==================== block 1
Fig. 1: block 1, cell density map
Scale: 3 px per µm. The die is cut into 12 by 12 equal tiles; black is low, pale yellow is high, 0 to 100% covered.
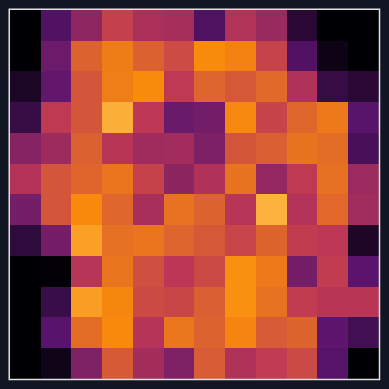
Fig. 2: block 1, sequential cells coloured by netlist name
Scale: 3 px per µm. Other sequential cells in the stronger grey, the rest of the logic in the fainter grey.
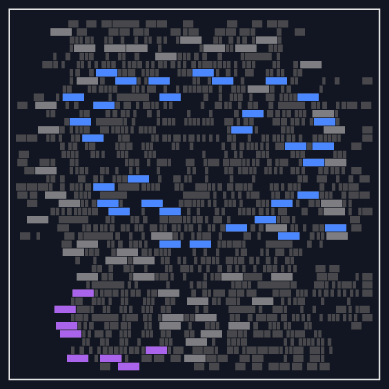
Fig. 3: block 1, clock wiring as the flow saved it
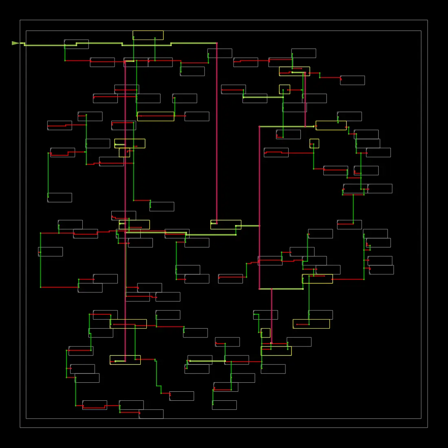
### src/rtl/timer_pkg.sv
// Shared constants for the memory-mapped interval timer: register offsets,
// TCON bit positions, FSM encoding and the address-map helper.
package timer_pkg;

  localparam logic [4:0] TH_OFS      = 5'h00;
  localparam logic [4:0] TL_OFS      = 5'h04;
  localparam logic [4:0] TCON_OFS    = 5'h08;
  localparam logic [4:0] PRESC_OFS   = 5'h0C;
  localparam logic [4:0] SYSTICK_OFS = 5'h10;

  localparam int TCON_EN      = 0;
  localparam int TCON_IE      = 1;
  localparam int TCON_PEND    = 2;
  localparam int TCON_ONESHOT = 3;

  typedef enum logic {
    STOPPED = 1'b0,
    RUNNING = 1'b1
  } timer_state_e;

  // True when the word offset inside the 32-byte window holds a register.
  function automatic logic ofsMapped(input logic [4:0] ofs);
    case (ofs)
      TH_OFS, TL_OFS, TCON_OFS, PRESC_OFS: return 1'b1;
`ifdef TIMER_SYSTICK_EN
      SYSTICK_OFS: return 1'b1;
`endif
      default: return 1'b0;
    endcase
  endfunction

endpackage

### src/rtl/timer_prescaler.sv
// Clock prescaler: emits a one-cycle tick every (divisor+1) cycles while run
// is high; clear restarts the period from zero.
module timer_prescaler #(
  parameter int PRESC_W = 8
) (
  input  logic               clk,
  input  logic               reset,
  input  logic               run,
  input  logic               clear,
  input  logic [PRESC_W-1:0] divisor,
  output logic               tick
);

  logic [PRESC_W-1:0] count;

  assign tick = run && (count == divisor);

  always_ff @(posedge clk) begin
    if (reset) begin
      count <= '0;
    end else if (clear) begin
      count <= '0;
    end else if (run) begin
      count <= tick ? '0 : count + 1'b1;
    end
  end

endmodule

### src/rtl/timer_irq_ctrl.sv
// Interval timer and interrupt controller on the core data bus.
// Build option: define TIMER_SYSTICK_EN to map a free-running cycle counter at 0x10.
module timer_irq_ctrl
  import timer_pkg::*;
#(
  parameter logic [31:0] BASE_ADDR = 32'h40000000,
  parameter int          PRESC_W   = 8
) (
  input  logic        clk,
  input  logic        reset,
  input  logic [31:0] iAddr,
  input  logic        iWrite,
  input  logic [31:0] iWData,
  input  logic        iRead,
  output logic [31:0] oRData,
  output logic        oHit,
  output logic        oInterrupt
);

  logic [31:0]        th;
  logic [31:0]        tl;
  logic               ie;
  logic               pend;
  logic               oneShot;
  logic [PRESC_W-1:0] presc;
  timer_state_e       state;
  timer_state_e       stateNext;
  logic               prescClear;
  logic               tick;
  logic               overflow;
  logic [4:0]         ofs;

  // Bus protocol: iWrite commits on the next posedge only when oHit is set;
  // iRead merely qualifies oRData in the same cycle and never changes state.
  assign ofs  = iAddr[4:0];
  assign oHit = (iAddr[31:5] == BASE_ADDR[31:5]) && (iAddr[1:0] == 2'b00) && ofsMapped(ofs);

  logic wrTh, wrTl, wrTcon, wrPresc;
  assign wrTh    = iWrite && oHit && (ofs == TH_OFS);
  assign wrTl    = iWrite && oHit && (ofs == TL_OFS);
  assign wrTcon  = iWrite && oHit && (ofs == TCON_OFS);
  assign wrPresc = iWrite && oHit && (ofs == PRESC_OFS);

  // A software TL write in the overflow cycle discards that overflow entirely.
  assign overflow = tick && (tl == 32'hFFFF_FFFF) && !wrTl;

  timer_prescaler #(.PRESC_W(PRESC_W)) uPrescaler (
    .clk     (clk),
    .reset   (reset),
    .run     (state == RUNNING),
    .clear   (prescClear),
    .divisor (presc),
    .tick    (tick)
  );

  always_comb begin
    stateNext  = state;
    prescClear = wrPresc;
    case (state)
      STOPPED: begin
        if (wrTcon && iWData[TCON_EN]) begin
          stateNext  = RUNNING;
          prescClear = 1'b1;
        end
      end
      RUNNING: begin
        if (wrTcon) begin
          if (!iWData[TCON_EN]) stateNext = STOPPED;
        end else if (overflow && oneShot) begin
          stateNext = STOPPED;
        end
      end
    endcase
  end

  // TCON.EN is the FSM state itself, so a one-shot stop clears it on the same edge.
  always_ff @(posedge clk) begin
    if (reset) begin
      state      <= STOPPED;
      th         <= '0;
      tl         <= '0;
      ie         <= 1'b0;
      pend       <= 1'b0;
      oneShot    <= 1'b0;
      presc      <= '0;
      oInterrupt <= 1'b0;
    end else begin
      state      <= stateNext;
      oInterrupt <= pend & ie;
      if (wrTh) th <= iWData;
      if (wrTl) begin
        tl <= iWData;
      end else if (tick) begin
        tl <= (tl == 32'hFFFF_FFFF) ? th : tl + 32'd1;
      end
      if (wrTcon) begin
        ie      <= iWData[TCON_IE];
        oneShot <= iWData[TCON_ONESHOT];
      end
      if (overflow) begin
        pend <= 1'b1;
      end else if (wrTcon && iWData[TCON_PEND]) begin
        pend <= 1'b0;
      end
      if (wrPresc) presc <= iWData[PRESC_W-1:0];
    end
  end

`ifdef TIMER_SYSTICK_EN
  logic [31:0] sysTick;
  logic        wrSysTick;
  assign wrSysTick = iWrite && oHit && (ofs == SYSTICK_OFS);

  always_ff @(posedge clk) begin
    if (reset || wrSysTick) begin
      sysTick <= '0;
    end else begin
      sysTick <= sysTick + 32'd1;
    end
  end
`endif

  always_comb begin
    oRData = '0;
    if (iRead && oHit) begin
      case (ofs)
        TH_OFS:    oRData = th;
        TL_OFS:    oRData = tl;
        TCON_OFS:  oRData = {28'd0, oneShot, pend, ie, (state == RUNNING)};
        PRESC_OFS: oRData = 32'(presc);
`ifdef TIMER_SYSTICK_EN
        SYSTICK_OFS: oRData = sysTick;
`endif
        default:   oRData = '0;
      endcase
    end
  end

endmodule
### config.mk
export PLATFORM = sky130hd
export DESIGN_NAME = timer_irq_ctrl
export DESIGN_NICKNAME = d
export VERILOG_FILES = /design/src/rtl/timer_pkg.sv /design/src/rtl/timer_prescaler.sv /design/src/rtl/timer_irq_ctrl.sv
export SDC_FILE = /design/constraint.sdc
export NUM_CORES = 1
export LEC_CHECK = 0
export ABC_AREA = 1
export CAP_MARGIN = 40
export CORE_MARGIN = 1.5
export CORE_UTILIZATION = 40
export CTS_CLUSTER_SIZE = 24
export DETAILED_ROUTE_END_ITERATION = 12
export PLACE_DENSITY = 0.7
export SLEW_MARGIN = 20
export SYNTH_ARGS = -nofsm -noshare
export SYNTH_HDL_FRONTEND = slang
export SYNTH_SLANG_ARGS = --single-unit
export TNS_END_PERCENT = 100
### constraint.sdc
create_clock -name clk -period 5.2 [get_ports clk]
set_clock_uncertainty 0.2 [all_clocks]
set_input_delay 0.78 -clock clk [delete_from_list [all_inputs] [get_ports clk]]
set_output_delay 0.78 -clock clk [all_outputs]
set_load 0.02 [all_outputs]
==> flow_metrics.tcl <==
# flow metrics
set metrics [dict create \
    status "finished clean" \
    wl_um 18900 \
    drc 0 \
    vias_per_cell 5.23 \
    ys_seq_elements 85 \
    setup_ws_ps 828 \
    die_x_um 123 \
    cts.hold.buffers_added 0 \
    timing.hold.ws_ps 316 \
    p_seq_share_pct 42.8 \
    grt.met1_usage_pct 35.4 \
    rsz0062_at_grt "false" \
    hold_path_depth 2 \
    path_clk_slew_ps 70 \
    dr.pass1.iters 5 \
    pwr_density_cell_nw_per_um2 210 \
    numPortBuffers 101 \
    grt_max_degree 58 \
    grt_use_met2_pct 40.7 \
    cp_top_family "buffers and inverters" \
    wl_met1_um 8820 \
    buffer_area_share_pct 15.4 \
    cts_tree "done" \
    gp_congestion 0.948 \
    syn_area_um2 5750 \
    path_buffers 3 \
    met2WireLength_um 8430 \
    max_freq_mhz 229 \
    busiest_layer "met2" \
    warning_count 26 \
    critPathArrivalTime_ps 3390 \
    cpMaxStageDelayCell "clkdlybuf4s50_1" \
    use_met3_pct 4.11 \
    drt-initial-drc-count 482 \
    hold_viol 0 \
    yosys-stat-cells 976 \
    final_cells 1244 \
    p_total_mw 1.52 \
    dp_hpwl_um 13300 \
    nets 1129 \
    largestRegisters "th: 32 flops, tl: 32 flops" \
    layout.area.comb_um2 3440 \
]
About Fig. 1:
densest ninth of the die = south
fullest tile = 83%
tiles over 75% full = 4.2%
nearly empty tiles = 7.6%
fp_density: 41.3%
Core Box Area: 13900 µm²

About Fig. 2:
`tl` -> blue  # placed flops 32
`uPrescaler.count` -> purple  # placed flops 8, where south-west
not coloured = 45
Final Util: 51.8%
seq pwr: 651 µW
Seq area share: 23.6%
Flop area: 1700 µm²

About Fig. 3:
total CTS buffers: 9
sequential cell count: 85
Clock Latency Late Sink: 360 ps
Clock buffer cells: 9
Sink Count: 85

## logic make-up after synthesis
kind of cell               count (synthesis)  synth area share (%)
AOI/OAI and AO/OA                        154                  13.7
adders and majority gates                  2                 0.435
DFF                                       85                  29.6
buffers and inverters                    140                  10.6
xor gates and xnor gates                  15                  2.28
and+or+nand+nor                          580                  43.4
## path summary, 6_finish.rpt
kind                  from    endpoint
setup reg to reg     tl[1]      tl[29]
setup / recovery  iAddr[1]  oRData[11]
hold reg to reg         ie  oInterrupt
hold / removal          ie  oInterrupt

==================== block 2
Fig. 4: block 2, clock wiring as the flow saved it
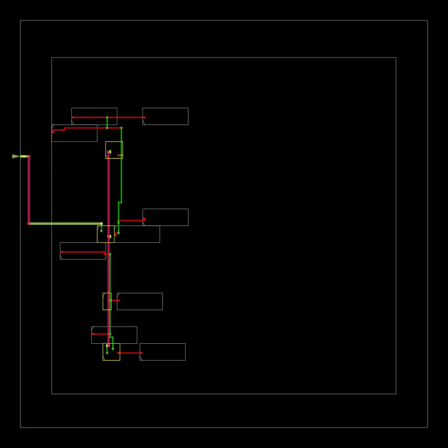
Fig. 5: block 2, cell density map
Scale: 6 px per µm. The die is cut into 7 by 7 equal tiles; black is low, pale yellow is high, 0 to 100% covered.
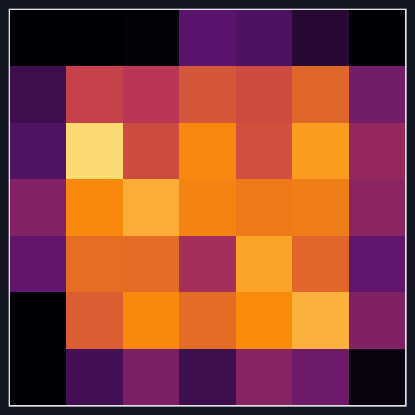
[config.mk]
export PLATFORM = sky130hd
export DESIGN_NAME = pipe_ctrl_sb_flat
export DESIGN_NICKNAME = d
export VERILOG_FILES = /design/src/rtl/pipe_ctrl_sb_if.sv /design/src/rtl/pipe_ctrl_sb.sv /design/src/flat_wrapper.sv
export SDC_FILE = /design/constraint.sdc
export NUM_CORES = 1
export LEC_CHECK = 0
export ABC_AREA = 1
export CAP_MARGIN = 5
export CORE_MARGIN = 5
export CORE_UTILIZATION = 39
export CTS_CLUSTER_SIZE = 25
export DETAILED_ROUTE_END_ITERATION = 16
export GPL_TIMING_DRIVEN = 0
export PLACE_DENSITY = 0.75
export SKIP_CTS_REPAIR_TIMING = 1
export SLEW_MARGIN = 20
export SYNTH_ARGS = -nofsm -noshare
export SYNTH_HDL_FRONTEND = slang
export SYNTH_SLANG_ARGS = --single-unit
export TNS_END_PERCENT = 20
[constraint.sdc]
create_clock -name clk -period 2.76 [get_ports clk]
set_input_delay 0.828 -clock clk [delete_from_list [all_inputs] [get_ports clk]]
set_output_delay 0.828 -clock clk [all_outputs]
set_load 0.005 [all_outputs]
[src/rtl/pipe_ctrl_sb_if.sv]
// Hazard-control bundle between the pipeline and pipe_ctrl_sb: ID/EX/MEM decode state in,
// stall/flush/forward selects and long-op scoreboard state out.
interface pipe_ctrl_sb_if #(
    parameter int unsigned AW = 5
) ();
    // ID stage
    logic [AW-1:0] rs;
    logic [AW-1:0] rt;
    logic [AW-1:0] rd;
    logic          readsRs;
    logic          readsRt;
    logic          regWrite;
    logic          isStore;
    logic          isLongOp;
    logic          branch;
    logic          jump;
    logic          brTaken;
    // EX / MEM stages
    logic [AW-1:0] ex_rd;
    logic          ex_regWrite;
    logic          ex_isLoad;
    logic [AW-1:0] mem_rd;
    logic          mem_regWrite;
    // Controller outputs
    logic          stall;
    logic          flush;
    logic          flowChange;
    logic [1:0]    id_forwardA;
    logic [1:0]    id_forwardB;
    logic          id_ldstBypass;
    logic          lop_busy;
    logic          lop_wb;
    logic [AW-1:0] lop_wb_rd;

    modport master (
        output rs, rt, rd, readsRs, readsRt, regWrite, isStore, isLongOp,
        output branch, jump, brTaken,
        output ex_rd, ex_regWrite, ex_isLoad, mem_rd, mem_regWrite,
        input  stall, flush, flowChange, id_forwardA, id_forwardB, id_ldstBypass,
        input  lop_busy, lop_wb, lop_wb_rd
    );

    modport slave (
        input  rs, rt, rd, readsRs, readsRt, regWrite, isStore, isLongOp,
        input  branch, jump, brTaken,
        input  ex_rd, ex_regWrite, ex_isLoad, mem_rd, mem_regWrite,
        output stall, flush, flowChange, id_forwardA, id_forwardB, id_ldstBypass,
        output lop_busy, lop_wb, lop_wb_rd
    );
endinterface

[src/rtl/pipe_ctrl_sb.sv]
// In-order pipeline hazard controller: load-use / branch / long-op stalls, EX-MEM-WB and
// long-op forwarding selects, and a single-entry scoreboard for the fixed-latency mul/div unit.
module pipe_ctrl_sb #(
    parameter int unsigned AW      = 5,
    parameter int unsigned LOP_LAT = 4
) (
    input logic           clk,
    input logic           reset,
    pipe_ctrl_sb_if.slave bus
);

    localparam int unsigned   CW      = $clog2(LOP_LAT + 1);
    localparam logic [CW-1:0] CntLoad = CW'(LOP_LAT);
    localparam logic [CW-1:0] CntLast = CW'(1);

    typedef enum logic [0:0] {StIdle, StBusy} lopState_e;

    lopState_e     stateQ, stateD;
    logic [CW-1:0] cntQ, cntD;
    logic [AW-1:0] lopRdQ, lopRdD;

    function automatic logic regHit(input logic en, input logic [AW-1:0] x,
                                    input logic [AW-1:0] r);
        return en && (x != '0) && (x == r);
    endfunction

    function automatic logic [1:0] fwdSel(input logic [AW-1:0] r,
                                          input logic exWr, input logic [AW-1:0] exRd,
                                          input logic memWr, input logic [AW-1:0] memRd,
                                          input logic wb, input logic [AW-1:0] wbRd);
        logic [1:0] sel;
        sel = 2'b00;
        if (regHit(exWr, exRd, r)) begin
            sel = 2'b10;
        end else if (regHit(memWr, memRd, r)) begin
            sel = 2'b01;
        end else if (regHit(wb, wbRd, r)) begin
            sel = 2'b11;
        end
        return sel;
    endfunction

    logic sbLive, lastCycle, hazWin, wbLive;
    logic exA, exB, memA, memB, lopA, lopB;
    logic loadUse, brStall, lopStall, stall, issue;

    // Scoreboard terms are masked while reset is held so stale state cannot stall or forward.
    always_comb begin
        sbLive    = (stateQ == StBusy) && !reset;
        lastCycle = (cntQ == CntLast);
        hazWin    = sbLive && !lastCycle;
        wbLive    = sbLive && lastCycle;

        exA  = regHit(bus.readsRs, bus.ex_rd, bus.rs);
        exB  = regHit(bus.readsRt, bus.ex_rd, bus.rt);
        memA = regHit(bus.readsRs, bus.mem_rd, bus.rs);
        memB = regHit(bus.readsRt, bus.mem_rd, bus.rt);
        lopA = regHit(bus.readsRs, lopRdQ, bus.rs);
        lopB = regHit(bus.readsRt, lopRdQ, bus.rt);

        // Store data that depends on a load is served by the ld/st bypass instead of stalling.
        loadUse  = bus.ex_isLoad && (exA || (exB && !bus.isStore));
        brStall  = bus.branch && ((bus.ex_regWrite && (exA || exB)) ||
                                  (bus.mem_regWrite && (memA || memB)));
        lopStall = hazWin && (lopA || lopB || bus.isLongOp ||
                              (bus.regWrite && (bus.rd == lopRdQ) && (lopRdQ != '0)));

        stall = loadUse || brStall || lopStall;
        issue = bus.isLongOp && !stall;
    end

    assign bus.stall         = stall;
    assign bus.flush         = (bus.branch && bus.brTaken && !stall) || bus.jump;
    assign bus.flowChange    = bus.flush;
    assign bus.id_ldstBypass = bus.isStore && bus.ex_isLoad && (bus.ex_rd != '0) &&
                               (bus.ex_rd == bus.rt);
    assign bus.id_forwardA   = fwdSel(bus.rs, bus.ex_regWrite, bus.ex_rd,
                                      bus.mem_regWrite, bus.mem_rd, wbLive, lopRdQ);
    assign bus.id_forwardB   = fwdSel(bus.rt, bus.ex_regWrite, bus.ex_rd,
                                      bus.mem_regWrite, bus.mem_rd, wbLive, lopRdQ);
    assign bus.lop_busy      = (stateQ == StBusy);
    assign bus.lop_wb        = wbLive;
    assign bus.lop_wb_rd     = lopRdQ;

    // An issue in the write-back cycle reloads the unit without an idle gap.
    always_comb begin
        stateD = stateQ;
        cntD   = cntQ;
        lopRdD = lopRdQ;
        if (issue) begin
            stateD = StBusy;
            cntD   = CntLoad;
            lopRdD = bus.rd;
        end else if (stateQ == StBusy) begin
            if (lastCycle) begin
                stateD = StIdle;
                cntD   = '0;
            end else begin
                cntD = cntQ - CntLast;
            end
        end
    end

    always_ff @(posedge clk) begin
        if (reset) begin
            stateQ <= StIdle;
            cntQ   <= '0;
            lopRdQ <= '0;
        end else begin
            stateQ <= stateD;
            cntQ   <= cntD;
            lopRdQ <= lopRdD;
        end
    end

    aCntNonZero : assert property (@(posedge clk) disable iff (reset)
                                   (stateQ == StBusy) |-> (cntQ != '0));
    aCntBounded : assert property (@(posedge clk) disable iff (reset) cntQ <= CntLoad);

endmodule

[src/flat_wrapper.sv]
// flat-port wrapper written by rule: the top's interface ports become plain ports
module pipe_ctrl_sb_flat 
#(
    parameter int unsigned AW      = 5,
    parameter int unsigned LOP_LAT = 4
)
  (clk, reset, bus_rs, bus_rt, bus_rd, bus_readsRs, bus_readsRt, bus_regWrite, bus_isStore, bus_isLongOp, bus_branch, bus_jump, bus_brTaken, bus_ex_rd, bus_ex_regWrite, bus_ex_isLoad, bus_mem_rd, bus_mem_regWrite, bus_stall, bus_flush, bus_flowChange, bus_id_forwardA, bus_id_forwardB, bus_id_ldstBypass, bus_lop_busy, bus_lop_wb, bus_lop_wb_rd);
  pipe_ctrl_sb_if #(.AW(AW)) bus_i ();
  input logic clk;
  input logic reset;
  input wire logic [$bits(bus_i.rs)-1:0] bus_rs;
  input wire logic [$bits(bus_i.rt)-1:0] bus_rt;
  input wire logic [$bits(bus_i.rd)-1:0] bus_rd;
  input wire logic [$bits(bus_i.readsRs)-1:0] bus_readsRs;
  input wire logic [$bits(bus_i.readsRt)-1:0] bus_readsRt;
  input wire logic [$bits(bus_i.regWrite)-1:0] bus_regWrite;
  input wire logic [$bits(bus_i.isStore)-1:0] bus_isStore;
  input wire logic [$bits(bus_i.isLongOp)-1:0] bus_isLongOp;
  input wire logic [$bits(bus_i.branch)-1:0] bus_branch;
  input wire logic [$bits(bus_i.jump)-1:0] bus_jump;
  input wire logic [$bits(bus_i.brTaken)-1:0] bus_brTaken;
  input wire logic [$bits(bus_i.ex_rd)-1:0] bus_ex_rd;
  input wire logic [$bits(bus_i.ex_regWrite)-1:0] bus_ex_regWrite;
  input wire logic [$bits(bus_i.ex_isLoad)-1:0] bus_ex_isLoad;
  input wire logic [$bits(bus_i.mem_rd)-1:0] bus_mem_rd;
  input wire logic [$bits(bus_i.mem_regWrite)-1:0] bus_mem_regWrite;
  output wire logic [$bits(bus_i.stall)-1:0] bus_stall;
  output wire logic [$bits(bus_i.flush)-1:0] bus_flush;
  output wire logic [$bits(bus_i.flowChange)-1:0] bus_flowChange;
  output wire logic [$bits(bus_i.id_forwardA)-1:0] bus_id_forwardA;
  output wire logic [$bits(bus_i.id_forwardB)-1:0] bus_id_forwardB;
  output wire logic [$bits(bus_i.id_ldstBypass)-1:0] bus_id_ldstBypass;
  output wire logic [$bits(bus_i.lop_busy)-1:0] bus_lop_busy;
  output wire logic [$bits(bus_i.lop_wb)-1:0] bus_lop_wb;
  output wire logic [$bits(bus_i.lop_wb_rd)-1:0] bus_lop_wb_rd;
  assign bus_i.rs = bus_rs;
  assign bus_i.rt = bus_rt;
  assign bus_i.rd = bus_rd;
  assign bus_i.readsRs = bus_readsRs;
  assign bus_i.readsRt = bus_readsRt;
  assign bus_i.regWrite = bus_regWrite;
  assign bus_i.isStore = bus_isStore;
  assign bus_i.isLongOp = bus_isLongOp;
  assign bus_i.branch = bus_branch;
  assign bus_i.jump = bus_jump;
  assign bus_i.brTaken = bus_brTaken;
  assign bus_i.ex_rd = bus_ex_rd;
  assign bus_i.ex_regWrite = bus_ex_regWrite;
  assign bus_i.ex_isLoad = bus_ex_isLoad;
  assign bus_i.mem_rd = bus_mem_rd;
  assign bus_i.mem_regWrite = bus_mem_regWrite;
  assign bus_stall = bus_i.stall;
  assign bus_flush = bus_i.flush;
  assign bus_flowChange = bus_i.flowChange;
  assign bus_id_forwardA = bus_i.id_forwardA;
  assign bus_id_forwardB = bus_i.id_forwardB;
  assign bus_id_ldstBypass = bus_i.id_ldstBypass;
  assign bus_lop_busy = bus_i.lop_busy;
  assign bus_lop_wb = bus_i.lop_wb;
  assign bus_lop_wb_rd = bus_i.lop_wb_rd;
  pipe_ctrl_sb #(.AW(AW), .LOP_LAT(LOP_LAT)) u_core (.clk(clk), .reset(reset), .bus(bus_i));
endmodule
==> flow_metrics.tcl <==
# flow metrics
set metrics [dict create \
    status "finished with violations" \
    violations "negative setup slack" \
    p_seq_share_pct 29.7 \
    antenna_found_initial 0 \
    skew_ps 7.46 \
    wl_um 3530 \
    grt_pass1_vias 1297 \
    dp_hpwl_um 2820 \
    cp.depth 12 \
    cp_top_family "buffers and inverters" \
    crit_required_ps 1930 \
    ys_seq_elements 9 \
    numPortBuffers 52 \
    worstReg2RegEnd "u_core.bus.lop_wb_rd[3]" \
    finalSetupViolations 4 \
    syn_to_final_growth_pct 61.3 \
    nets 301 \
    setup_ws_ps -292 \
    yosys_area_um2 1220 \
    tns_ps -886 \
    cts_tree "done" \
    timing.hold.ws_ps 568 \
    ff_type "dfxtp_1" \
    dpl_cell_area_um2 1790 \
    placementRows 20 \
    seq_power_uw 154 \
    gp_congestion 0.837 \
    ys_sh_mux_pct 0 \
]
Notes on Fig. 4 above:
P_clk: 103 µW
total CTS buffers: 3
Clock Latency Late Sink: 260 ps
Sink Count: 9

Notes on Fig. 5 above:
emptiest ninth of the die = north-west
nearly empty tiles = 12%
mean over tiles = 44%
fullest tile = 92%
tiles over 75% full = 10%
densest ninth of the die = centre

layer usage:
metal	vias up	wire (µm)	track usage, %
li1	747	-	-
met1	630	1560	18.9
met2	36	1730	29.2
met3	5	202	2.04
met4	0	42	5.44
met5	-	0	0
layout make-up:
| type | count | area (µm²) | area share (%) |
|---|---|---|---|
| inverter | 35 | 131 | 6.70 |
| timing repair buffer | 60 | 583 | 29.7 |
| clock buffer | 4 | 26.3 | 1.34 |
| buffer | 4 | 35.0 | 1.79 |
| multi-input combinational | 148 | 951 | 48.5 |
| sequential | 9 | 180 | 9.18 |
| tap | 44 | 55.1 | 2.81 |

==================== block 3
Fig. 6: block 3, metal 2
Scale: 4 px per µm.
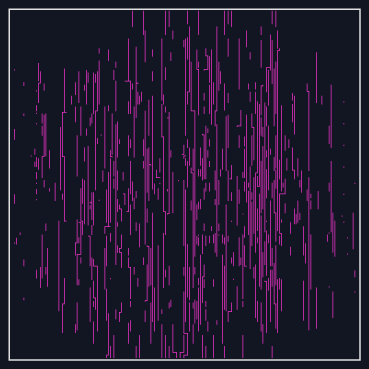
File: src/rtl/unique_history_mtf_pkg.sv
// Shared types and sizing helpers for the move-to-front unique-history block.
// Also used by its match encoder.
package unique_history_pkg;

    // What the update stage does to the list on the coming edge.
    typedef enum logic [1:0] {
        UPD_IDLE,
        UPD_HIT,
        UPD_FILL,
        UPD_EVICT
    } upd_op_e;

    // Index width that never collapses to zero bits for tiny lists.
    function automatic int clog2_min1(input int n);
        return (n <= 2) ? 1 : $clog2(n);
    endfunction

endpackage

File: src/rtl/unique_history_mtf_match_enc.sv
// Comparator bank plus priority encoder.
// Reports whether the key sits in any valid entry and the lowest such index.
module uh_match_enc
    import unique_history_pkg::*;
#(
    parameter int DATA_W = 8,
    parameter int DEPTH  = 4,
    localparam int IDX_W = clog2_min1(DEPTH)
) (
    input  logic [DEPTH-1:0][DATA_W-1:0] i_entries,
    input  logic [DEPTH-1:0]             i_valid,
    input  logic [DATA_W-1:0]            i_key,
    output logic                         o_match,
    output logic [IDX_W-1:0]             o_match_idx
);

    logic [DEPTH-1:0] w_eq;

    generate
        for (genvar gi = 0; gi < DEPTH; gi++) begin : g_cmp
            assign w_eq[gi] = i_valid[gi] && (i_entries[gi] == i_key);
        end
    endgenerate

    assign o_match = |w_eq;

    // Scan from the tail so the lowest matching index is written last.
    always_comb begin
        o_match_idx = '0;
        for (int k = DEPTH - 1; k >= 0; k--) begin
            if (w_eq[k]) begin
                o_match_idx = IDX_W'(k);
            end
        end
    end

endmodule

File: src/rtl/unique_history_mtf.sv
// Ordered list of the last DEPTH distinct samples, most recent first, with move-to-front.
// A registered input stage feeds the list update, so a sample reaches entry 0 two edges later.
module unique_history_mtf
    import unique_history_pkg::*;
#(
    parameter int DATA_W = 8,
    parameter int DEPTH  = 4,
    localparam int IDX_W = clog2_min1(DEPTH),
    localparam int CNT_W = clog2_min1(DEPTH + 1)
) (
    input  logic                    clk_in,
    input  logic                    reset_in,
    input  logic                    clear_in,
    input  logic                    in_valid,
    input  logic [DATA_W-1:0]       data_in,
    output logic [DEPTH*DATA_W-1:0] out_data,
    output logic [DEPTH-1:0]        out_valid,
    output logic [CNT_W-1:0]        count,
    output logic                    hit,
    output logic [IDX_W-1:0]        hit_idx,
    output logic                    evict_valid,
    output logic [DATA_W-1:0]       evict_data
);

    logic [DATA_W-1:0]             r_din;
    logic                          r_dvld;
    logic [DEPTH-1:0][DATA_W-1:0]  r_entry;
    logic [DEPTH-1:0]              r_valid;
    logic [CNT_W-1:0]              r_count;
    logic                          r_hit;
    logic [IDX_W-1:0]              r_hit_idx;
    logic                          r_evict_valid;
    logic [DATA_W-1:0]             r_evict_data;

    logic [DEPTH-1:0][DATA_W-1:0]  w_entry_next;
    logic                          w_match;
    logic [IDX_W-1:0]              w_match_idx;
    upd_op_e                       w_op;

    uh_match_enc #(
        .DATA_W (DATA_W),
        .DEPTH  (DEPTH)
    ) u_match (
        .i_entries   (r_entry),
        .i_valid     (r_valid),
        .i_key       (r_din),
        .o_match     (w_match),
        .o_match_idx (w_match_idx)
    );

    // A full list is recognised by its tail being valid; a miss then evicts.
    always_comb begin
        w_op = UPD_IDLE;
        if (r_dvld) begin
            if (w_match) begin
                w_op = UPD_HIT;
            end else if (r_valid[DEPTH-1]) begin
                w_op = UPD_EVICT;
            end else begin
                w_op = UPD_FILL;
            end
        end
    end

    // Entry k takes its predecessor on a miss, or on a hit at or beyond k.
    generate
        for (genvar gi = 0; gi < DEPTH; gi++) begin : g_entry
            logic w_load;
            assign w_load = (w_op == UPD_FILL) || (w_op == UPD_EVICT) ||
                            ((w_op == UPD_HIT) && (IDX_W'(gi) <= w_match_idx));
            if (gi == 0) begin : g_head
                assign w_entry_next[gi] = w_load ? r_din : r_entry[gi];
            end else begin : g_body
                assign w_entry_next[gi] = w_load ? r_entry[gi-1] : r_entry[gi];
            end
        end
    endgenerate

    always_ff @(posedge clk_in or posedge reset_in) begin
        if (reset_in) begin
            r_din         <= '0;
            r_dvld        <= 1'b0;
            r_entry       <= '0;
            r_valid       <= '0;
            r_count       <= '0;
            r_hit         <= 1'b0;
            r_hit_idx     <= '0;
            r_evict_valid <= 1'b0;
            r_evict_data  <= '0;
        end else if (clear_in) begin
            r_din         <= '0;
            r_dvld        <= 1'b0;
            r_entry       <= '0;
            r_valid       <= '0;
            r_count       <= '0;
            r_hit         <= 1'b0;
            r_hit_idx     <= '0;
            r_evict_valid <= 1'b0;
            r_evict_data  <= '0;
        end else begin
            r_din         <= data_in;
            r_dvld        <= in_valid;
            r_entry       <= w_entry_next;
            r_evict_valid <= 1'b0;
            case (w_op)
                UPD_HIT: begin
                    r_hit     <= 1'b1;
                    r_hit_idx <= w_match_idx;
                end
                UPD_FILL: begin
                    r_hit     <= 1'b0;
                    r_hit_idx <= '0;
                    r_valid   <= {r_valid[DEPTH-2:0], 1'b1};
                    r_count   <= r_count + CNT_W'(1);
                end
                UPD_EVICT: begin
                    r_hit         <= 1'b0;
                    r_hit_idx     <= '0;
                    r_evict_valid <= 1'b1;
                    r_evict_data  <= r_entry[DEPTH-1];
                end
                default: begin
                end
            endcase
        end
    end

    assign out_data    = r_entry;
    assign out_valid   = r_valid;
    assign count       = r_count;
    assign hit         = r_hit;
    assign hit_idx     = r_hit_idx;
    assign evict_valid = r_evict_valid;
    assign evict_data  = r_evict_data;

endmodule
File: config.mk
export PLATFORM = sky130hd
export DESIGN_NAME = unique_history_mtf
export DESIGN_NICKNAME = d
export VERILOG_FILES = /design/src/rtl/unique_history_mtf_pkg.sv /design/src/rtl/unique_history_mtf_match_enc.sv /design/src/rtl/unique_history_mtf.sv
export SDC_FILE = /design/constraint.sdc
export NUM_CORES = 1
export LEC_CHECK = 0
export CORE_UTILIZATION = 40
export DETAILED_ROUTE_END_ITERATION = 8
export GPL_TIMING_DRIVEN = 0
export PLACE_DENSITY = 0.65
export SETUP_SLACK_MARGIN = 0.05
export SYNTH_ARGS = -nofsm -noshare
export SYNTH_HDL_FRONTEND = slang
export SYNTH_SLANG_ARGS = --single-unit
File: constraint.sdc
create_clock -name clk_in -period 2.7 [get_ports clk_in]
set_clock_uncertainty 0.05 [all_clocks]
set_input_delay 0.54 -clock clk_in [delete_from_list [all_inputs] [get_ports clk_in]]
set_output_delay 0.54 -clock clk_in [all_outputs]
set_load 0.02 [all_outputs]
==> flow_metrics.tcl <==
# flow metrics
set metrics [dict create \
    grt.met1_usage_pct 26.3 \
    synth_warnings 0 \
    busiest_layer "met2" \
    wl_met1_um 3080 \
    status "finished clean" \
    sh_comb_area_pct 33.0 \
    p_comb_share_pct 11.7 \
    setup_ws_ps 594 \
    hold_path_depth 2 \
    p_int_mw 1.35 \
    path_buffers 1 \
    path_class "reg -> out" \
    ff_latch_area_um2 1500 \
    path_cells "clkdlybuf4s50_1" \
    ff2ff_setup_slack_ps 660 \
    power.share.clock_pct 37.2 \
    edf_count 0 \
    yosysUniqueCellTypes 32 \
    path_clk_slew_ps 70 \
    cts_max_path_buffers 2 \
    ys_sh_mux_pct 11.7 \
    mostFrequentLayoutCells "61 x clkdlybuf4s50_1, 60 x dfrtp_1, 41 x nor2_1" \
    numCtsBuffers 9 \
    placementRows 30 \
    timing.hold.ws_ps 476 \
    die_area_um2 7620 \
    routed.top_layer "met4" \
    grt_max_degree 40 \
    warning_count 26 \
    startpoint_type "flip-flop" \
    crit_fanout 7 \
    finalSetupViolations 0 \
    drc 0 \
    die_h_um 87.3 \
    clock_area_share_pct 4.10 \
    simple_gate_area_share_pct 15.6 \
    post_cts_buffers 0 \
    detail_route.wl_per_cell_um 15.0 \
    synth_area_per_cell_um2 10.9 \
    flops 60 \
    p_total_mw 1.82 \
    antenna_found_initial 0 \
    use_met3_pct 3.41 \
    p_switching_uw 464 \
    fp_nets 280 \
    grt_use_total_pct 19.5 \
    met2WireLength_um 3060 \
    dr.pass1.iters 4 \
    ctsResizeCount 0 \
    crit_path_start "out_valid[3]" \
    synth_adder_area_share_pct 0.430 \
    worst_slew_pin_slew_ps 719 \
    vdd_drop_max_uv 249 \
    sw_frac_of_total_pct 25.5 \
    detail-route-antenna-nets 0 \
    max_freq_mhz 475 \
    synthTopLogicFamily "simple AND/OR/NAND/NOR gates" \
    grt.overflow.total 0 \
    pg_comb_uw 212 \
    largest_cell_class "sequential cells" \
    io_pins 63 \
    fin_crit_sh_pct 78.0 \
    drive_gt1_share_pct 10.5 \
    lay_top_count "clkdlybuf4s50_1" \
    ys_seq_elements 60 \
    cp-end-kind "primary output" \
    syn_to_final_growth_pct 31.2 \
    cp.depth 1 \
]
Notes on Fig. 6 above:
nets with wire on the layer = 284
longest straight run = 45.0 µm
wire length on this layer = 3060 µm
Routed WL: 6600 µm
routing usage on met2: 30.6%
via count: 2146

-- sequential cells by signal (all words and copies together) (netlist names) --
register and flops:
hit 1, evict_valid 1, out_data 32, evict_data 8, r_dvld 1, out_valid 4
hit_idx 2, r_din 8, count 3
-- Yosys cell counts (3+ instances only) --
cell type	instances	share of area, %
a21oi_1	12	2.1
buf_4	7	1.8
buf_6	3	1.2
clkbuf_1	7	0.90
dfrtp_1	60	52
mux2i_1	34	12
nand2_1	15	1.9
nand2b_1	6	1.3
nand3_1	5	0.86
nand4_1	4	0.86
nor2_1	41	5.3
nor2b_1	10	2.1
o21ai_0	7	1.2
xnor2_1	33	9.9

==================== block 4
Fig. 7: block 4, PDN straps and rails
Scale: 6 px per µm. Pins as bars on the die edge.
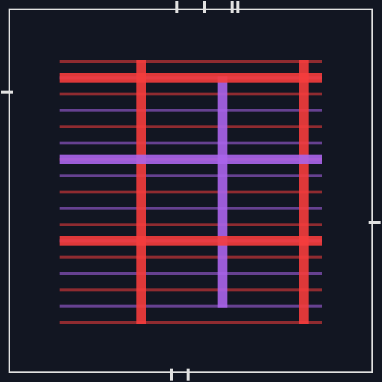
==> config.mk <==
export PLATFORM = sky130hd
export DESIGN_NAME = rx_frame_sequencer
export DESIGN_NICKNAME = d
export VERILOG_FILES = /design/src/rtl/rx_frame_sequencer.sv
export SDC_FILE = /design/constraint.sdc
export NUM_CORES = 1
export LEC_CHECK = 0
export CAP_MARGIN = 20
export CORE_MARGIN = 8
export CORE_UTILIZATION = 40
export DETAILED_ROUTE_END_ITERATION = 16
export GPL_TIMING_DRIVEN = 0
export PLACE_DENSITY = 0.67
export SYNTH_ARGS = -nofsm -noshare
export SYNTH_HDL_FRONTEND = slang
export SYNTH_SLANG_ARGS = --single-unit
==> constraint.sdc <==
create_clock -name clk -period 1.4 [get_ports clk]
set_input_delay 0.28 -clock clk [delete_from_list [all_inputs] [get_ports clk]]
set_output_delay 0.28 -clock clk [all_outputs]
set_load 0.005 [all_outputs]
==> src/rtl/rx_frame_sequencer.sv <==
// UART receive sequencer: start-bit detect/validate, mid-bit shift strobes, stop-bit check.
// Optional RX_OVERRUN_EN adds buffer_full input and sticky overrun_error output.
module rx_frame_sequencer #(
  parameter int unsigned CLKS_PER_BIT = 10,
  parameter int unsigned NUM_BITS     = 9
) (
  input  logic clk,
  input  logic rst,
  input  logic serial_in,
  input  logic stop_bit,
  output logic shift_strobe,
  output logic load_buffer,
  output logic framing_error,
  output logic rx_busy
`ifdef RX_OVERRUN_EN
  ,
  input  logic buffer_full,
  output logic overrun_error
`endif
);

  localparam int unsigned HALF  = CLKS_PER_BIT / 2;
  localparam int unsigned CNT_W = $clog2(CLKS_PER_BIT);
  localparam int unsigned BIT_W = $clog2(NUM_BITS + 1);

  typedef enum logic [2:0] {
    IDLE      = 3'd0,
    START_CHK = 3'd1,
    RECV      = 3'd2,
    CHECK     = 3'd3,
    LOAD      = 3'd4
  } state_t;

  state_t           state, state_next;
  logic [CNT_W-1:0] clk_cnt, clk_cnt_next;
  logic [BIT_W-1:0] bit_cnt, bit_cnt_next;
  logic             prev_in;
  logic             framing_error_next;
`ifdef RX_OVERRUN_EN
  logic             overrun_error_next;
`endif

  // State register, counters, edge-detect history and sticky flags
  always_ff @(posedge clk) begin
    if (rst) begin
      state         <= IDLE;
      clk_cnt       <= '0;
      bit_cnt       <= '0;
      prev_in       <= 1'b1;
      framing_error <= 1'b0;
`ifdef RX_OVERRUN_EN
      overrun_error <= 1'b0;
`endif
    end else begin
      state         <= state_next;
      clk_cnt       <= clk_cnt_next;
      bit_cnt       <= bit_cnt_next;
      prev_in       <= serial_in;
      framing_error <= framing_error_next;
`ifdef RX_OVERRUN_EN
      overrun_error <= overrun_error_next;
`endif
    end
  end

  // Next-state and counter/flag update logic
  always_comb begin
    state_next         = state;
    clk_cnt_next       = clk_cnt;
    bit_cnt_next       = bit_cnt;
    framing_error_next = framing_error;
`ifdef RX_OVERRUN_EN
    overrun_error_next = overrun_error;
`endif
    unique case (state)
      IDLE: begin
        if (prev_in && !serial_in) begin
          state_next   = START_CHK;
          clk_cnt_next = '0;
        end
      end
      START_CHK: begin
        if (clk_cnt == CNT_W'(HALF - 1)) begin
          if (serial_in) begin
            state_next = IDLE;
          end else begin
            state_next         = RECV;
            clk_cnt_next       = '0;
            bit_cnt_next       = '0;
            framing_error_next = 1'b0;
          end
        end else begin
          clk_cnt_next = clk_cnt + CNT_W'(1);
        end
      end
      RECV: begin
        if (clk_cnt == CNT_W'(CLKS_PER_BIT - 1)) begin
          clk_cnt_next = '0;
          bit_cnt_next = bit_cnt + BIT_W'(1);
          if (bit_cnt == BIT_W'(NUM_BITS - 1)) state_next = CHECK;
        end else begin
          clk_cnt_next = clk_cnt + CNT_W'(1);
        end
      end
      CHECK: begin
        if (stop_bit) begin
          state_next = LOAD;
        end else begin
          state_next         = IDLE;
          framing_error_next = 1'b1;
        end
      end
      LOAD: begin
        state_next = IDLE;
`ifdef RX_OVERRUN_EN
        overrun_error_next = buffer_full;
`endif
      end
      default: state_next = IDLE;
    endcase
  end

  // Outputs decoded purely from registered state and counters
  always_comb begin
    shift_strobe = 1'b0;
    load_buffer  = 1'b0;
    rx_busy      = (state != IDLE);
    if (state == RECV && clk_cnt == CNT_W'(CLKS_PER_BIT - 1)) shift_strobe = 1'b1;
    if (state == LOAD) load_buffer = 1'b1;
  end

endmodule

==> flow_metrics.tcl <==
# flow metrics
set metrics [dict create \
    ys_sh_mux_pct 2.56 \
    synth_adder_area_share_pct 7.99 \
    tns_ps -864 \
    detail-route-antenna-nets 0 \
    antenna_found_initial 0 \
    ctsResizeCount 28 \
    mostFrequentLayoutCells "11 x buf_4, 8 x dfxtp_1, 7 x nand2_1" \
    drt-initial-drc-count 14 \
    yosys_area_um2 783 \
    clk_latency_ps 280 \
    cts_tree "done" \
    setup_ws_ps -222 \
    status "finished with violations" \
    yosysUniqueCellTypes 34 \
    grt_pass1_wl_um 3400 \
    cp-end-kind "flip-flop" \
    leakage_nw 0.437 \
    ys_seq_elements 13 \
    finalSetupViolations 10 \
    hold_path_class "reg -> reg" \
    crit_required_ps 1620 \
    sh_comb_area_pct 52.1 \
    worstReg2RegEnd "bit_cnt[3]" \
    violations "negative setup slack" \
    largest_cell_class "multi-input combinational cells" \
    pwr_density_cell_nw_per_um2 653 \
    synth.most_common_cell "dfxtp_1" \
    dpl.cell_count 126 \
    yosys-stat-cells 92 \
    yosysTopAreaCell "dfxtp_1" \
    fin_crit_sh_pct 116 \
    die_area_um2 3630 \
    p_total_uw 743 \
    async_flop_share_pct 0 \
]
Notes on Fig. 7 above:
VSS -> red
VDD -> purple
met4 straps = 3
met1 rails = 17
met5 straps = 3
signal pins = 8

[power breakdown]
part	switching, mW	total [mW]	internal (mW)
sequential	0.00589	0.381	0.375
clock	0.132	0.243	0.111
combinational	0.0606	0.119	0.0584
[worst max-delay path, stage by stage, from the launching register on]
cell,delay [ps]
dfxtp_2,350
inv_4,60
ha_4,110
nand3b_1,130
buf_4,180
a2bb2oi_4,190
or4_4,420
a21oi_2,120
[sequential cells by signal (all words and copies together), names as in the netlist]
signal	flops
framing_error	1
prev_in	1
clk_cnt	4
state	3
bit_cnt	4

==================== block 5
`config.mk`:
```
export PLATFORM = sky130hd
export DESIGN_NAME = imul_resp_accum
export DESIGN_NICKNAME = d
export VERILOG_FILES = /design/src/rtl/imul_resp_accum.sv
export SDC_FILE = /design/constraint.sdc
export NUM_CORES = 1
export LEC_CHECK = 0
export CORE_ASPECT_RATIO = 0.9
export CORE_MARGIN = 2
export CORE_UTILIZATION = 64
export DETAILED_ROUTE_END_ITERATION = 10
export DONT_BUFFER_PORTS = 1
export GPL_ROUTABILITY_DRIVEN = 0
export PLACE_DENSITY_LB_ADDON = 0.05
export SYNTH_ARGS = -nofsm -noshare
export SYNTH_HDL_FRONTEND = slang
export SYNTH_SLANG_ARGS = --single-unit
export TNS_END_PERCENT = 100
```
`constraint.sdc`:
```
create_clock -name clk -period 3.55 [get_ports clk]
set_clock_uncertainty 0.05 [all_clocks]
set_input_delay 0.5325 -clock clk [delete_from_list [all_inputs] [get_ports clk]]
set_output_delay 0.5325 -clock clk [all_outputs]
set_load 0.05 [all_outputs]
```
`src/rtl/imul_resp_accum.sv`:
```
// Batch accumulator on the multiplier response stream: sums every p_len
// products and hands one sum plus an unsigned-overflow flag to the sink.
module imul_resp_accum #(
    parameter int p_nbits = 32,
    parameter int p_len   = 4
) (
    input  logic               clk,
    input  logic               reset,
    input  logic               clear,
    input  logic               in_val,
    output logic               in_rdy,
    input  logic [p_nbits-1:0] in_msg,
    output logic               out_val,
    input  logic               out_rdy,
    output logic [p_nbits-1:0] out_msg,
    output logic               out_ovf
);

    localparam int CW = (p_len < 2) ? 1 : $clog2(p_len + 1);
    localparam logic [CW-1:0] LAST = CW'(p_len - 1);

    localparam logic [0:0] ACC  = 1'b0;
    localparam logic [0:0] DONE = 1'b1;

    logic [0:0]         state;
    logic [p_nbits-1:0] sum;
    logic               ovf;
    logic [CW-1:0]      count;

    logic               in_xfer;
    logic               out_xfer;
    logic [p_nbits:0]   sum_ext;

    // Handshake readiness depends only on state, so no val->rdy paths exist.
    assign in_rdy   = (state == ACC);
    assign out_val  = (state == DONE);
    assign out_msg  = sum;
    assign out_ovf  = ovf;

    assign in_xfer  = in_val && in_rdy;
    assign out_xfer = out_val && out_rdy;
    assign sum_ext  = {1'b0, sum} + {1'b0, in_msg};

    always_ff @(posedge clk or posedge reset) begin
        if (reset) begin
            state <= ACC;
            sum   <= '0;
            ovf   <= 1'b0;
            count <= '0;
        end else if (clear) begin
            // Abort wins over any handshake this cycle; upstream must re-present.
            state <= ACC;
            sum   <= '0;
            ovf   <= 1'b0;
            count <= '0;
        end else begin
            case (state)
                ACC: begin
                    if (in_xfer) begin
                        sum   <= sum_ext[p_nbits-1:0];
                        ovf   <= ovf | sum_ext[p_nbits];
                        count <= count + 1'b1;
                        if (count == LAST) state <= DONE;
                    end
                end
                DONE: begin
                    if (out_xfer) begin
                        state <= ACC;
                        sum   <= '0;
                        ovf   <= 1'b0;
                        count <= '0;
                    end
                end
                default: state <= ACC;
            endcase
        end
    end

endmodule
```
Fig. 8: block 5, cell density map
Scale: 4 px per µm. The die is cut into 8 by 7 equal tiles; black is low, pale yellow is high, 0 to 100% covered.
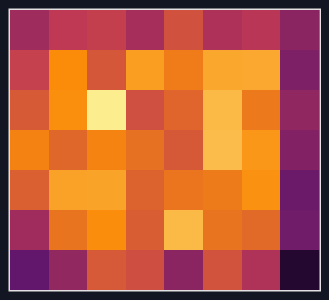
emptiest ninth of the die = south-east
fullest tile = 96%
tiles over 75% full = 23%
Core Box Area: 4740 µm²
Final Util: 69.9%
fp_density: 65.3%

==> flow_metrics.tcl <==
# flow metrics
set metrics [dict create \
    status "finished clean" \
    cts.hold.buffers_added 0 \
    synth_area_per_cell_um2 8.26 \
    top_area_share_pct 29.9 \
    pwr_density_cell_nw_per_um2 543 \
    placementRows 24 \
    critPathArrivalTime_ps 3300 \
    numPortBuffers 0 \
    wl_met1_um 3440 \
    grt_pass1_vias 2621 \
    ys_sh_aoi_pct 28.0 \
    n_antenna_cell 0 \
    use_met3_pct 5.94 \
    max_freq_mhz 317 \
    path_class "reg -> reg" \
    ys_sh_mux_pct 0 \
    worstReg2RegEnd "out_msg[22]" \
    dpl.cell_count 433 \
    p_seq_share_pct 38.4 \
    power.share.clock_pct 18.7 \
    cpMaxStageDelayCell "dfrtp_1" \
    sw_frac_of_total_pct 46.5 \
    ff2ff_setup_slack_ps 390 \
    numCtsBuffers 5 \
    synth_warnings 0 \
    tns_ps 0 \
    worst_slew_pin_slew_ps 778 \
    cts-htree-levels 2 \
    detail-route-antenna-nets 0 \
    crit_path_start "out_msg[2]" \
    met2WireLength_um 3210 \
    finalSetupViolations 0 \
    fp_nets 447 \
    path_buffers 0 \
    cts_tree "done" \
    ff_type "dfrtp_1" \
    synth.most_common_cell "nand2_1" \
    die_h_um 70.0 \
    cts_root_buffer "clkbuf_8" \
    powerClk_uw 338 \
    crit_path_end "out_msg[22]" \
    wl_met3_um 569 \
    relSlewSlack_pct 48.0 \
    die_area_um2 5420 \
    clk_latency_ps 300 \
]
-- sequential cells by signal, indices dropped and copies added, names as in the netlist --
signal,flops
count,3
out_msg,32
out_ovf,1
out_val,1
-- cell type report --
| class | count | share of cell area (%) |
|---|---|---|
| Clock buffer | 7 | 2.90 |
| Clock inverter | 1 | 0.151 |
| Inverter | 10 | 1.13 |
| Multi-Input combinational cell | 310 | 62.6 |
| Sequential cell | 37 | 27.9 |
| Tap cell | 65 | 2.45 |
| Timing Repair Buffer | 11 | 2.87 |

==================== block 6
--- config.mk ---
export PLATFORM = sky130hd
export DESIGN_NAME = pcie_arbitro_fsm
export DESIGN_NICKNAME = d
export VERILOG_FILES = /design/src/rtl/pcie_arbitro_fsm.sv
export SDC_FILE = /design/constraint.sdc
export NUM_CORES = 1
export LEC_CHECK = 0
export CORE_MARGIN = 5
export CORE_UTILIZATION = 38
export DETAILED_ROUTE_END_ITERATION = 10
export PLACE_DENSITY = 0.75
export SETUP_SLACK_MARGIN = 0.02
export SLEW_MARGIN = 10
export SYNTH_ARGS = -nofsm -noshare
export SYNTH_HDL_FRONTEND = slang
export SYNTH_SLANG_ARGS = --single-unit
export TNS_END_PERCENT = 5
--- constraint.sdc ---
create_clock -name clk -period 2.84 [get_ports clk]
set_input_delay 0.426 -clock clk [delete_from_list [all_inputs] [get_ports clk]]
set_output_delay 0.426 -clock clk [all_outputs]
set_load 0.02 [all_outputs]
--- src/rtl/pcie_arbitro_fsm.sv ---
// Central controller of the 4-class switch: sequences RESET/INIT/IDLE/ACTIVE/ERROR and round-robins input pops.
// Latency: pop_in is combinational in ACTIVE; the matching push_out is registered and follows one cycle later.
// Backpressure: a class whose destination output FIFO is almost full is skipped; other classes keep flowing.
module pcie_arbitro_fsm #(
  parameter int UMBRALES_L_H = 8,
  parameter int NUM_FIFOS    = 4
) (
  input  logic                      clk,
  input  logic                      reset_L,
  input  logic                      init,
  input  logic [UMBRALES_L_H-1:0]   umbral_L_in,
  input  logic [UMBRALES_L_H-1:0]   umbral_H_in,
  input  logic [NUM_FIFOS-1:0]      fifo_empty_in,
  input  logic [2*NUM_FIFOS-1:0]    head_dest,
  input  logic [NUM_FIFOS-1:0]      almost_full_out,
  input  logic [NUM_FIFOS-1:0]      fifo_error,
  output logic [NUM_FIFOS-1:0]      pop_in,
  output logic [NUM_FIFOS-1:0]      push_out,
  output logic [UMBRALES_L_H-1:0]   umbral_L,
  output logic [UMBRALES_L_H-1:0]   umbral_H,
  output logic [2:0]                state,
  output logic                      idle_out,
  output logic                      error_out
);

  typedef enum logic [2:0] {
    ST_RESET  = 3'b000,
    ST_INIT   = 3'b001,
    ST_IDLE   = 3'b010,
    ST_ACTIVE = 3'b011,
    ST_ERROR  = 3'b100
  } state_t;

  state_t                 state_q;
  state_t                 state_nxt;
  logic [1:0]             rr_ptr;
  logic [NUM_FIFOS-1:0]   elig;
  logic                   grant_vld;
  logic [1:0]             grant_idx;
  logic [1:0]             cand;
  logic [1:0]             grant_dest;
  logic                   grant_fire;

  assign state = state_q;

  always_comb begin
    for (int i = 0; i < NUM_FIFOS; i++) begin
      elig[i] = !fifo_empty_in[i] && !almost_full_out[head_dest[2*i +: 2]];
    end
  end

  // Search from rr_ptr with natural 2-bit wrap so 3 rolls over to 0.
  always_comb begin
    grant_vld = 1'b0;
    grant_idx = rr_ptr;
    cand      = rr_ptr;
    for (int k = 0; k < NUM_FIFOS; k++) begin
      cand = rr_ptr + 2'(k);
      if (!grant_vld && elig[cand]) begin
        grant_vld = 1'b1;
        grant_idx = cand;
      end
    end
  end

  assign grant_fire = (state_q == ST_ACTIVE) && grant_vld;
  assign grant_dest = head_dest[2*grant_idx +: 2];
  assign pop_in     = grant_fire ? (NUM_FIFOS'(1) << grant_idx) : '0;

  always_comb begin
    state_nxt = state_q;
    if (state_q == ST_ERROR || (state_q != ST_RESET && |fifo_error)) begin
      state_nxt = ST_ERROR;
    end else begin
      case (state_q)
        ST_RESET:  state_nxt = ST_INIT;
        ST_INIT:   state_nxt = init ? ST_INIT : ST_IDLE;
        ST_IDLE: begin
          if (init)                state_nxt = ST_INIT;
          else if (!(&fifo_empty_in)) state_nxt = ST_ACTIVE;
        end
        ST_ACTIVE: begin
          if (init)                state_nxt = ST_INIT;
          else if (&fifo_empty_in) state_nxt = ST_IDLE;
        end
        default:   state_nxt = ST_ERROR;
      endcase
    end
  end

  always_ff @(posedge clk or negedge reset_L) begin
    if (!reset_L) begin
      state_q   <= ST_RESET;
      umbral_L  <= '0;
      umbral_H  <= '0;
      push_out  <= '0;
      rr_ptr    <= '0;
      idle_out  <= 1'b0;
      error_out <= 1'b0;
    end else begin
      state_q   <= state_nxt;
      idle_out  <= (state_nxt == ST_IDLE);
      error_out <= (state_nxt == ST_ERROR);
      if (state_q == ST_INIT) begin
        umbral_L <= umbral_L_in;
        umbral_H <= umbral_H_in;
      end
      // A grant made on the edge that leaves ACTIVE still pushes; only ERROR kills it.
      if (state_nxt == ST_ERROR) begin
        push_out <= '0;
      end else begin
        push_out <= grant_fire ? (NUM_FIFOS'(1) << grant_dest) : '0;
        if (grant_fire) rr_ptr <= grant_idx + 2'd1;
      end
    end
  end

endmodule

Fig. 9: block 6, clock wiring as the flow saved it
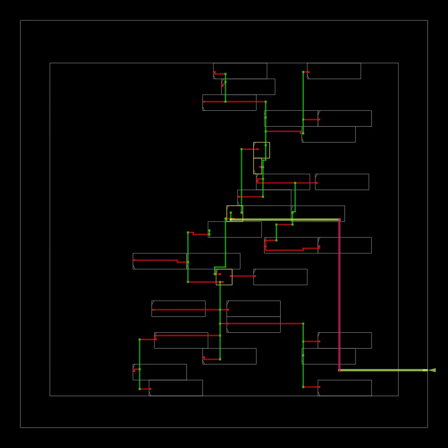
total CTS buffers: 3
P_clk: 160 µW
Clock buffer cells: 4
Worst Clk Skew: 5.75 ps

Fig. 10: block 6, PDN straps and rails
Scale: 6 px per µm. Pins as bars on the die edge.
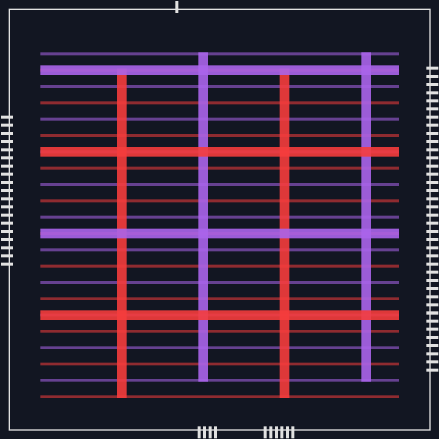
VDD -> purple
VSS -> red
met5 straps = 4
met1 rails = 22
signal pins = 68
die height: 69.9 µm
Max VDD drop: 125 µV

==> flow_metrics.tcl <==
# flow metrics
set metrics [dict create \
    io_pins 68 \
    ff_type "dfrtp_1" \
    warning_count 31 \
    finalSetupViolations 0 \
    cp.depth 10 \
    grt_pass1_wl_um 6100 \
    yosys-stat-cells 103 \
    p_int_uw 599 \
    path_cells "clkdlybuf4s15_2, mux4_2, or2_4, nand2_2, o221ai_2, o22a_2, inv_2, ha_2, and2_4, buf_6" \
    cts_tree "done" \
    status "finished clean" \
    gp_congestion 0.775 \
    cp-end-kind "primary output" \
    grt.met1_usage_pct 16.9 \
    die_x_um 69.9 \
    leakage_nw 0.994 \
    yosysSeqAreaShare_pct 49.6 \
    path_buffers 3 \
    crit_required_ps 2410 \
    worstReg2RegEnd "push_out[1]" \
    via_count 1173 \
    wl_met1_um 1510 \
    syn_to_final_growth_pct 65.6 \
    dpl_cell_area_um2 2180 \
    startpoint_type "primary input" \
    pre_cts_ws_ps -762 \
    drv_slew 0 \
    p_switching_uw 221 \
    hold_viol 0 \
    antenna_found_initial 0 \
    detail-route-antenna-nets 0 \
    comb_cells 72 \
    clock_area_share_pct 1.16 \
    syn_area_um2 1360 \
    flops 27 \
    seq_power_uw 412 \
    crit_path_end "pop_in[1]" \
    rr_worst_depth 7 \
    sw_frac_of_total_pct 27.0 \
    grt_use_met2_pct 26.4 \
    met2WireLength_um 1800 \
    crit_path_start "head_dest[2]" \
    common_cells "27 x dfrtp_1, 17 x mux2_2, 8 x nor2_1" \
    drc 0 \
    routed.top_layer "met4" \
]
==> kinds of logic (layout without fill, tap and decap cells) <==
group	Yosys count	count (layout)	synth area share, %
adder cells (fa/ha/maj)	4	4	3.67
AND/OR/NAND/NOR	30	30	12.5
flip-flops	27	27	49.6
multiplexers	27	27	25.6
buffers and inverters	4	88	1.10
AND-OR/OR-AND	11	11	7.53
==> registers in the layout (all words and copies together) (netlist names) <==
name,count
umbral_H,8
push_out,4
error_out,1
state,3
idle_out,1
rr_ptr,2
umbral_L,8

==================== block 7
Fig. 11: block 7, cell density map
Scale: 4 px per µm. The die is cut into 7 by 7 equal tiles; black is low, pale yellow is high, 0 to 100% covered.
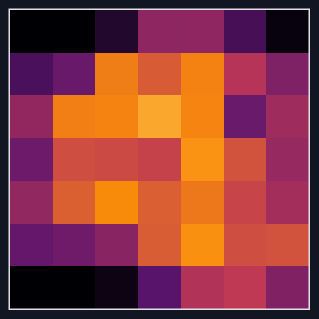
<file path="src/rtl/uart_pkg.sv">
// Shared UART definitions: receiver/transmitter FSM states and bit-period arithmetic.
package uart_pkg;

   typedef enum logic [2:0] {
      IDLE  = 3'd0,
      START = 3'd1,
      DATA  = 3'd2,
      STOP  = 3'd3,
      BREAK = 3'd4
   } uart_state_t;

   function automatic int clks_per_bit(input int clk_freq, input int baud_rate);
      return clk_freq / baud_rate;
   endfunction

endpackage

</file>
<file path="src/rtl/uart_rx_sync.sv">
// Serial input front end: 2-FF synchroniser, falling-edge detect and
// 3-sample majority voter around mid-bit.
module uart_rx_sync #(
   parameter logic RST_VAL = 1'b1,
   parameter int   CNT_W   = 4,
   parameter int   HALF    = 8
) (
   input  logic             clk,
   input  logic             rst_n,
   input  logic             rx,
   input  logic [CNT_W-1:0] clk_cnt,
   output logic             rx_s,
   output logic             fall,
   output logic             vote
);

   localparam logic [CNT_W-1:0] CNT_SMP_A = CNT_W'(HALF - 1);
   localparam logic [CNT_W-1:0] CNT_SMP_B = CNT_W'(HALF);

   logic rx_m;
   logic rx_d;
   logic smp_a;
   logic smp_b;

   always_ff @(posedge clk or negedge rst_n) begin
      if (!rst_n) begin
         rx_m  <= RST_VAL;
         rx_s  <= RST_VAL;
         rx_d  <= RST_VAL;
         smp_a <= RST_VAL;
         smp_b <= RST_VAL;
      end else begin
         rx_m <= rx;
         rx_s <= rx_m;
         rx_d <= rx_s;
         if (clk_cnt == CNT_SMP_A) smp_a <= rx_s;
         if (clk_cnt == CNT_SMP_B) smp_b <= rx_s;
      end
   end

   assign fall = rx_d & ~rx_s;

   // Third sample is the live rx_s, so the vote is valid while clk_cnt == HALF+1.
   assign vote = (smp_a & smp_b) | (smp_a & rx_s) | (smp_b & rx_s);

endmodule

</file>
<file path="src/rtl/uart_receiver.sv">
// UART receiver: start-bit validation, mid-bit majority sampling, LSB-first
// deserialisation, framing-error detection and break recovery.
module uart_receiver
   import uart_pkg::*;
#(
   parameter int BAUD_RATE = 4800,
   parameter int DATA_BITS = 8,
   parameter int CLK_FREQ  = 27_000_000
) (
   input  logic                 clk,
   input  logic                 rst_n,
   input  logic                 received_signal,
   output logic [DATA_BITS-1:0] data,
   output logic                 data_ready,
   output logic                 frame_error,
   output logic                 busy
);

   localparam int CLKS_PER_BIT = clks_per_bit(CLK_FREQ, BAUD_RATE);
   localparam int HALF         = CLKS_PER_BIT / 2;
   localparam int CNT_W        = $clog2(CLKS_PER_BIT);
   localparam int BIT_W        = $clog2(DATA_BITS);

   localparam logic [CNT_W-1:0] CNT_MID  = CNT_W'(HALF + 1);
   localparam logic [CNT_W-1:0] CNT_LAST = CNT_W'(CLKS_PER_BIT - 1);
   localparam logic [BIT_W-1:0] BIT_LAST = BIT_W'(DATA_BITS - 1);

   uart_state_t          state;
   uart_state_t          state_n;
   logic [CNT_W-1:0]     clk_cnt;
   logic [BIT_W-1:0]     bit_cnt;
   logic [DATA_BITS-1:0] shreg;
   logic                 rx_s;
   logic                 fall;
   logic                 vote;
   logic                 mid;
   logic                 wrap;
   logic                 load;
   logic                 ferr;

   uart_rx_sync #(
      .RST_VAL (1'b1),
      .CNT_W   (CNT_W),
      .HALF    (HALF)
   ) u_sync (
      .clk     (clk),
      .rst_n   (rst_n),
      .rx      (received_signal),
      .clk_cnt (clk_cnt),
      .rx_s    (rx_s),
      .fall    (fall),
      .vote    (vote)
   );

   assign mid  = (clk_cnt == CNT_MID);
   assign wrap = (clk_cnt == CNT_LAST);
   assign busy = (state != IDLE);

   always_ff @(posedge clk or negedge rst_n) begin
      if (!rst_n) state <= IDLE;
      else        state <= state_n;
   end

   always_comb begin
      state_n = state;
      load    = 1'b0;
      ferr    = 1'b0;
      case (state)
         IDLE:  if (fall) state_n = START;
         START: begin
            if (mid && vote) state_n = IDLE;
            else if (wrap)   state_n = DATA;
         end
         DATA:  if (wrap && (bit_cnt == BIT_LAST)) state_n = STOP;
         STOP: begin
            if (mid) begin
               if (vote) begin
                  load    = 1'b1;
                  state_n = IDLE;
               end else begin
                  ferr    = 1'b1;
                  state_n = BREAK;
               end
            end
         end
         BREAK: if (rx_s) state_n = IDLE;
         default: state_n = IDLE;
      endcase
   end

   // The edge-detect cycle in IDLE counts as tick 0 of the start bit, so START begins at 1.
   always_ff @(posedge clk or negedge rst_n) begin
      if (!rst_n) begin
         clk_cnt     <= '0;
         bit_cnt     <= '0;
         shreg       <= '0;
         data        <= '0;
         data_ready  <= 1'b0;
         frame_error <= 1'b0;
      end else begin
         data_ready  <= load;
         frame_error <= ferr;
         if (load) data <= shreg;

         if ((state_n == IDLE) || (state_n == BREAK)) clk_cnt <= '0;
         else if (wrap)                               clk_cnt <= '0;
         else                                         clk_cnt <= clk_cnt + CNT_W'(1);

         if (state == IDLE)               bit_cnt <= '0;
         else if ((state == DATA) && wrap) bit_cnt <= bit_cnt + BIT_W'(1);

         if ((state == DATA) && mid) shreg <= {vote, shreg[DATA_BITS-1:1]};
      end
   end

endmodule

</file>
<file path="config.mk">
export PLATFORM = sky130hd
export DESIGN_NAME = uart_receiver
export DESIGN_NICKNAME = d
export VERILOG_FILES = /design/src/rtl/uart_pkg.sv /design/src/rtl/uart_rx_sync.sv /design/src/rtl/uart_receiver.sv
export SDC_FILE = /design/constraint.sdc
export NUM_CORES = 1
export LEC_CHECK = 0
export CAP_MARGIN = 30
export CORE_MARGIN = 2
export CORE_UTILIZATION = 40
export CTS_BUF_LIST = sky130_fd_sc_hd__clkbuf_8
export CTS_CLUSTER_SIZE = 20
export DETAILED_ROUTE_END_ITERATION = 10
export MAX_ROUTING_LAYER = met4
export SKIP_CTS_REPAIR_TIMING = 1
export SLEW_MARGIN = 20
export SYNTH_ARGS = -nofsm -noshare
export SYNTH_HDL_FRONTEND = slang
export SYNTH_HIERARCHICAL = 1
export SYNTH_SLANG_ARGS = --single-unit
</file>
<file path="constraint.sdc">
create_clock -name clk -period 1.89 [get_ports clk]
set_input_delay 0.2835 -clock clk [delete_from_list [all_inputs] [get_ports clk]]
set_output_delay 0.2835 -clock clk [all_outputs]
set_load 0.05 [all_outputs]
</file>
==> flow_metrics.tcl <==
# flow metrics
set metrics [dict create \
    setup_ws_ps -7.86 \
    busiest_layer "met2" \
    common_cells "37 x dfrtp_1, 18 x nor2_1, 10 x mux2_2, 10 x nand2_1, 9 x inv_1" \
    drive_gt1_share_pct 30.1 \
    finalSetupViolations 3 \
    power.share.clock_pct 28.4 \
    cts_tree "done" \
    drc 0 \
    status "finished with violations" \
    path_class "reg -> reg" \
    routed.top_layer "met4" \
    grt.met1_usage_pct 18.7 \
    dr.pass1.iters 4 \
    relSlewSlack_pct 66.0 \
    n_tap_cell 67 \
    top_area_share_pct 46.4 \
    pg_comb_uw 454 \
    use_met3_pct 4.02 \
    crit_fanout 11 \
    ff_type "dfrtp_1" \
    io_pins 14 \
    clk_latency_ps 290 \
    timing.hold.ws_ps 359 \
    powerClk_uw 584 \
    grt_use_met2_pct 27.0 \
    p_int_mw 1.44 \
    met2WireLength_um 1900 \
    lay_top_count "dfrtp_1" \
    ys_seq_elements 42 \
    gp_congestion 0.921 \
    fin_crit_ps 1900 \
    nets 216 \
    yosysUniqueCellTypes 43 \
    drv_cap 0 \
    crit_path_start "clk_cnt[2]" \
    leakage_nw 1.20 \
    antenna_found_initial 0 \
    buffer_area_share_pct 12.7 \
    cts_max_path_buffers 2 \
    power_leader "registers" \
    grt.overflow.total 0 \
    p_comb_share_pct 22.1 \
    vdd_drop_max_uv 500 \
    drt-initial-drc-count 62 \
    seq_share_pct 42.2 \
    worst_slew_pin_slew_ps 508 \
    crit_required_ps 2070 \
    fin_util_pct 52.7 \
    seq_power_mw 1.02 \
    drv_slew 0 \
    numCtsBuffers 5 \
    grt_pass1_vias 1411 \
    fp_util_pct 42.0 \
    edf_count 0 \
    cts-htree-levels 2 \
    num-fill-cells 426 \
    async_flop_share_pct 100 \
    mostFrequentLayoutCells "37 x dfrtp_1, 20 x buf_4, 18 x nor2_1" \
    largest_cell_class "sequential cells" \
    violations "negative setup slack" \
]
About Fig. 11:
mean over tiles = 44%
tiles over 75% full = 6.1%
densest ninth of the die = centre

## state kept, by name (all words and copies together) (netlist names)
register	cells
data_ready	1
frame_error	1
shreg	8
state	3
u_sync/smp_b	1
data	8
u_sync/rx_d	1
clk_cnt	13
u_sync/rx_m	1
u_sync/smp_a	1
bit_cnt	3
u_sync/rx_s	1
## cell families (layout without fill, tap and decap cells)
kind of cell	Yosys count	in the layout	share of synthesized area, %
and+or+nand+nor	67	67	22.1
DFF	42	42	52.9
muxes	18	18	10.2
AOI/OAI and AO/OA	12	12	4.07
xor gates and xnor gates	11	11	4.82
buffers and inverters	11	53	2.26
adders and majority gates	6	6	3.63

==================== block 8
### config.mk
export PLATFORM = sky130hd
export DESIGN_NAME = alt_vipvfr130_video_packet_decoder
export DESIGN_NICKNAME = d
export VERILOG_FILES = /design/src/rtl/alt_vipvfr130_pkg.sv /design/src/rtl/alt_vipvfr130_ctrl_nibble_unpacker.sv /design/src/rtl/alt_vipvfr130_video_packet_decoder.sv
export SDC_FILE = /design/constraint.sdc
export NUM_CORES = 1
export LEC_CHECK = 0
export CAP_MARGIN = 5
export CORE_AREA = 2 2 165 167
export CTS_BUF_LIST = sky130_fd_sc_hd__clkbuf_8 sky130_fd_sc_hd__clkbuf_16
export CTS_CLUSTER_DIAMETER = 120
export DETAILED_ROUTE_END_ITERATION = 7
export DIE_AREA = 0 0 167 169
export DONT_BUFFER_PORTS = 1
export SLEW_MARGIN = 20
export SYNTH_ARGS = -nofsm -noshare
export SYNTH_HDL_FRONTEND = slang
export SYNTH_SLANG_ARGS = --single-unit
export TNS_END_PERCENT = 5
### constraint.sdc
create_clock -name clk -period 10.3 [get_ports clk]
set_input_delay 2.575 -clock clk [delete_from_list [all_inputs] [get_ports clk]]
set_output_delay 2.575 -clock clk [all_outputs]
set_load 0.02 [all_outputs]
### src/rtl/alt_vipvfr130_pkg.sv
// Shared types and constants for the video packet decoder.
// Packet type codes, FSM states and the control-packet nibble count live here.
package alt_vipvfr130_pkg;

    localparam logic [3:0] PKT_VIDEO    = 4'h0;
    localparam logic [3:0] PKT_CTRL     = 4'hF;
    localparam logic [3:0] NIBBLE_COUNT = 4'd9;

    typedef logic [15:0] geom_t;

    typedef enum logic [1:0] {
        ST_IDLE    = 2'd0,
        ST_CTRL    = 2'd1,
        ST_VIDEO   = 2'd2,
        ST_DISCARD = 2'd3
    } state_t;

endpackage

### src/rtl/alt_vipvfr130_ctrl_nibble_unpacker.sv
// Collects the nine control-packet nibbles (low 4 bits of each symbol) into a shift register.
// Outputs show the state including the beat being shifted this cycle, so the top can commit on EOP.
module alt_vipvfr130_ctrl_nibble_unpacker
    import alt_vipvfr130_pkg::*;
#(
    parameter int BITS_PER_SYMBOL  = 8,
    parameter int SYMBOLS_PER_BEAT = 3
) (
    input  logic                                        clk,
    input  logic                                        rst,
    input  logic                                        start,
    input  logic                                        shift,
    input  logic [BITS_PER_SYMBOL*SYMBOLS_PER_BEAT-1:0] data,
    output geom_t                                       width_next,
    output geom_t                                       height_next,
    output logic [3:0]                                  interlaced_next,
    output logic                                        complete_next
);

    localparam int SR_W = 36;

    logic [SR_W-1:0] sr, sr_next;
    logic [3:0]      cnt, cnt_next;
    logic            unused_data;

    assign unused_data = ^data;

    // Nibbles past the ninth are ignored; the counter saturates.
    always_comb begin
        sr_next  = sr;
        cnt_next = cnt;
        if (start) begin
            sr_next  = '0;
            cnt_next = '0;
        end else if (shift) begin
            for (int i = 0; i < SYMBOLS_PER_BEAT; i++) begin
                if (cnt_next < NIBBLE_COUNT) begin
                    sr_next  = {sr_next[SR_W-5:0], data[i*BITS_PER_SYMBOL +: 4]};
                    cnt_next = cnt_next + 4'd1;
                end
            end
        end
    end

    always_ff @(posedge clk) begin
        if (!rst) begin
            sr  <= '0;
            cnt <= '0;
        end else begin
            sr  <= sr_next;
            cnt <= cnt_next;
        end
    end

    assign width_next      = sr_next[35:20];
    assign height_next     = sr_next[19:4];
    assign interlaced_next = sr_next[3:0];
    assign complete_next   = (cnt_next == NIBBLE_COUNT);

endmodule

### src/rtl/alt_vipvfr130_video_packet_decoder.sv
// Avalon-ST video sink: decodes control packets into frame geometry and forwards video
// pixels with x/y position and line/frame flags, flagging short and long frames.
module alt_vipvfr130_video_packet_decoder
    import alt_vipvfr130_pkg::*;
#(
    parameter int BITS_PER_SYMBOL  = 8,
    parameter int SYMBOLS_PER_BEAT = 3,
    parameter int DEFAULT_WIDTH    = 1920,
    parameter int DEFAULT_HEIGHT   = 1080,
    parameter int MAX_WIDTH        = 1920,
    parameter int MAX_HEIGHT       = 1080
) (
    input  logic                                        clk,
    input  logic                                        rst,
    output logic                                        din_ready,
    input  logic                                        din_valid,
    input  logic                                        din_sop,
    input  logic                                        din_eop,
    input  logic [BITS_PER_SYMBOL*SYMBOLS_PER_BEAT-1:0] din_data,
    input  logic                                        dout_ready,
    output logic                                        dout_valid,
    output logic [BITS_PER_SYMBOL*SYMBOLS_PER_BEAT-1:0] dout_data,
    output logic                                        dout_sof,
    output logic                                        dout_eof,
    output logic                                        dout_sol,
    output logic                                        dout_eol,
    output logic [15:0]                                 dout_x,
    output logic [15:0]                                 dout_y,
    output logic [15:0]                                 width,
    output logic [15:0]                                 height,
    output logic [3:0]                                  interlaced,
    output logic                                        status_short,
    output logic                                        status_long,
    input  logic                                        status_clear
);

    localparam geom_t MAX_W = geom_t'(MAX_WIDTH);
    localparam geom_t MAX_H = geom_t'(MAX_HEIGHT);

    state_t     state, state_next;
    geom_t      w_m1, h_m1, x, y;
    logic       accept, at_eol, at_eof;
    logic       start_ctrl, shift_ctrl, geom_ok;
    logic       fwd, snap, commit, set_short, set_long, force_eof;
    logic [3:0] pkt_type;
    geom_t      width_next, height_next;
    logic [3:0] interlaced_next;
    logic       complete_next;

    // A pending pixel always drains before anything else is accepted.
    assign din_ready = !dout_valid || dout_ready;
    assign accept    = din_valid && din_ready;
    assign pkt_type  = din_data[3:0];
    assign at_eol    = (x == w_m1);
    assign at_eof    = at_eol && (y == h_m1);

    assign start_ctrl = accept && din_sop && !din_eop && (pkt_type == PKT_CTRL);
    assign shift_ctrl = accept && !din_sop && (state == ST_CTRL);

    alt_vipvfr130_ctrl_nibble_unpacker #(
        .BITS_PER_SYMBOL (BITS_PER_SYMBOL),
        .SYMBOLS_PER_BEAT(SYMBOLS_PER_BEAT)
    ) u_unpacker (
        .clk            (clk),
        .rst            (rst),
        .start          (start_ctrl),
        .shift          (shift_ctrl),
        .data           (din_data),
        .width_next     (width_next),
        .height_next    (height_next),
        .interlaced_next(interlaced_next),
        .complete_next  (complete_next)
    );

    assign geom_ok = complete_next
                  && (width_next != '0)  && (width_next <= MAX_W)
                  && (height_next != '0) && (height_next <= MAX_H);

    always_comb begin
        state_next = state;
        fwd        = 1'b0;
        snap       = 1'b0;
        commit     = 1'b0;
        set_short  = 1'b0;
        set_long   = 1'b0;
        force_eof  = 1'b0;
        if (accept) begin
            if (din_sop) begin
                // A new header aborts whatever packet was in progress.
                set_short = (state == ST_VIDEO);
                if (din_eop) begin
                    state_next = ST_IDLE;
                end else if (pkt_type == PKT_VIDEO) begin
                    state_next = ST_VIDEO;
                    snap       = 1'b1;
                end else if (pkt_type == PKT_CTRL) begin
                    state_next = ST_CTRL;
                end else begin
                    state_next = ST_DISCARD;
                end
            end else begin
                case (state)
                    ST_CTRL: begin
                        if (din_eop) begin
                            state_next = ST_IDLE;
                            commit     = geom_ok;
                        end
                    end
                    ST_VIDEO: begin
                        fwd = 1'b1;
                        if (din_eop) begin
                            state_next = ST_IDLE;
                            set_short  = !at_eof;
                            force_eof  = !at_eof;
                        end else if (at_eof) begin
                            state_next = ST_DISCARD;
                            set_long   = 1'b1;
                        end
                    end
                    ST_DISCARD: begin
                        if (din_eop) state_next = ST_IDLE;
                    end
                    default: ;
                endcase
            end
        end
    end

    always_ff @(posedge clk) begin
        if (!rst) begin
            state        <= ST_IDLE;
            w_m1         <= geom_t'(DEFAULT_WIDTH - 1);
            h_m1         <= geom_t'(DEFAULT_HEIGHT - 1);
            x            <= '0;
            y            <= '0;
            dout_valid   <= 1'b0;
            dout_data    <= '0;
            dout_sof     <= 1'b0;
            dout_eof     <= 1'b0;
            dout_sol     <= 1'b0;
            dout_eol     <= 1'b0;
            dout_x       <= '0;
            dout_y       <= '0;
            width        <= geom_t'(DEFAULT_WIDTH);
            height       <= geom_t'(DEFAULT_HEIGHT);
            interlaced   <= '0;
            status_short <= 1'b0;
            status_long  <= 1'b0;
        end else begin
            state <= state_next;

            // Geometry is frozen per frame so a control packet cannot disturb it mid-frame.
            if (snap) begin
                w_m1 <= width - 16'd1;
                h_m1 <= height - 16'd1;
                x    <= '0;
                y    <= '0;
            end else if (fwd) begin
                if (at_eol) begin
                    x <= '0;
                    y <= y + 16'd1;
                end else begin
                    x <= x + 16'd1;
                end
            end

            if (fwd) begin
                dout_valid <= 1'b1;
                dout_data  <= din_data;
                dout_x     <= x;
                dout_y     <= y;
                dout_sof   <= (x == '0) && (y == '0);
                dout_sol   <= (x == '0);
                dout_eol   <= at_eol;
                dout_eof   <= at_eof || force_eof;
            end else if (dout_ready) begin
                dout_valid <= 1'b0;
            end

            if (commit) begin
                width      <= width_next;
                height     <= height_next;
                interlaced <= interlaced_next;
            end

            status_short <= set_short || (status_short && !status_clear);
            status_long  <= set_long  || (status_long  && !status_clear);
        end
    end

endmodule

Fig. 12: block 8, metal 2
Scale: 2 px per µm.
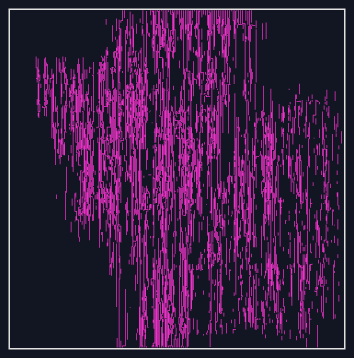
share of all routed wire = 47%
longest straight run = 78.2 µm
main direction = vertical

Fig. 13: block 8, cell density map
Scale: 2 px per µm. The die is cut into 17 by 17 equal tiles; black is low, pale yellow is high, 0 to 100% covered.
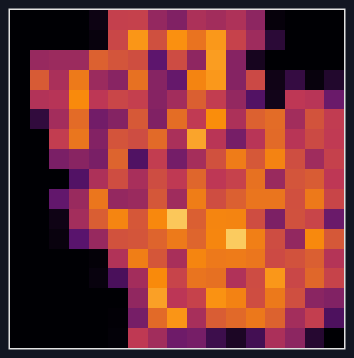
fullest tile = 89%
tiles over 75% full = 4.5%
nearly empty tiles = 22%
mean over tiles = 39%

Fig. 14: block 8, clock wiring as the flow saved it
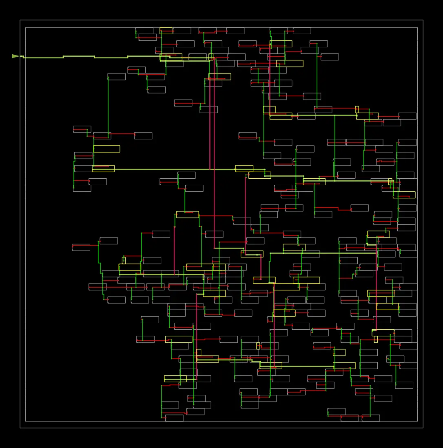
total CTS buffers: 23
P_clk: 951 µW

==> flow_metrics.tcl <==
# flow metrics
set metrics [dict create \
    async_flop_share_pct 0 \
    yosysSeqAreaShare_pct 39.4 \
    use_met3_pct 3.62 \
    finalSetupViolations 0 \
    worst_slew_pin_slew_ps 1070 \
    inv_count 29 \
    topCellsByArea "dfxtp_1 39%, nand2_1 7.0%, a21oi_1 5.8%, nor2_1 4.5%, xnor2_1 4.4%" \
    path_clk_slew_ps 60 \
    fin_crit_ps 6040 \
    synth_area_per_cell_um2 8.08 \
    ys_seq_elements 205 \
    dr.pass1.iters 5 \
    antenna_found_initial 0 \
    leakage_nw 4.01 \
    grt.overflow.total 0 \
    nets 1271 \
    status "finished clean" \
    crit_required_ps 10700 \
    ctsResizeCount 0 \
    crit_path_start "din_sop" \
    critPathArrivalTime_ps 6440 \
    ff_type "dfxtp_1" \
    clock_area_share_pct 7.78 \
    largest_cell_class "multi-input combinational cells" \
    final_cells 1587 \
    post_cts_buffers 0 \
    cts_root_buffer "clkbuf_16" \
    cts_max_path_buffers 3 \
    setup_ws_ps 4260 \
    tns_ps 0 \
    yosys-stat-cells 1290 \
    synth_adder_area_share_pct 1.32 \
    fin_area_um2 11400 \
    lay_top_count "dfxtp_1" \
    fp_nets 1332 \
    pre_cts_ws_ps 3740 \
    hold_path_depth 2 \
    die_h_um 169 \
    wl_um 31100 \
    buffers 12 \
    via_count 9311 \
    mostFrequentLayoutCells "205 x dfxtp_1, 193 x nand2_1, 124 x nor2_1" \
    skew_ps 11.9 \
    numPortBuffers 0 \
    cts.hold.buffers_added 0 \
    core_area_um2 26500 \
    dp_hpwl_um 21500 \
    max_freq_mhz 166 \
    buffer_area_share_pct 0.821 \
    warning_count 32 \
    comb_cells 958 \
    path_cells "or3b_4, nor3_4, buf_4, mux2i_1, o22ai_1, or4_1, nand2_1, nand3_1, nor4_4, buf_4, mux2_1" \
    fp_util_pct 39.3 \
    cts-htree-levels 1 \
    ff2ff_setup_slack_ps 4420 \
    seq_share_pct 35.9 \
    placementRows 60 \
    wl_met3_um 1990 \
    crit_fanout 24 \
    common_cells "205 x dfxtp_1, 194 x nand2_1, 125 x nor2_1" \
]
-- flip-flops by register name, indices dropped and copies added, names as in the netlist, 16 cells and up --
signal         count
h_m1              16
dout_y            16
height            16
y                 16
u_unpacker.sr     36
dout_x            16
w_m1              16
width             16
x                 16
dout_data         24
-- where the power goes --
group	leakage, nW	switching, mW	total (mW)	internal [mW]
clock	0.455	0.338	0.951	0.613
combinational	1.90	0.0366	0.0522	0.0157
sequential	1.65	0.00729	0.804	0.797
-- tightest hold or removal path: stages, from the launching register on --
cell      delay, ps
dfxtp_1         310
nand2_1          60
o211ai_1         70

==================== block 9
[config.mk]
export PLATFORM = sky130hd
export DESIGN_NAME = uart_rx
export DESIGN_NICKNAME = d
export VERILOG_FILES = /design/src/rtl/uart_pkg.sv /design/src/rtl/uart_sync2.sv /design/src/rtl/uart_rx.sv
export SDC_FILE = /design/constraint.sdc
export NUM_CORES = 1
export LEC_CHECK = 0
export ABC_AREA = 1
export CORE_MARGIN = 2
export CORE_UTILIZATION = 50
export DETAILED_ROUTE_END_ITERATION = 16
export PLACE_DENSITY = 0.8
export SYNTH_ARGS = -nofsm -noshare
export SYNTH_HDL_FRONTEND = slang
export SYNTH_SLANG_ARGS = --single-unit
[constraint.sdc]
create_clock -name clk -period 2.9 [get_ports clk]
set_input_delay 0.58 -clock clk [delete_from_list [all_inputs] [get_ports clk]]
set_output_delay 0.58 -clock clk [all_outputs]
set_load 0.005 [all_outputs]
[src/rtl/uart_pkg.sv]
// Shared definitions for the UART transmitter and receiver pair.
package uart_pkg;

    localparam int UART_DATA_BITS            = 8;
    localparam int UART_DEFAULT_CLKS_PER_BIT = 16;

    typedef enum logic [1:0] {
        IDLE,
        START,
        DATA,
        STOP
    } uart_state_t;

endpackage

[src/rtl/uart_sync2.sv]
// Two-flop synchroniser for an asynchronous single-bit input, with a
// configurable reset value so idle-high lines do not glitch out of reset.
module uart_sync2 #(
    parameter logic RESET_VAL = 1'b1
) (
    input  logic clk,
    input  logic i_reset,
    input  logic i_async,
    output logic o_sync
);

    logic r_meta;
    logic r_sync;

    always_ff @(posedge clk) begin
        if (i_reset) begin
            r_meta <= RESET_VAL;
            r_sync <= RESET_VAL;
        end else begin
            r_meta <= i_async;
            r_sync <= r_meta;
        end
    end

    assign o_sync = r_sync;

endmodule

[src/rtl/uart_rx.sv]
// 8N1 serial receiver: synchronises rx, validates the start bit at half a bit,
// samples data at bit centres and offers each byte on a valid/ack handshake.
module uart_rx
    import uart_pkg::*;
#(
    parameter int CLKS_PER_BIT = UART_DEFAULT_CLKS_PER_BIT
) (
    input  logic                      clk,
    input  logic                      reset,
    input  logic                      rx,
    output logic [UART_DATA_BITS-1:0] data_out,
    output logic                      data_valid,
    input  logic                      data_ack,
    output logic                      framing_err,
    output logic                      overrun,
    output logic                      busy
);

    localparam int               CNT_W     = $clog2(CLKS_PER_BIT);
    localparam logic [CNT_W-1:0] HALF_LAST = CNT_W'(CLKS_PER_BIT / 2 - 1);
    localparam logic [CNT_W-1:0] BIT_LAST  = CNT_W'(CLKS_PER_BIT - 1);
    localparam logic [2:0]       IDX_LAST  = 3'(UART_DATA_BITS - 1);

    logic                      w_rx_s;
    logic                      r_rx_s_d;
    uart_state_t               r_state;
    logic [CNT_W-1:0]          r_cnt;
    logic [2:0]                r_bit_idx;
    logic [UART_DATA_BITS-1:0] r_shift;

    uart_sync2 #(
        .RESET_VAL (1'b1)
    ) u_rx_sync (
        .clk     (clk),
        .i_reset (reset),
        .i_async (rx),
        .o_sync  (w_rx_s)
    );

    always_ff @(posedge clk) begin
        if (reset) begin
            r_rx_s_d    <= 1'b1;
            r_state     <= IDLE;
            r_cnt       <= '0;
            r_bit_idx   <= '0;
            r_shift     <= '0;
            data_out    <= '0;
            data_valid  <= 1'b0;
            framing_err <= 1'b0;
            overrun     <= 1'b0;
            busy        <= 1'b0;
        end else begin
            r_rx_s_d    <= w_rx_s;
            framing_err <= 1'b0;
            overrun     <= 1'b0;

            // A byte landing this cycle overrides the clear below.
            if (data_valid && data_ack) begin
                data_valid <= 1'b0;
            end

            case (r_state)
                IDLE: begin
                    if (r_rx_s_d && !w_rx_s) begin
                        r_state <= START;
                        r_cnt   <= '0;
                        busy    <= 1'b1;
                    end
                end

                START: begin
                    if (r_cnt == HALF_LAST) begin
                        r_cnt <= '0;
                        if (!w_rx_s) begin
                            r_state   <= DATA;
                            r_bit_idx <= '0;
                        end else begin
                            r_state <= IDLE;
                            busy    <= 1'b0;
                        end
                    end else begin
                        r_cnt <= r_cnt + 1'b1;
                    end
                end

                DATA: begin
                    if (r_cnt == BIT_LAST) begin
                        r_cnt   <= '0;
                        r_shift <= {w_rx_s, r_shift[UART_DATA_BITS-1:1]};
                        if (r_bit_idx == IDX_LAST) begin
                            r_state <= STOP;
                        end else begin
                            r_bit_idx <= r_bit_idx + 3'd1;
                        end
                    end else begin
                        r_cnt <= r_cnt + 1'b1;
                    end
                end

                STOP: begin
                    if (r_cnt == BIT_LAST) begin
                        r_cnt   <= '0;
                        r_state <= IDLE;
                        busy    <= 1'b0;
                        if (w_rx_s) begin
                            data_out   <= r_shift;
                            data_valid <= 1'b1;
                            overrun    <= data_valid && !data_ack;
                        end else begin
                            framing_err <= 1'b1;
                        end
                    end else begin
                        r_cnt <= r_cnt + 1'b1;
                    end
                end

                default: begin
                    r_state <= IDLE;
                    r_cnt   <= '0;
                    busy    <= 1'b0;
                end
            endcase
        end
    end

endmodule

==> flow_metrics.tcl <==
# flow metrics
set metrics [dict create \
    nets 200 \
    via_count 1136 \
    num-fill-cells 228 \
    grt_use_met2_pct 27.4 \
    n_antenna_cell 0 \
    relSlewSlack_pct 67.1 \
    path_buffers 1 \
    common_cells "32 x dfxtp_1, 25 x nand2_1, 20 x inv_1" \
    cts.hold.buffers_added 0 \
    wl_um 2440 \
    synth_area_per_cell_um2 7.80 \
    p_seq_share_pct 54.6 \
    worst_slew_pin_slew_ps 492 \
    ys_sh_mux_pct 0 \
    detail-route-antenna-nets 0 \
    synth_adder_area_share_pct 2.75 \
    grt_use_total_pct 17.1 \
    grt.overflow.total 0 \
    finalSetupViolations 0 \
    drv_cap 0 \
    critPathArrivalTime_ps 1190 \
    edf_count 0 \
    largestRegisters "data_out: 8 flops, r_shift: 8 flops, r_cnt: 4 flops" \
    cts_tree "done" \
    whs_endpoint "u_rx_sync.o_sync" \
    routed.top_layer "met4" \
    status "finished clean" \
    cts_root_buffer "clkbuf_4" \
    skew_ps 7.70 \
    topCellsByArea "dfxtp_1 47%, nand2_1 6.9%, a21oi_1 6.2%, o21ai_0 6.2%, inv_1 5.5%" \
    hold_path_class "reg -> reg" \
    crit_path_end "data_out[4]" \
    max_stage_delay_ps 500 \
    dr.pass1.iters 4 \
    power_leader "registers" \
    busiest_layer "met2" \
    synth_warnings 0 \
    yosysTopAreaCell "dfxtp_1" \
    lay_top_count "dfxtp_1" \
    wl_met1_um 1150 \
]
## worst register-to-register path, cell delays in order (launching register included)
cell     delay [ps]
dfxtp_1         390
ha_1            250
nand2_2         100
nor2_4          180
nand2_4         120
nand2_2         120
nand3_2         100
nand2_1          80
a21oi_1          60
## per-stage QoR
stage | hold slack, ps | power [mW] | cells | setup slack, ps
final | 422 | 0.822 | 224 | 1130
after CTS | 426 | 0.831 | 224 | 1110
after floorplan | 389 | 0.489 | 175 | 1600
after global routing | 462 | 0.851 | 224 | 1040
after global placement | 393 | 0.500 | 216 | 899
after detailed placement | 403 | 0.502 | 216 | 791
Fig. 15: block 9, cell density map
Scale: 6 px per µm. The die is cut into 11 by 11 equal tiles; black is low, pale yellow is high, 0 to 100% covered.
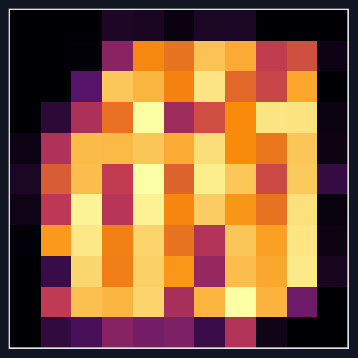
densest ninth of the die = centre
mean over tiles = 50%
tiles over 75% full = 36%
emptiest ninth of the die = north-west
nearly empty tiles = 17%
fullest tile = 100%
Core Box Area: 2520 µm²
fp_density: 54.1%
Final Util: 63.6%

Fig. 16: block 9, sequential cells coloured by netlist name
Scale: 6 px per µm. Other sequential cells in the stronger grey, the rest of the logic in the fainter grey.
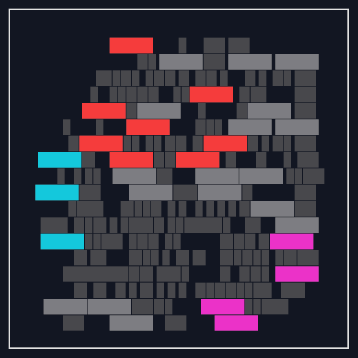
`r_bit_idx` -> cyan  # placed flops 3
`r_shift` -> red  # placed flops 8
`r_cnt` -> magenta  # placed flops 4, where south-east
not coloured = 17
Seq area share: 39.9%
Flop area: 641 µm²
seq pwr: 449 µW


==================== block 10
## src/rtl/ks_prefix_adder_pipe.sv

```systemverilog
// Pipelined Kogge-Stone adder/subtractor, KGP carry encoding, valid/ready flow control.
// Define KSA_OVF_EN to add the registered signed-overflow output out_ovf.
module ks_prefix_adder_pipe #(
    parameter int WIDTH = 16,
    parameter int TAG_W = 4
) (
    input  logic             clk,
    input  logic             rst,
    input  logic             in_valid,
    output logic             in_ready,
    input  logic [WIDTH-1:0] in_a,
    input  logic [WIDTH-1:0] in_b,
    input  logic             in_cin,
    input  logic             in_sub,
    input  logic [TAG_W-1:0] in_tag,
    output logic             out_valid,
    input  logic             out_ready,
    output logic [WIDTH:0]   out_sum,
    output logic [TAG_W-1:0] out_tag
`ifdef KSA_OVF_EN
    ,
    output logic             out_ovf
`endif
);

    localparam int LEVELS = $clog2(WIDTH);
    localparam int LAT    = LEVELS + 2;
    localparam int LAST   = LAT - 2;

    localparam logic [1:0] KGP_K = 2'b00;
    localparam logic [1:0] KGP_P = 2'b01;
    localparam logic [1:0] KGP_G = 2'b11;

    // Index 0 holds position -1 (carry-in); index i+1 holds bit i.
    typedef logic [WIDTH:0][1:0] kgp_vec_t;

    logic             adv;
    logic [WIDTH-1:0] b_eff;
    logic [WIDTH-1:0] x0_d;
    kgp_vec_t         pre_d [0:LAST];
    kgp_vec_t         pre_q [0:LAST];
    logic [WIDTH-1:0] x_q   [0:LAST];
    logic [TAG_W-1:0] tag_q [0:LAST];
    logic [LAST:0]    v_q;

    logic [WIDTH-1:0] carry;
    logic [1:0]       cout_kgp;
    logic             cout;
    logic [WIDTH:0]   sum_d;

    logic             out_valid_q;
    logic [WIDTH:0]   out_sum_q;
    logic [TAG_W-1:0] out_tag_q;

    assign adv      = !out_valid_q || out_ready;
    assign in_ready = adv;

    assign b_eff       = in_sub ? ~in_b : in_b;
    assign x0_d        = in_a ^ b_eff;
    assign pre_d[0][0] = (in_sub || in_cin) ? KGP_G : KGP_K;

    genvar gi, gk;
    generate
        for (gi = 0; gi < WIDTH; gi++) begin : g_kgp
            assign pre_d[0][gi+1] = {in_a[gi] & b_eff[gi], in_a[gi] | b_eff[gi]};
        end

        for (gi = 1; gi <= LAST; gi++) begin : g_level
            localparam int D = 1 << (gi - 1);
            for (gk = 0; gk <= WIDTH; gk++) begin : g_pos
                if (gk >= D) begin : g_comb
                    assign pre_d[gi][gk] = (pre_q[gi-1][gk] == KGP_P) ? pre_q[gi-1][gk-D]
                                                                       : pre_q[gi-1][gk];
                end else begin : g_pass
                    assign pre_d[gi][gk] = pre_q[gi-1][gk];
                end
            end
        end

        for (gi = 0; gi < WIDTH; gi++) begin : g_carry
            assign carry[gi] = (pre_q[LAST][gi] == KGP_G);
        end
    endgenerate

    // With a power-of-two WIDTH the top span stops just short of the carry-in,
    // so one closing combine against position -1 resolves the carry out.
    assign cout_kgp = (pre_q[LAST][WIDTH] == KGP_P) ? pre_q[LAST][0] : pre_q[LAST][WIDTH];
    assign cout     = (cout_kgp == KGP_G);
    assign sum_d    = {cout, x_q[LAST] ^ carry};

    always_ff @(posedge clk) begin
        if (rst) begin
            v_q         <= '0;
            out_valid_q <= 1'b0;
            out_sum_q   <= '0;
            out_tag_q   <= '0;
        end else if (adv) begin
            v_q      <= {v_q[LAST-1:0], in_valid};
            pre_q[0] <= pre_d[0];
            x_q[0]   <= x0_d;
            tag_q[0] <= in_tag;
            for (int s = 1; s <= LAST; s++) begin
                pre_q[s] <= pre_d[s];
                x_q[s]   <= x_q[s-1];
                tag_q[s] <= tag_q[s-1];
            end
            out_valid_q <= v_q[LAST];
            out_sum_q   <= sum_d;
            out_tag_q   <= tag_q[LAST];
        end
    end

    assign out_valid = out_valid_q;
    assign out_sum   = out_sum_q;
    assign out_tag   = out_tag_q;

`ifdef KSA_OVF_EN
    logic out_ovf_q;

    always_ff @(posedge clk) begin
        if (rst) begin
            out_ovf_q <= 1'b0;
        end else if (adv) begin
            out_ovf_q <= carry[WIDTH-1] ^ cout;
        end
    end

    assign out_ovf = out_ovf_q;
`endif

endmodule

```

## config.mk

```make
export PLATFORM = sky130hd
export DESIGN_NAME = ks_prefix_adder_pipe
export DESIGN_NICKNAME = d
export VERILOG_FILES = /design/src/rtl/ks_prefix_adder_pipe.sv
export SDC_FILE = /design/constraint.sdc
export NUM_CORES = 1
export LEC_CHECK = 0
export CAP_MARGIN = 20
export CORE_MARGIN = 5
export CORE_UTILIZATION = 38
export DETAILED_ROUTE_END_ITERATION = 6
export GPL_TIMING_DRIVEN = 0
export PLACE_DENSITY_LB_ADDON = 0.05
export SLEW_MARGIN = 20
export SYNTH_ARGS = -nofsm -noshare
export SYNTH_HDL_FRONTEND = slang
export SYNTH_SLANG_ARGS = --single-unit
```

## constraint.sdc

```tcl
create_clock -name clk -period 15.5 [get_ports clk]
set_input_delay 2.325 -clock clk [delete_from_list [all_inputs] [get_ports clk]]
set_output_delay 2.325 -clock clk [all_outputs]
set_load 0.01 [all_outputs]
```

Fig. 17: block 10, clock wiring as the flow saved it
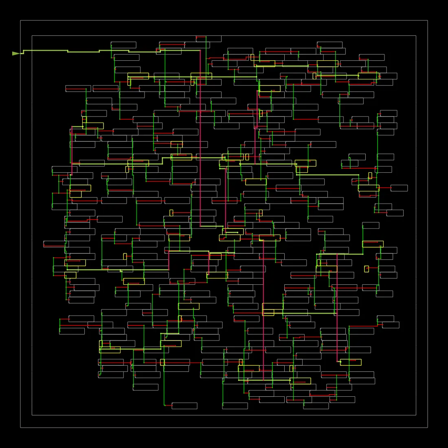
sequential cell count: 292
Sink Count: 292
P_clk: 666 µW
Clock buffer cells: 52

Fig. 18: block 10, cell density map
Scale: 2 px per µm. The die is cut into 18 by 18 equal tiles; black is low, pale yellow is high, 0 to 100% covered.
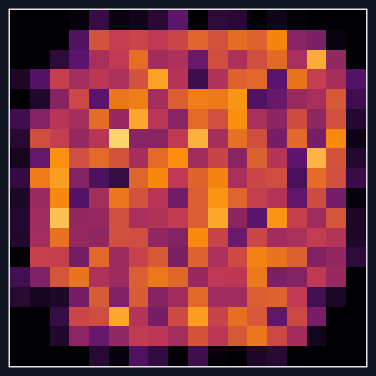
mean over tiles = 40%
nearly empty tiles = 12%
fullest tile = 91%
densest ninth of the die = centre
tiles over 75% full = 5.2%

==> flow_metrics.tcl <==
# flow metrics
set metrics [dict create \
    buffer_area_share_pct 7.15 \
    ff_latch_area_um2 8500 \
    via_count 4866 \
    dr.pass1.iters 4 \
    grt_use_met2_pct 17.7 \
    n_antenna_cell 0 \
    syn_to_final_growth_pct 21.0 \
    crit_path_start "out_ready" \
    numCtsBuffers 30 \
    io_pins 65 \
    cp_top_family "buffers and inverters" \
    path_cells "clkdlybuf4s50_1, nor2b_4, inv_4, buf_6, clkdlybuf4s50_1" \
    crit_path_end "in_ready" \
    cts_tree "done" \
    largest_cell_class "sequential cells" \
    ys_sh_aoi_pct 9.82 \
    grt_max_degree 31 \
    skew_ps 10.8 \
    antenna_found_initial 0 \
    n_tap_cell 378 \
    layout.area.comb_um2 1960 \
    power.share.clock_pct 38.8 \
    status "finished clean" \
    buffers 82 \
    numPortBuffers 62 \
    gp_congestion 0.679 \
    post_cts_buffers 0 \
    edf_count 265 \
    clock_area_share_pct 7.19 \
    pg_comb_uw 94.0 \
    power_leader "registers" \
    dp_hpwl_um 11400 \
    p_int_mw 1.37 \
    hold_viol 0 \
    synth_cells 603 \
    max_freq_mhz 165 \
    busiest_layer "met2" \
    synth-xor-area-share_pct 2.61 \
]
==> sequential cells by signal, indices dropped and copies added, names as in the netlist <==
name       flops
pre_q        165
x_q           80
tag_q         20
out_sum       17
v_q            5
out_tag        4
out_valid      1
==> metrics by stage <==
stage | area, µm² | total power, mW | utilization (%) | cells
detailed placement | 12000 | 1.07 | 43.2 | 1053
CTS | 13000 | 1.74 | 46.6 | 1109
global route | 13000 | 1.79 | 46.6 | 1109
finish | 13000 | 1.72 | 46.6 | 1109
floorplan | 10700 | 1.03 | - | 603
global placement | 11800 | 1.08 | 42.4 | 1043

==================== block 11
Fig. 19: block 11, PDN straps and rails
Scale: 6 px per µm. Pins as bars on the die edge.
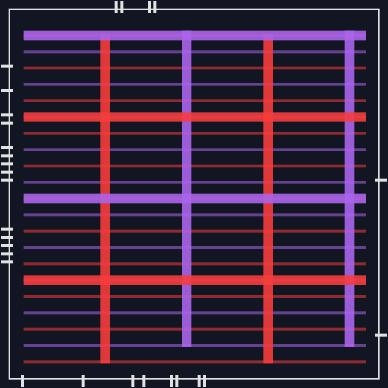
Fig. 20: block 11, sequential cells coloured by netlist name
Scale: 6 px per µm. Other sequential cells in the stronger grey, the rest of the logic in the fainter grey.
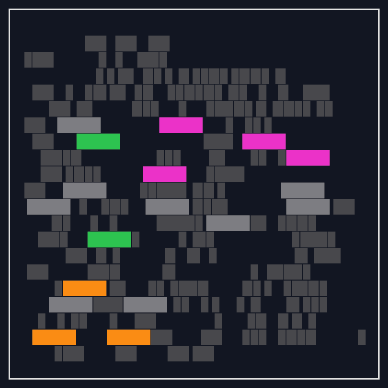
**src/rtl/ahb_master_arbiter.sv**
```systemverilog
`default_nettype none
// ============================================================================
// Module      : ahb_master_arbiter
// Description : Round-robin AHB arbiter for three masters (DMA, CPU, debug)
//               with fixed-length burst protection and locked-transfer hold.
//               Drives the one-hot grant, the address/data-phase master
//               selects for the decode/mux stage, and HMASTER/HMASTLOCK.
// Revision    : 1.0 - initial release
// ============================================================================
module ahb_master_arbiter #(
    parameter int NUM_MASTERS    = 3,
    parameter int DEFAULT_MASTER = 1
) (
    input  logic                   HCLK,
    input  logic                   HRESET,
    input  logic [NUM_MASTERS-1:0] HBUSREQ,
    input  logic [NUM_MASTERS-1:0] HLOCK,
    input  logic [1:0]             HTRANS,
    input  logic [2:0]             HBURST,
    input  logic                   HREADY,
    input  logic [1:0]             HRESP,
    output logic [NUM_MASTERS-1:0] HGRANT,
    output logic [1:0]             hmsel,
    output logic [1:0]             hmsel_data,
    output logic [3:0]             HMASTER,
    output logic                   HMASTLOCK
);

    localparam logic [1:0] c_st_arb       = 2'd0;
    localparam logic [1:0] c_st_burst     = 2'd1;
    localparam logic [1:0] c_st_locked    = 2'd2;
    localparam logic [1:0] c_st_lock_tail = 2'd3;

    localparam logic [1:0] c_trans_idle   = 2'b00;
    localparam logic [1:0] c_trans_nonseq = 2'b10;
    localparam logic [1:0] c_trans_seq    = 2'b11;

    localparam logic [1:0]             c_default_idx = 2'(DEFAULT_MASTER);
    localparam logic [NUM_MASTERS-1:0] c_reset_grant =
        {{(NUM_MASTERS-1){1'b0}}, 1'b1} << DEFAULT_MASTER;

    logic [1:0]             r_state;
    logic [1:0]             w_state_next;
    logic [3:0]             r_cnt;
    logic [3:0]             w_cnt_next;
    logic [1:0]             r_ptr;
    logic [1:0]             w_ptr_next;
    logic [1:0]             r_gidx;
    logic [1:0]             w_gidx_next;
    logic [NUM_MASTERS-1:0] r_grant;
    logic [NUM_MASTERS-1:0] w_grant_next;
    logic [1:0]             r_hmsel;
    logic [1:0]             r_hmsel_data;
    logic                   r_hmastlock;

    logic [3:0]             w_burst_len;
    logic                   w_load;
    logic                   w_err_clear;
    logic                   w_owner_lock;
    logic [1:0]             w_rr_idx;
    logic                   w_rr_found;
    logic [1:0]             w_rr_probe;

    // Beats-minus-one for fixed-length bursts; SINGLE and INCR give zero.
    always_comb begin
        w_burst_len = 4'd0;
        case (HBURST)
            3'b010, 3'b011: w_burst_len = 4'd3;
            3'b100, 3'b101: w_burst_len = 4'd7;
            3'b110, 3'b111: w_burst_len = 4'd15;
            default:        w_burst_len = 4'd0;
        endcase
    end

    assign w_load       = HREADY && (HTRANS == c_trans_nonseq) && (w_burst_len != 4'd0);
    assign w_err_clear  = !HREADY && (HRESP != 2'b00);
    assign w_owner_lock = HBUSREQ[r_gidx] && HLOCK[r_gidx];

    // Burst beat counter: error and IDLE both abandon whatever burst is in flight.
    always_comb begin
        w_cnt_next = r_cnt;
        if (w_err_clear) begin
            w_cnt_next = 4'd0;
        end else if (HREADY) begin
            case (HTRANS)
                c_trans_nonseq: if (w_burst_len != 4'd0) w_cnt_next = w_burst_len;
                c_trans_seq:    if (r_cnt != 4'd0) w_cnt_next = r_cnt - 4'd1;
                c_trans_idle:   w_cnt_next = 4'd0;
                default:        w_cnt_next = r_cnt;
            endcase
        end
    end

    // First requester after the pointer in circular order; scanning from the
    // farthest offset down lets the nearest requester win.
    always_comb begin
        w_rr_idx   = c_default_idx;
        w_rr_found = 1'b0;
        w_rr_probe = 2'd0;
        for (int k = NUM_MASTERS; k >= 1; k--) begin
            w_rr_probe = 2'((int'(r_ptr) + k) % NUM_MASTERS);
            if (HBUSREQ[w_rr_probe]) begin
                w_rr_idx   = w_rr_probe;
                w_rr_found = 1'b1;
            end
        end
    end

    // Arbitration state machine: lock beats burst, both freeze the grant.
    always_comb begin
        w_state_next = r_state;
        w_gidx_next  = r_gidx;
        w_ptr_next   = r_ptr;
        case (r_state)
            c_st_arb: begin
                if (w_owner_lock) begin
                    w_state_next = c_st_locked;
                end else if (w_load) begin
                    w_state_next = c_st_burst;
                end else begin
                    w_gidx_next = w_rr_idx;
                    if (w_rr_found) w_ptr_next = w_rr_idx;
                end
            end
            c_st_burst:     if (w_cnt_next == 4'd0) w_state_next = c_st_arb;
            c_st_locked:    if (!HLOCK[r_gidx]) w_state_next = c_st_lock_tail;
            c_st_lock_tail: w_state_next = c_st_arb;
            default:        w_state_next = c_st_arb;
        endcase
    end

    // One-hot decode of the next grantee.
    always_comb begin
        w_grant_next              = '0;
        w_grant_next[w_gidx_next] = 1'b1;
    end

    // State registers; ownership qualifiers only advance on HREADY edges.
    always_ff @(posedge HCLK) begin
        if (HRESET) begin
            r_state      <= c_st_arb;
            r_cnt        <= 4'd0;
            r_ptr        <= c_default_idx;
            r_gidx       <= c_default_idx;
            r_grant      <= c_reset_grant;
            r_hmsel      <= c_default_idx;
            r_hmsel_data <= c_default_idx;
            r_hmastlock  <= 1'b0;
        end else begin
            r_state <= w_state_next;
            r_cnt   <= w_cnt_next;
            r_ptr   <= w_ptr_next;
            r_gidx  <= w_gidx_next;
            r_grant <= w_grant_next;
            if (HREADY) begin
                r_hmsel      <= r_gidx;
                r_hmsel_data <= r_hmsel;
                r_hmastlock  <= HLOCK[r_gidx];
            end
        end
    end

    assign HGRANT     = r_grant;
    assign hmsel      = r_hmsel;
    assign hmsel_data = r_hmsel_data;
    assign HMASTER    = {2'b00, r_hmsel};
    assign HMASTLOCK  = r_hmastlock;

endmodule
`default_nettype wire

```
**config.mk**
```make
export PLATFORM = sky130hd
export DESIGN_NAME = ahb_master_arbiter
export DESIGN_NICKNAME = d
export VERILOG_FILES = /design/src/rtl/ahb_master_arbiter.sv
export SDC_FILE = /design/constraint.sdc
export NUM_CORES = 1
export LEC_CHECK = 0
export ABC_AREA = 1
export CELL_PAD_IN_SITES_DETAIL_PLACEMENT = 0
export CELL_PAD_IN_SITES_GLOBAL_PLACEMENT = 1
export CORE_MARGIN = 2
export CORE_UTILIZATION = 34
export CTS_BUF_LIST = sky130_fd_sc_hd__clkbuf_8
export DETAILED_ROUTE_END_ITERATION = 10
export PLACE_DENSITY_LB_ADDON = 0.12
export SLEW_MARGIN = 10
export SYNTH_ARGS = -nofsm -noshare
export SYNTH_HDL_FRONTEND = slang
export SYNTH_SLANG_ARGS = --single-unit
```
**constraint.sdc**
```tcl
create_clock -name HCLK -period 2.1 [get_ports HCLK]
set_input_delay 0.315 -clock HCLK [delete_from_list [all_inputs] [get_ports HCLK]]
set_output_delay 0.315 -clock HCLK [all_outputs]
set_load 0.01 [all_outputs]
```
==> flow_metrics.tcl <==
# flow metrics
set metrics [dict create \
    status "finished clean" \
    fp_util_pct 36.0 \
    ys_sh_aoi_pct 15.2 \
    fin_crit_sh_pct 83.7 \
    clock_area_share_pct 3.78 \
    synth_adder_area_share_pct 3.36 \
    edf_count 0 \
    mostFrequentLayoutCells "48 x nand2_1, 25 x nor2_1, 24 x clkdlybuf4s50_1" \
    p_int_uw 939 \
    crit_path_end "HGRANT[1]" \
    drc 0 \
    drive_gt1_share_pct 9.27 \
    use_met3_pct 3.15 \
    clkbuf_count 4 \
    comb_cells 131 \
    largest_reg_flops 4 \
    grt.met1_usage_pct 20.6 \
    rsz0062_at_grt "false" \
    critPathMostFrequentCell "nand2_1" \
    pwr_density_cell_nw_per_um2 1100 \
    cp-end-kind "flip-flop" \
    ys_sh_mux_pct 0 \
    worst_r2r_startpoint "r_ptr[0]" \
    hold_path_depth 2 \
    cp_top_family "simple AND/OR/NAND/NOR gates" \
    drt-initial-drc-count 80 \
    whs_endpoint "hmsel_data[0]" \
    path_clk_slew_ps 60 \
    clock_sinks 18 \
    path_cells "inv_1, ha_1, a21oi_1, o21ai_0, and2_1, o211ai_1, nand2_1, nand2_1, nand2_2, nand2_1, inv_1" \
    grt_use_met2_pct 22.6 \
    drv_cap 0 \
    numCtsBuffers 3 \
    cts-htree-levels 1 \
    simple_gate_area_share_pct 36.4 \
    routed.top_layer "met4" \
    inv_count 25 \
    num-fill-cells 342 \
    common_cells "48 x nand2_1, 25 x nor2_1, 21 x inv_1" \
    ff_type "dfxtp_1" \
    syn_area_um2 1120 \
    dp_hpwl_um 1930 \
    cts_tree "done" \
    vdd_drop_max_uv 717 \
    topCellsByArea "dfxtp_1 32%, nand2_1 16%, nor2_1 8.4%, inv_1 7.0%, nand3_1 6.3%" \
    nets 225 \
    pg_comb_uw 826 \
    p_comb_share_pct 51.6 \
    lay_top_count "nand2_1" \
    grt_max_degree 11 \
    cpMaxStageDelayCell "ha_1" \
    die_h_um 61.4 \
    layout.area.comb_um2 631 \
    skew_ps 0.923 \
]
## Picture notes: Fig. 19
VDD -> purple
VSS -> red
met1 rails = 21
rows = 20
met5 straps = 4
signal pins = 28
met4 straps = 4

## Picture notes: Fig. 20
`HGRANT` -> orange  # placed flops 3
`r_cnt` -> magenta  # placed flops 4
`hmsel` -> green  # placed flops 2
not coloured = 9
Flop area: 360 µm²
Seq area share: 24.7%

## per-stage QoR
step / cell area, µm² / utilization [%] / power, mW / cells / setup WS (ps)
floorplan: 1120 / - / 1.11 / 179 / 502
global placement: 1400 / 45.2 / 1.33 / 245 / 219
detailed placement: 1400 / 45.2 / 1.34 / 245 / 211
CTS: 1460 / 47.0 / 1.62 / 249 / 331
global route: 1460 / 47.0 / 1.77 / 249 / 75.0
finish: 1460 / 47.0 / 1.60 / 249 / 341

==================== block 12
`config.mk`:
```
export PLATFORM = sky130hd
export DESIGN_NAME = coklu_toplama
export DESIGN_NICKNAME = d
export VERILOG_FILES = /design/src/rtl/coklu_toplama.sv
export SDC_FILE = /design/constraint.sdc
export NUM_CORES = 1
export LEC_CHECK = 0
export CAP_MARGIN = 20
export CORE_MARGIN = 3
export CORE_UTILIZATION = 50
export CTS_CLUSTER_DIAMETER = 50
export DETAILED_ROUTE_END_ITERATION = 6
export GPL_ROUTABILITY_DRIVEN = 1
export GPL_TIMING_DRIVEN = 0
export HOLD_SLACK_MARGIN = 0.15
export PLACE_DENSITY = 0.78
export RECOVER_POWER = 100
export SETUP_SLACK_MARGIN = 0.5
export SLEW_MARGIN = 5
export SYNTH_ARGS = -nofsm -noshare
export SYNTH_HDL_FRONTEND = slang
export SYNTH_SLANG_ARGS = --single-unit
```
`constraint.sdc`:
```
create_clock -name clk -period 5.1 [get_ports clk]
set_clock_uncertainty 0.15 [all_clocks]
set_input_delay 1.02 -clock clk [delete_from_list [all_inputs] [get_ports clk]]
set_output_delay 1.02 -clock clk [all_outputs]
set_load 0.005 [all_outputs]
```
`src/rtl/coklu_toplama.sv`:
```
// Multi-cycle adder: sums M operands of N bits using K lane accumulators.
// Result is valid C+1 edges after acceptance; accepts only when idle and holds the result until consumed.
module coklu_toplama #(
    parameter int N = 8,
    parameter int M = 10,
    parameter int K = 2
) (
    input  logic                      clk,
    input  logic                      rst_n,
    input  logic                      giris_etkin,
    output logic                      hazir,
    input  logic                      isaretli,
    input  logic [M*N-1:0]            sayilar,
    output logic [N+$clog2(M)-1:0]    sonuc,
    output logic                      sonuc_etkin,
    input  logic                      sonuc_al
);

    localparam int W  = N + $clog2(M);
    localparam int C  = (M + K - 1) / K;
    localparam int CW = (C > 1) ? $clog2(C) : 1;

    localparam logic [1:0] BOS       = 2'd0;
    localparam logic [1:0] TOPLA     = 2'd1;
    localparam logic [1:0] BIRLESTIR = 2'd2;
    localparam logic [1:0] SONUC     = 2'd3;

    logic [1:0]     r_state;
    logic [M*N-1:0] r_sayilar;
    logic           r_isaretli;
    logic [CW-1:0]  r_c;
    logic [W-1:0]   r_acc [K];
    logic [W-1:0]   r_sonuc;
    logic           r_sonuc_etkin;

    logic [W-1:0]   w_ext     [M];
    logic [W-1:0]   w_lane_op [K];
    logic [W-1:0]   w_toplam;

    // Sign bit only propagates when the latched mode is signed.
    always_comb begin
        for (int i = 0; i < M; i++) begin
            w_ext[i] = {{(W-N){r_isaretli & r_sayilar[i*N+N-1]}}, r_sayilar[i*N +: N]};
        end
    end

    // Lane j picks operand c*K+j; slots past the last operand stay zero.
    always_comb begin
        for (int j = 0; j < K; j++) begin
            w_lane_op[j] = '0;
            for (int i = 0; i < M; i++) begin
                if (i == int'(r_c) * K + j) begin
                    w_lane_op[j] = w_ext[i];
                end
            end
        end
    end

    always_comb begin
        w_toplam = '0;
        for (int j = 0; j < K; j++) begin
            w_toplam = w_toplam + r_acc[j];
        end
    end

    always_ff @(posedge clk or negedge rst_n) begin
        if (!rst_n) begin
            r_state       <= BOS;
            r_sayilar     <= '0;
            r_isaretli    <= 1'b0;
            r_c           <= '0;
            r_sonuc       <= '0;
            r_sonuc_etkin <= 1'b0;
            for (int j = 0; j < K; j++) begin
                r_acc[j] <= '0;
            end
        end else begin
            case (r_state)
                BOS: begin
                    if (giris_etkin) begin
                        r_sayilar  <= sayilar;
                        r_isaretli <= isaretli;
                        r_c        <= '0;
                        for (int j = 0; j < K; j++) begin
                            r_acc[j] <= '0;
                        end
                        r_state    <= TOPLA;
                    end
                end
                TOPLA: begin
                    for (int j = 0; j < K; j++) begin
                        r_acc[j] <= r_acc[j] + w_lane_op[j];
                    end
                    r_c <= r_c + 1'b1;
                    if (r_c == CW'(C - 1)) begin
                        r_state <= BIRLESTIR;
                    end
                end
                BIRLESTIR: begin
                    r_sonuc       <= w_toplam;
                    r_sonuc_etkin <= 1'b1;
                    r_state       <= SONUC;
                end
                SONUC: begin
                    if (sonuc_al) begin
                        r_sonuc_etkin <= 1'b0;
                        r_state       <= BOS;
                    end
                end
                default: r_state <= BOS;
            endcase
        end
    end

    assign hazir       = (r_state == BOS);
    assign sonuc       = r_sonuc;
    assign sonuc_etkin = r_sonuc_etkin;

endmodule

```
Fig. 21: block 12, cell density map
Scale: 3 px per µm. The die is cut into 12 by 12 equal tiles; black is low, pale yellow is high, 0 to 100% covered.
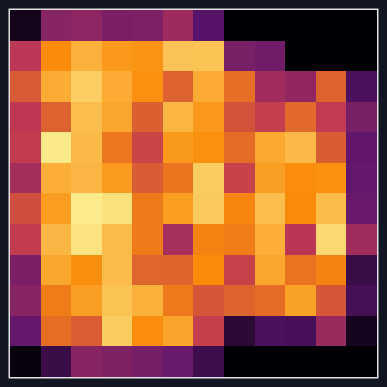
densest ninth of the die = west
mean over tiles = 56%
tiles over 75% full = 35%
nearly empty tiles = 9.7%
emptiest ninth of the die = north-east
fullest tile = 96%

Fig. 22: block 12, metal 2
Scale: 3 px per µm.
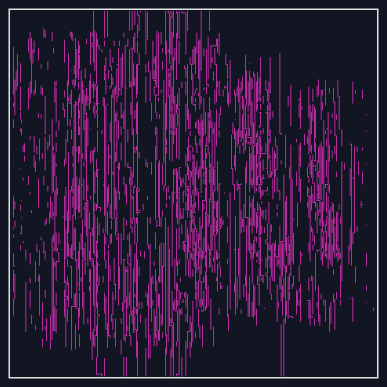
longest straight run = 49.0 µm
nets with wire on the layer = 779
routing usage on met2: 40.4%
Routed WL: 16700 µm

Fig. 23: block 12, sequential cells coloured by netlist name
Scale: 3 px per µm. Other sequential cells in the stronger grey, the rest of the logic in the fainter grey.
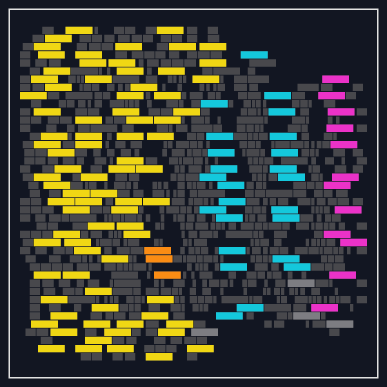
`sonuc` -> magenta  # placed flops 12
`r_c` -> orange  # placed flops 3
`r_sayilar` -> yellow  # placed flops 80
`r_acc` -> cyan  # placed flops 24
not coloured = 4

==> flow_metrics.tcl <==
# flow metrics
set metrics [dict create \
    status "finished with violations" \
    violations "max-capacitance violations, max-slew violations" \
    leakage_nw 3.72 \
    rr_worst_depth 17 \
    finalSetupViolations 0 \
    yosysTopAreaCell "dfrtp_1" \
    ys_seq_elements 123 \
    n_antenna_cell 0 \
    die_h_um 122 \
    syn_to_final_growth_pct 25.9 \
    synthTopLogicFamily "AND-OR/OR-AND gates" \
    p_seq_share_pct 29.5 \
    min_from "sonuc[1]" \
    cp-end-kind "flip-flop" \
    vias_per_cell 5.74 \
    lay_top_count "dfrtp_1" \
    relSlewSlack_pct -57.6 \
    ff2ff_setup_slack_ps 470 \
    drv_slew 98 \
    max_freq_mhz 216 \
    detail-route-antenna-nets 0 \
    layout.area.comb_um2 3530 \
    busiest_layer "met2" \
    syn_area_um2 6770 \
    cts.hold.buffers_added 0 \
    top_area_share_pct 45.5 \
    flops 123 \
    fp_util_pct 52.4 \
    drv_cap 1 \
    wl_met3_um 829 \
    hold_path_depth 2 \
    worst_r2r_startpoint "r_c[0]" \
]
through the flow:
step / total power [mW] / util [%] / hold WS, ps / setup TNS [ps]
final: 5.93 / 65.9 / 325 / 0
after global routing: 6.38 / 65.9 / 343 / 0
after CTS: 5.94 / 66.1 / 312 / 0
after detailed placement: 4.81 / 61.9 / 324 / 0
after global placement: 4.63 / 61.6 / 318 / -215960
after floorplan: 3.93 / - / 321 / 0

==================== block 13
**config.mk**
```make
export PLATFORM = sky130hd
export DESIGN_NAME = serializer_gearbox
export DESIGN_NICKNAME = d
export VERILOG_FILES = /design/src/rtl/serializer_gearbox.sv
export SDC_FILE = /design/constraint.sdc
export NUM_CORES = 1
export LEC_CHECK = 0
export CORE_MARGIN = 5
export CORE_UTILIZATION = 55
export DETAILED_ROUTE_END_ITERATION = 10
export HOLD_SLACK_MARGIN = 0.1
export PLACE_DENSITY = 0.94
export SYNTH_ARGS = -nofsm -noshare
export SYNTH_HDL_FRONTEND = slang
export SYNTH_SLANG_ARGS = --single-unit
```
**constraint.sdc**
```tcl
create_clock -name i_clk -period 2.9 [get_ports i_clk]
set_input_delay 0.435 -clock i_clk [delete_from_list [all_inputs] [get_ports i_clk]]
set_output_delay 0.435 -clock i_clk [all_outputs]
set_load 0.02 [all_outputs]
```
**src/rtl/serializer_gearbox.sv**
```systemverilog
// Multi-lane gearbox: DATA_W-bit words in, OUT_W-bit slices out LSB-first, shared handshake.
// Optional saturating underrun counter enabled by SERIALIZER_UNDERRUN_CNT_EN.
module serializer_gearbox #(
    parameter int                CHANNELS  = 3,
    parameter int                DATA_W    = 10,
    parameter int                OUT_W     = 2,
    parameter logic [DATA_W-1:0] IDLE_WORD = '1
) (
    input  logic                       i_clk,
    input  logic                       i_rst,
    input  logic [CHANNELS*DATA_W-1:0] i_data,
    input  logic                       i_valid,
    output logic                       o_ready,
    output logic [CHANNELS*OUT_W-1:0]  o_data,
    output logic                       o_word_start,
    output logic                       o_underrun
`ifdef SERIALIZER_UNDERRUN_CNT_EN
    ,
    output logic [15:0]                o_underrun_count
`endif
);
    localparam int RATIO = DATA_W / OUT_W;
    localparam int CNT_W = (RATIO > 1) ? $clog2(RATIO) : 1;

    if (DATA_W % OUT_W != 0) begin : g_bad_ratio
        $error("serializer_gearbox: DATA_W must be a multiple of OUT_W");
    end

    typedef enum logic {ST_START, ST_RUN} state_t;

    state_t                           state_q, state_nxt;
    logic [CNT_W-1:0]                 slice_cnt;
    logic                             hold_full;
    logic                             boundary;
    logic                             accept;
    logic                             underrun_nxt;
    logic [CHANNELS-1:0][DATA_W-1:0]  data_lanes;
    logic [CHANNELS-1:0][OUT_W-1:0]   out_lanes;

    assign boundary   = (slice_cnt == CNT_W'(RATIO - 1));
    // Holding register can drain and refill on the same boundary edge.
    assign o_ready    = !i_rst && (!hold_full || boundary);
    assign accept     = i_valid && o_ready;
    assign data_lanes = i_data;
    assign o_data     = out_lanes;

    always_comb begin
        state_nxt    = state_q;
        underrun_nxt = 1'b0;
        case (state_q)
            ST_START: if (boundary && hold_full) state_nxt = ST_RUN;
            ST_RUN:   if (boundary && !hold_full) underrun_nxt = 1'b1;
            default:  state_nxt = ST_START;
        endcase
    end

    always_ff @(posedge i_clk) begin
        if (i_rst) begin
            state_q      <= ST_START;
            slice_cnt    <= '0;
            hold_full    <= 1'b0;
            o_word_start <= 1'b0;
            o_underrun   <= 1'b0;
        end else begin
            state_q      <= state_nxt;
            slice_cnt    <= boundary ? '0 : slice_cnt + CNT_W'(1);
            o_word_start <= boundary;
            o_underrun   <= underrun_nxt;
            if (accept)
                hold_full <= 1'b1;
            else if (boundary)
                hold_full <= 1'b0;
        end
    end

    for (genvar c = 0; c < CHANNELS; c++) begin : g_lane
        logic [DATA_W-1:0] hold_q;
        logic [DATA_W-1:0] shift_q;

        // A word accepted on a boundary with an empty hold is not loaded until the next boundary.
        always_ff @(posedge i_clk) begin
            if (i_rst) begin
                hold_q  <= '0;
                shift_q <= IDLE_WORD;
            end else begin
                if (accept)
                    hold_q <= data_lanes[c];
                if (boundary)
                    shift_q <= hold_full ? hold_q : IDLE_WORD;
                else
                    shift_q <= shift_q >> OUT_W;
            end
        end

        assign out_lanes[c] = shift_q[OUT_W-1:0];
    end

`ifdef SERIALIZER_UNDERRUN_CNT_EN
    logic [15:0] underrun_cnt_q;

    always_ff @(posedge i_clk) begin
        if (i_rst)
            underrun_cnt_q <= '0;
        else if (o_underrun && underrun_cnt_q != 16'hFFFF)
            underrun_cnt_q <= underrun_cnt_q + 16'd1;
    end

    assign o_underrun_count = underrun_cnt_q;
`endif

endmodule

```
==> flow_metrics.tcl <==
# flow metrics
set metrics [dict create \
    fin_crit_sh_pct 80.5 \
    crit_fanout 7 \
    numCtsBuffers 9 \
    yosys-stat-cells 199 \
    cp-end-kind "primary output" \
    synth_area_per_cell_um2 12.0 \
    dr.pass1.iters 4 \
    pwr_density_cell_nw_per_um2 678 \
    p_switching_uw 434 \
    cts_tree "done" \
    grt_pass1_vias 1571 \
    ctsResizeCount 0 \
    simple_gate_area_share_pct 10.8 \
    placementRows 24 \
    synth.most_common_cell "dfxtp_1" \
    dpl.cell_count 277 \
    edf_count 0 \
    dp_hpwl_um 2860 \
    power.share.clock_pct 40.1 \
    detail_route.wl_per_cell_um 15.4 \
    crit_path_end "o_ready" \
    io_pins 42 \
    rsz0062_at_grt "false" \
    yosysSeqAreaShare_pct 56.0 \
    fin_crit_ps 2330 \
    path_class "reg -> out" \
    drive_gt1_share_pct 21.2 \
    synth-xor-area-share_pct 0.366 \
    drv_slew 0 \
    critPathArrivalTime_ps 1900 \
    warning_count 27 \
    min_from "g_lane[0].shift_q[7]" \
    grt_pass1_wl_um 7450 \
    setup_ws_ps 565 \
    drc 0 \
    p_seq_share_pct 50.4 \
    fp_nets 234 \
    p_total_mw 2.02 \
    drv_cap 0 \
    fin_area_um2 2990 \
    fp_util_pct 55.8 \
    final_cells 293 \
    core_area_um2 4290 \
    num-fill-cells 315 \
    largestRegisters "g_lane.hold_q: 30 flops, g_lane.shift_q: 30 flops, slice_cnt: 3 flops" \
    async_flop_share_pct 0 \
    wl_um 4520 \
    cts.hold.buffers_added 0 \
    die_area_um2 5770 \
    status "finished clean" \
    synth_warnings 0 \
    die_h_um 76.0 \
    power_leader "registers" \
    synthTopLogicFamily "multiplexers" \
    rr_worst_depth 6 \
    max_freq_mhz 428 \
    hold_path_depth 1 \
    cts_max_path_buffers 2 \
    hold_path_class "reg -> reg" \
    dpl_cell_area_um2 2780 \
    yosysUniqueCellTypes 19 \
    clock_sinks 67 \
]
metal layers:
metal | track usage (%) | share of wire [%]
met5 | 0 | 0
met3 | 6.86 | 5.6
met4 | 8.36 | 2.1
met2 | 28.2 | 53
met1 | 16.9 | 40
layout make-up:
| class | count | area share (%) |
|---|---|---|
| clock buffers | 11 | 4.40 |
| clock inverters | 5 | 2.60 |
| inverters | 3 | 0.377 |
| multi-input cells | 109 | 30.5 |
| flip-flops and latches | 67 | 44.9 |
| well taps | 52 | 2.18 |
| repair buffers | 46 | 15.0 |
Fig. 24: block 13, PDN straps and rails
Scale: 4 px per µm. Pins as bars on the die edge.
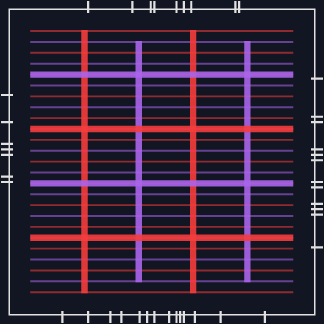
VDD -> purple
VSS -> red
met5 straps = 4
signal pins = 42
met4 straps = 4
met1 rails = 25
rows = 24

Fig. 25: block 13, cell density map
Scale: 4 px per µm. The die is cut into 8 by 8 equal tiles; black is low, pale yellow is high, 0 to 100% covered.
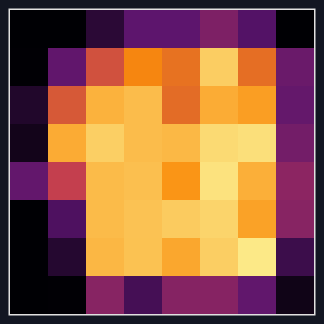
nearly empty tiles = 13%
fullest tile = 95%
densest ninth of the die = centre
mean over tiles = 51%
tiles over 75% full = 41%

Fig. 26: block 13, sequential cells coloured by netlist name
Scale: 4 px per µm. Other sequential cells in the stronger grey, the rest of the logic in the fainter grey.
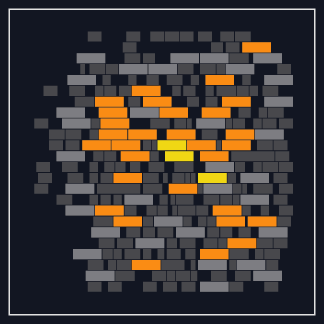
`g_lane.shift_q` -> orange  # placed flops 30
`slice_cnt` -> yellow  # placed flops 3
Flop area: 1340 µm²
Final Util: 69.5%
Seq area share: 44.9%
seq pwr: 1.02 mW



==> gallery <==
Clock wiring as the flow saved it.
(a)
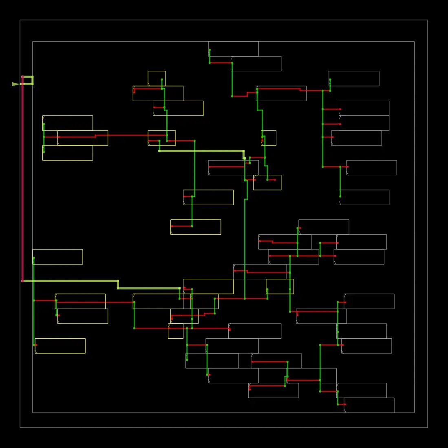
(b)
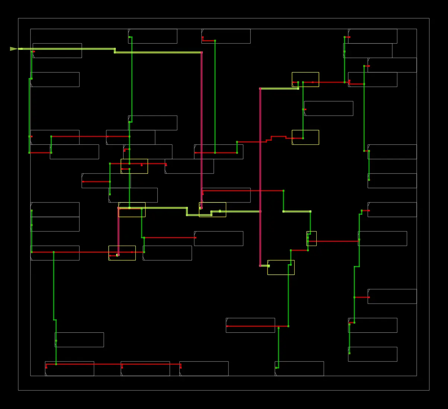
(c)
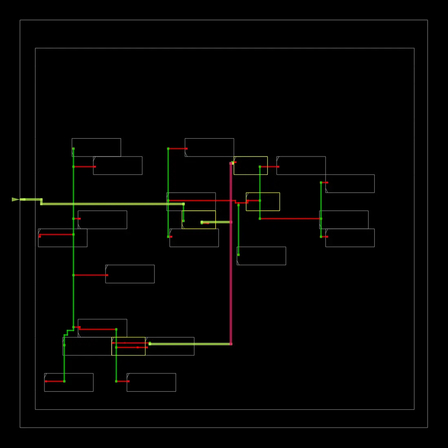
(d)
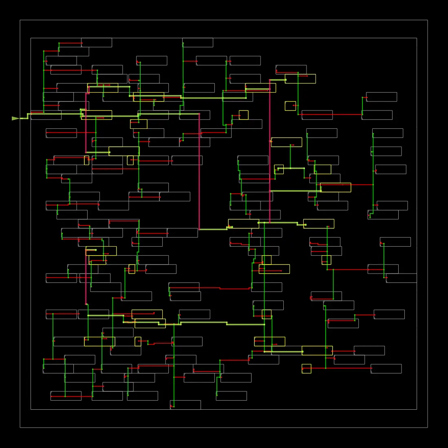
(e)
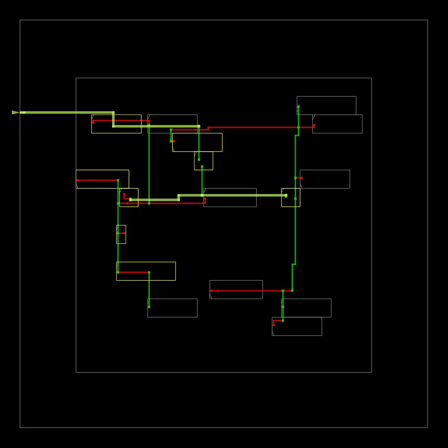
(f)
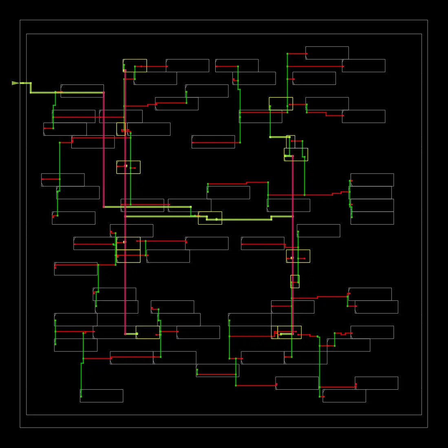
The one with the most clock buffers is (d).
block 3 -> (f)
block 4 -> (e)
block 7 -> (a)
block 12 -> (d)
block 11 -> (c)
block 5 -> (b)


==> screenshots <==
Sequential cells coloured by netlist name.
image #1
Scale: 2 px per µm. Other sequential cells in the stronger grey, the rest of the logic in the fainter grey.
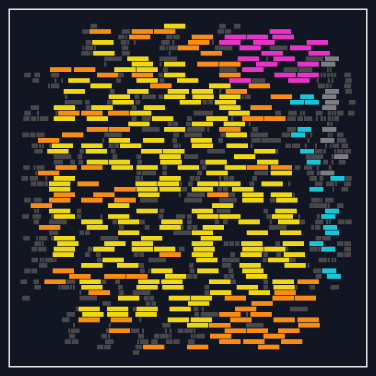
image #2
Scale: 6 px per µm. Other sequential cells in the stronger grey, the rest of the logic in the fainter grey.
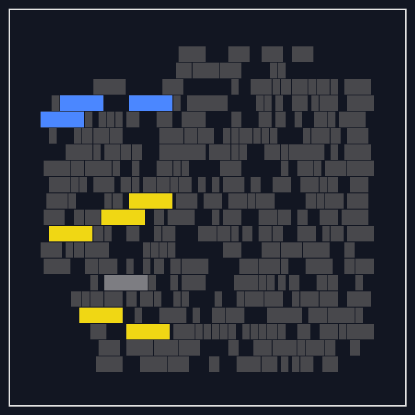
image #3
Scale: 6 px per µm. Other sequential cells in the stronger grey, the rest of the logic in the fainter grey.
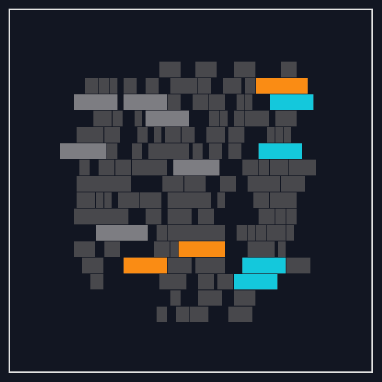
image #4
Scale: 4 px per µm. Other sequential cells in the stronger grey, the rest of the logic in the fainter grey.
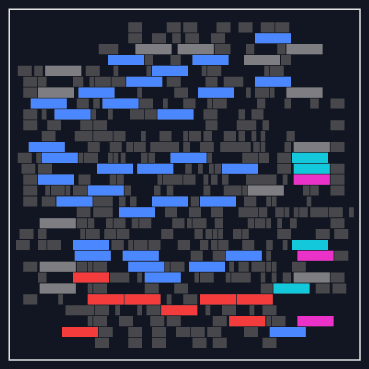
image #5
Scale: 2 px per µm. Other sequential cells in the stronger grey, the rest of the logic in the fainter grey.
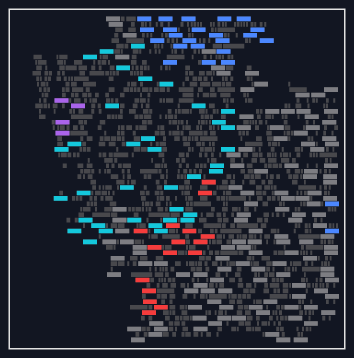
image #6
Scale: 6 px per µm. Other sequential cells in the stronger grey, the rest of the logic in the fainter grey.
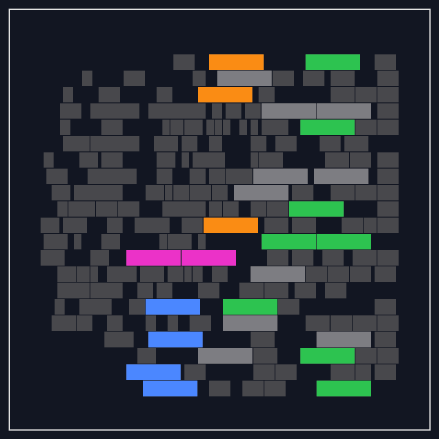
| from | picture |
|---|---|
| block 2 | image #2 |
| block 10 | image #1 |
| block 4 | image #3 |
| block 8 | image #5 |
| block 6 | image #6 |
| block 3 | image #4 |

Key to image #3:
`state` -> orange  # placed flops 3
`bit_cnt` -> cyan  # placed flops 4
not coloured = 6

No activity file was given, so power comes from the tool's default toggle rates.
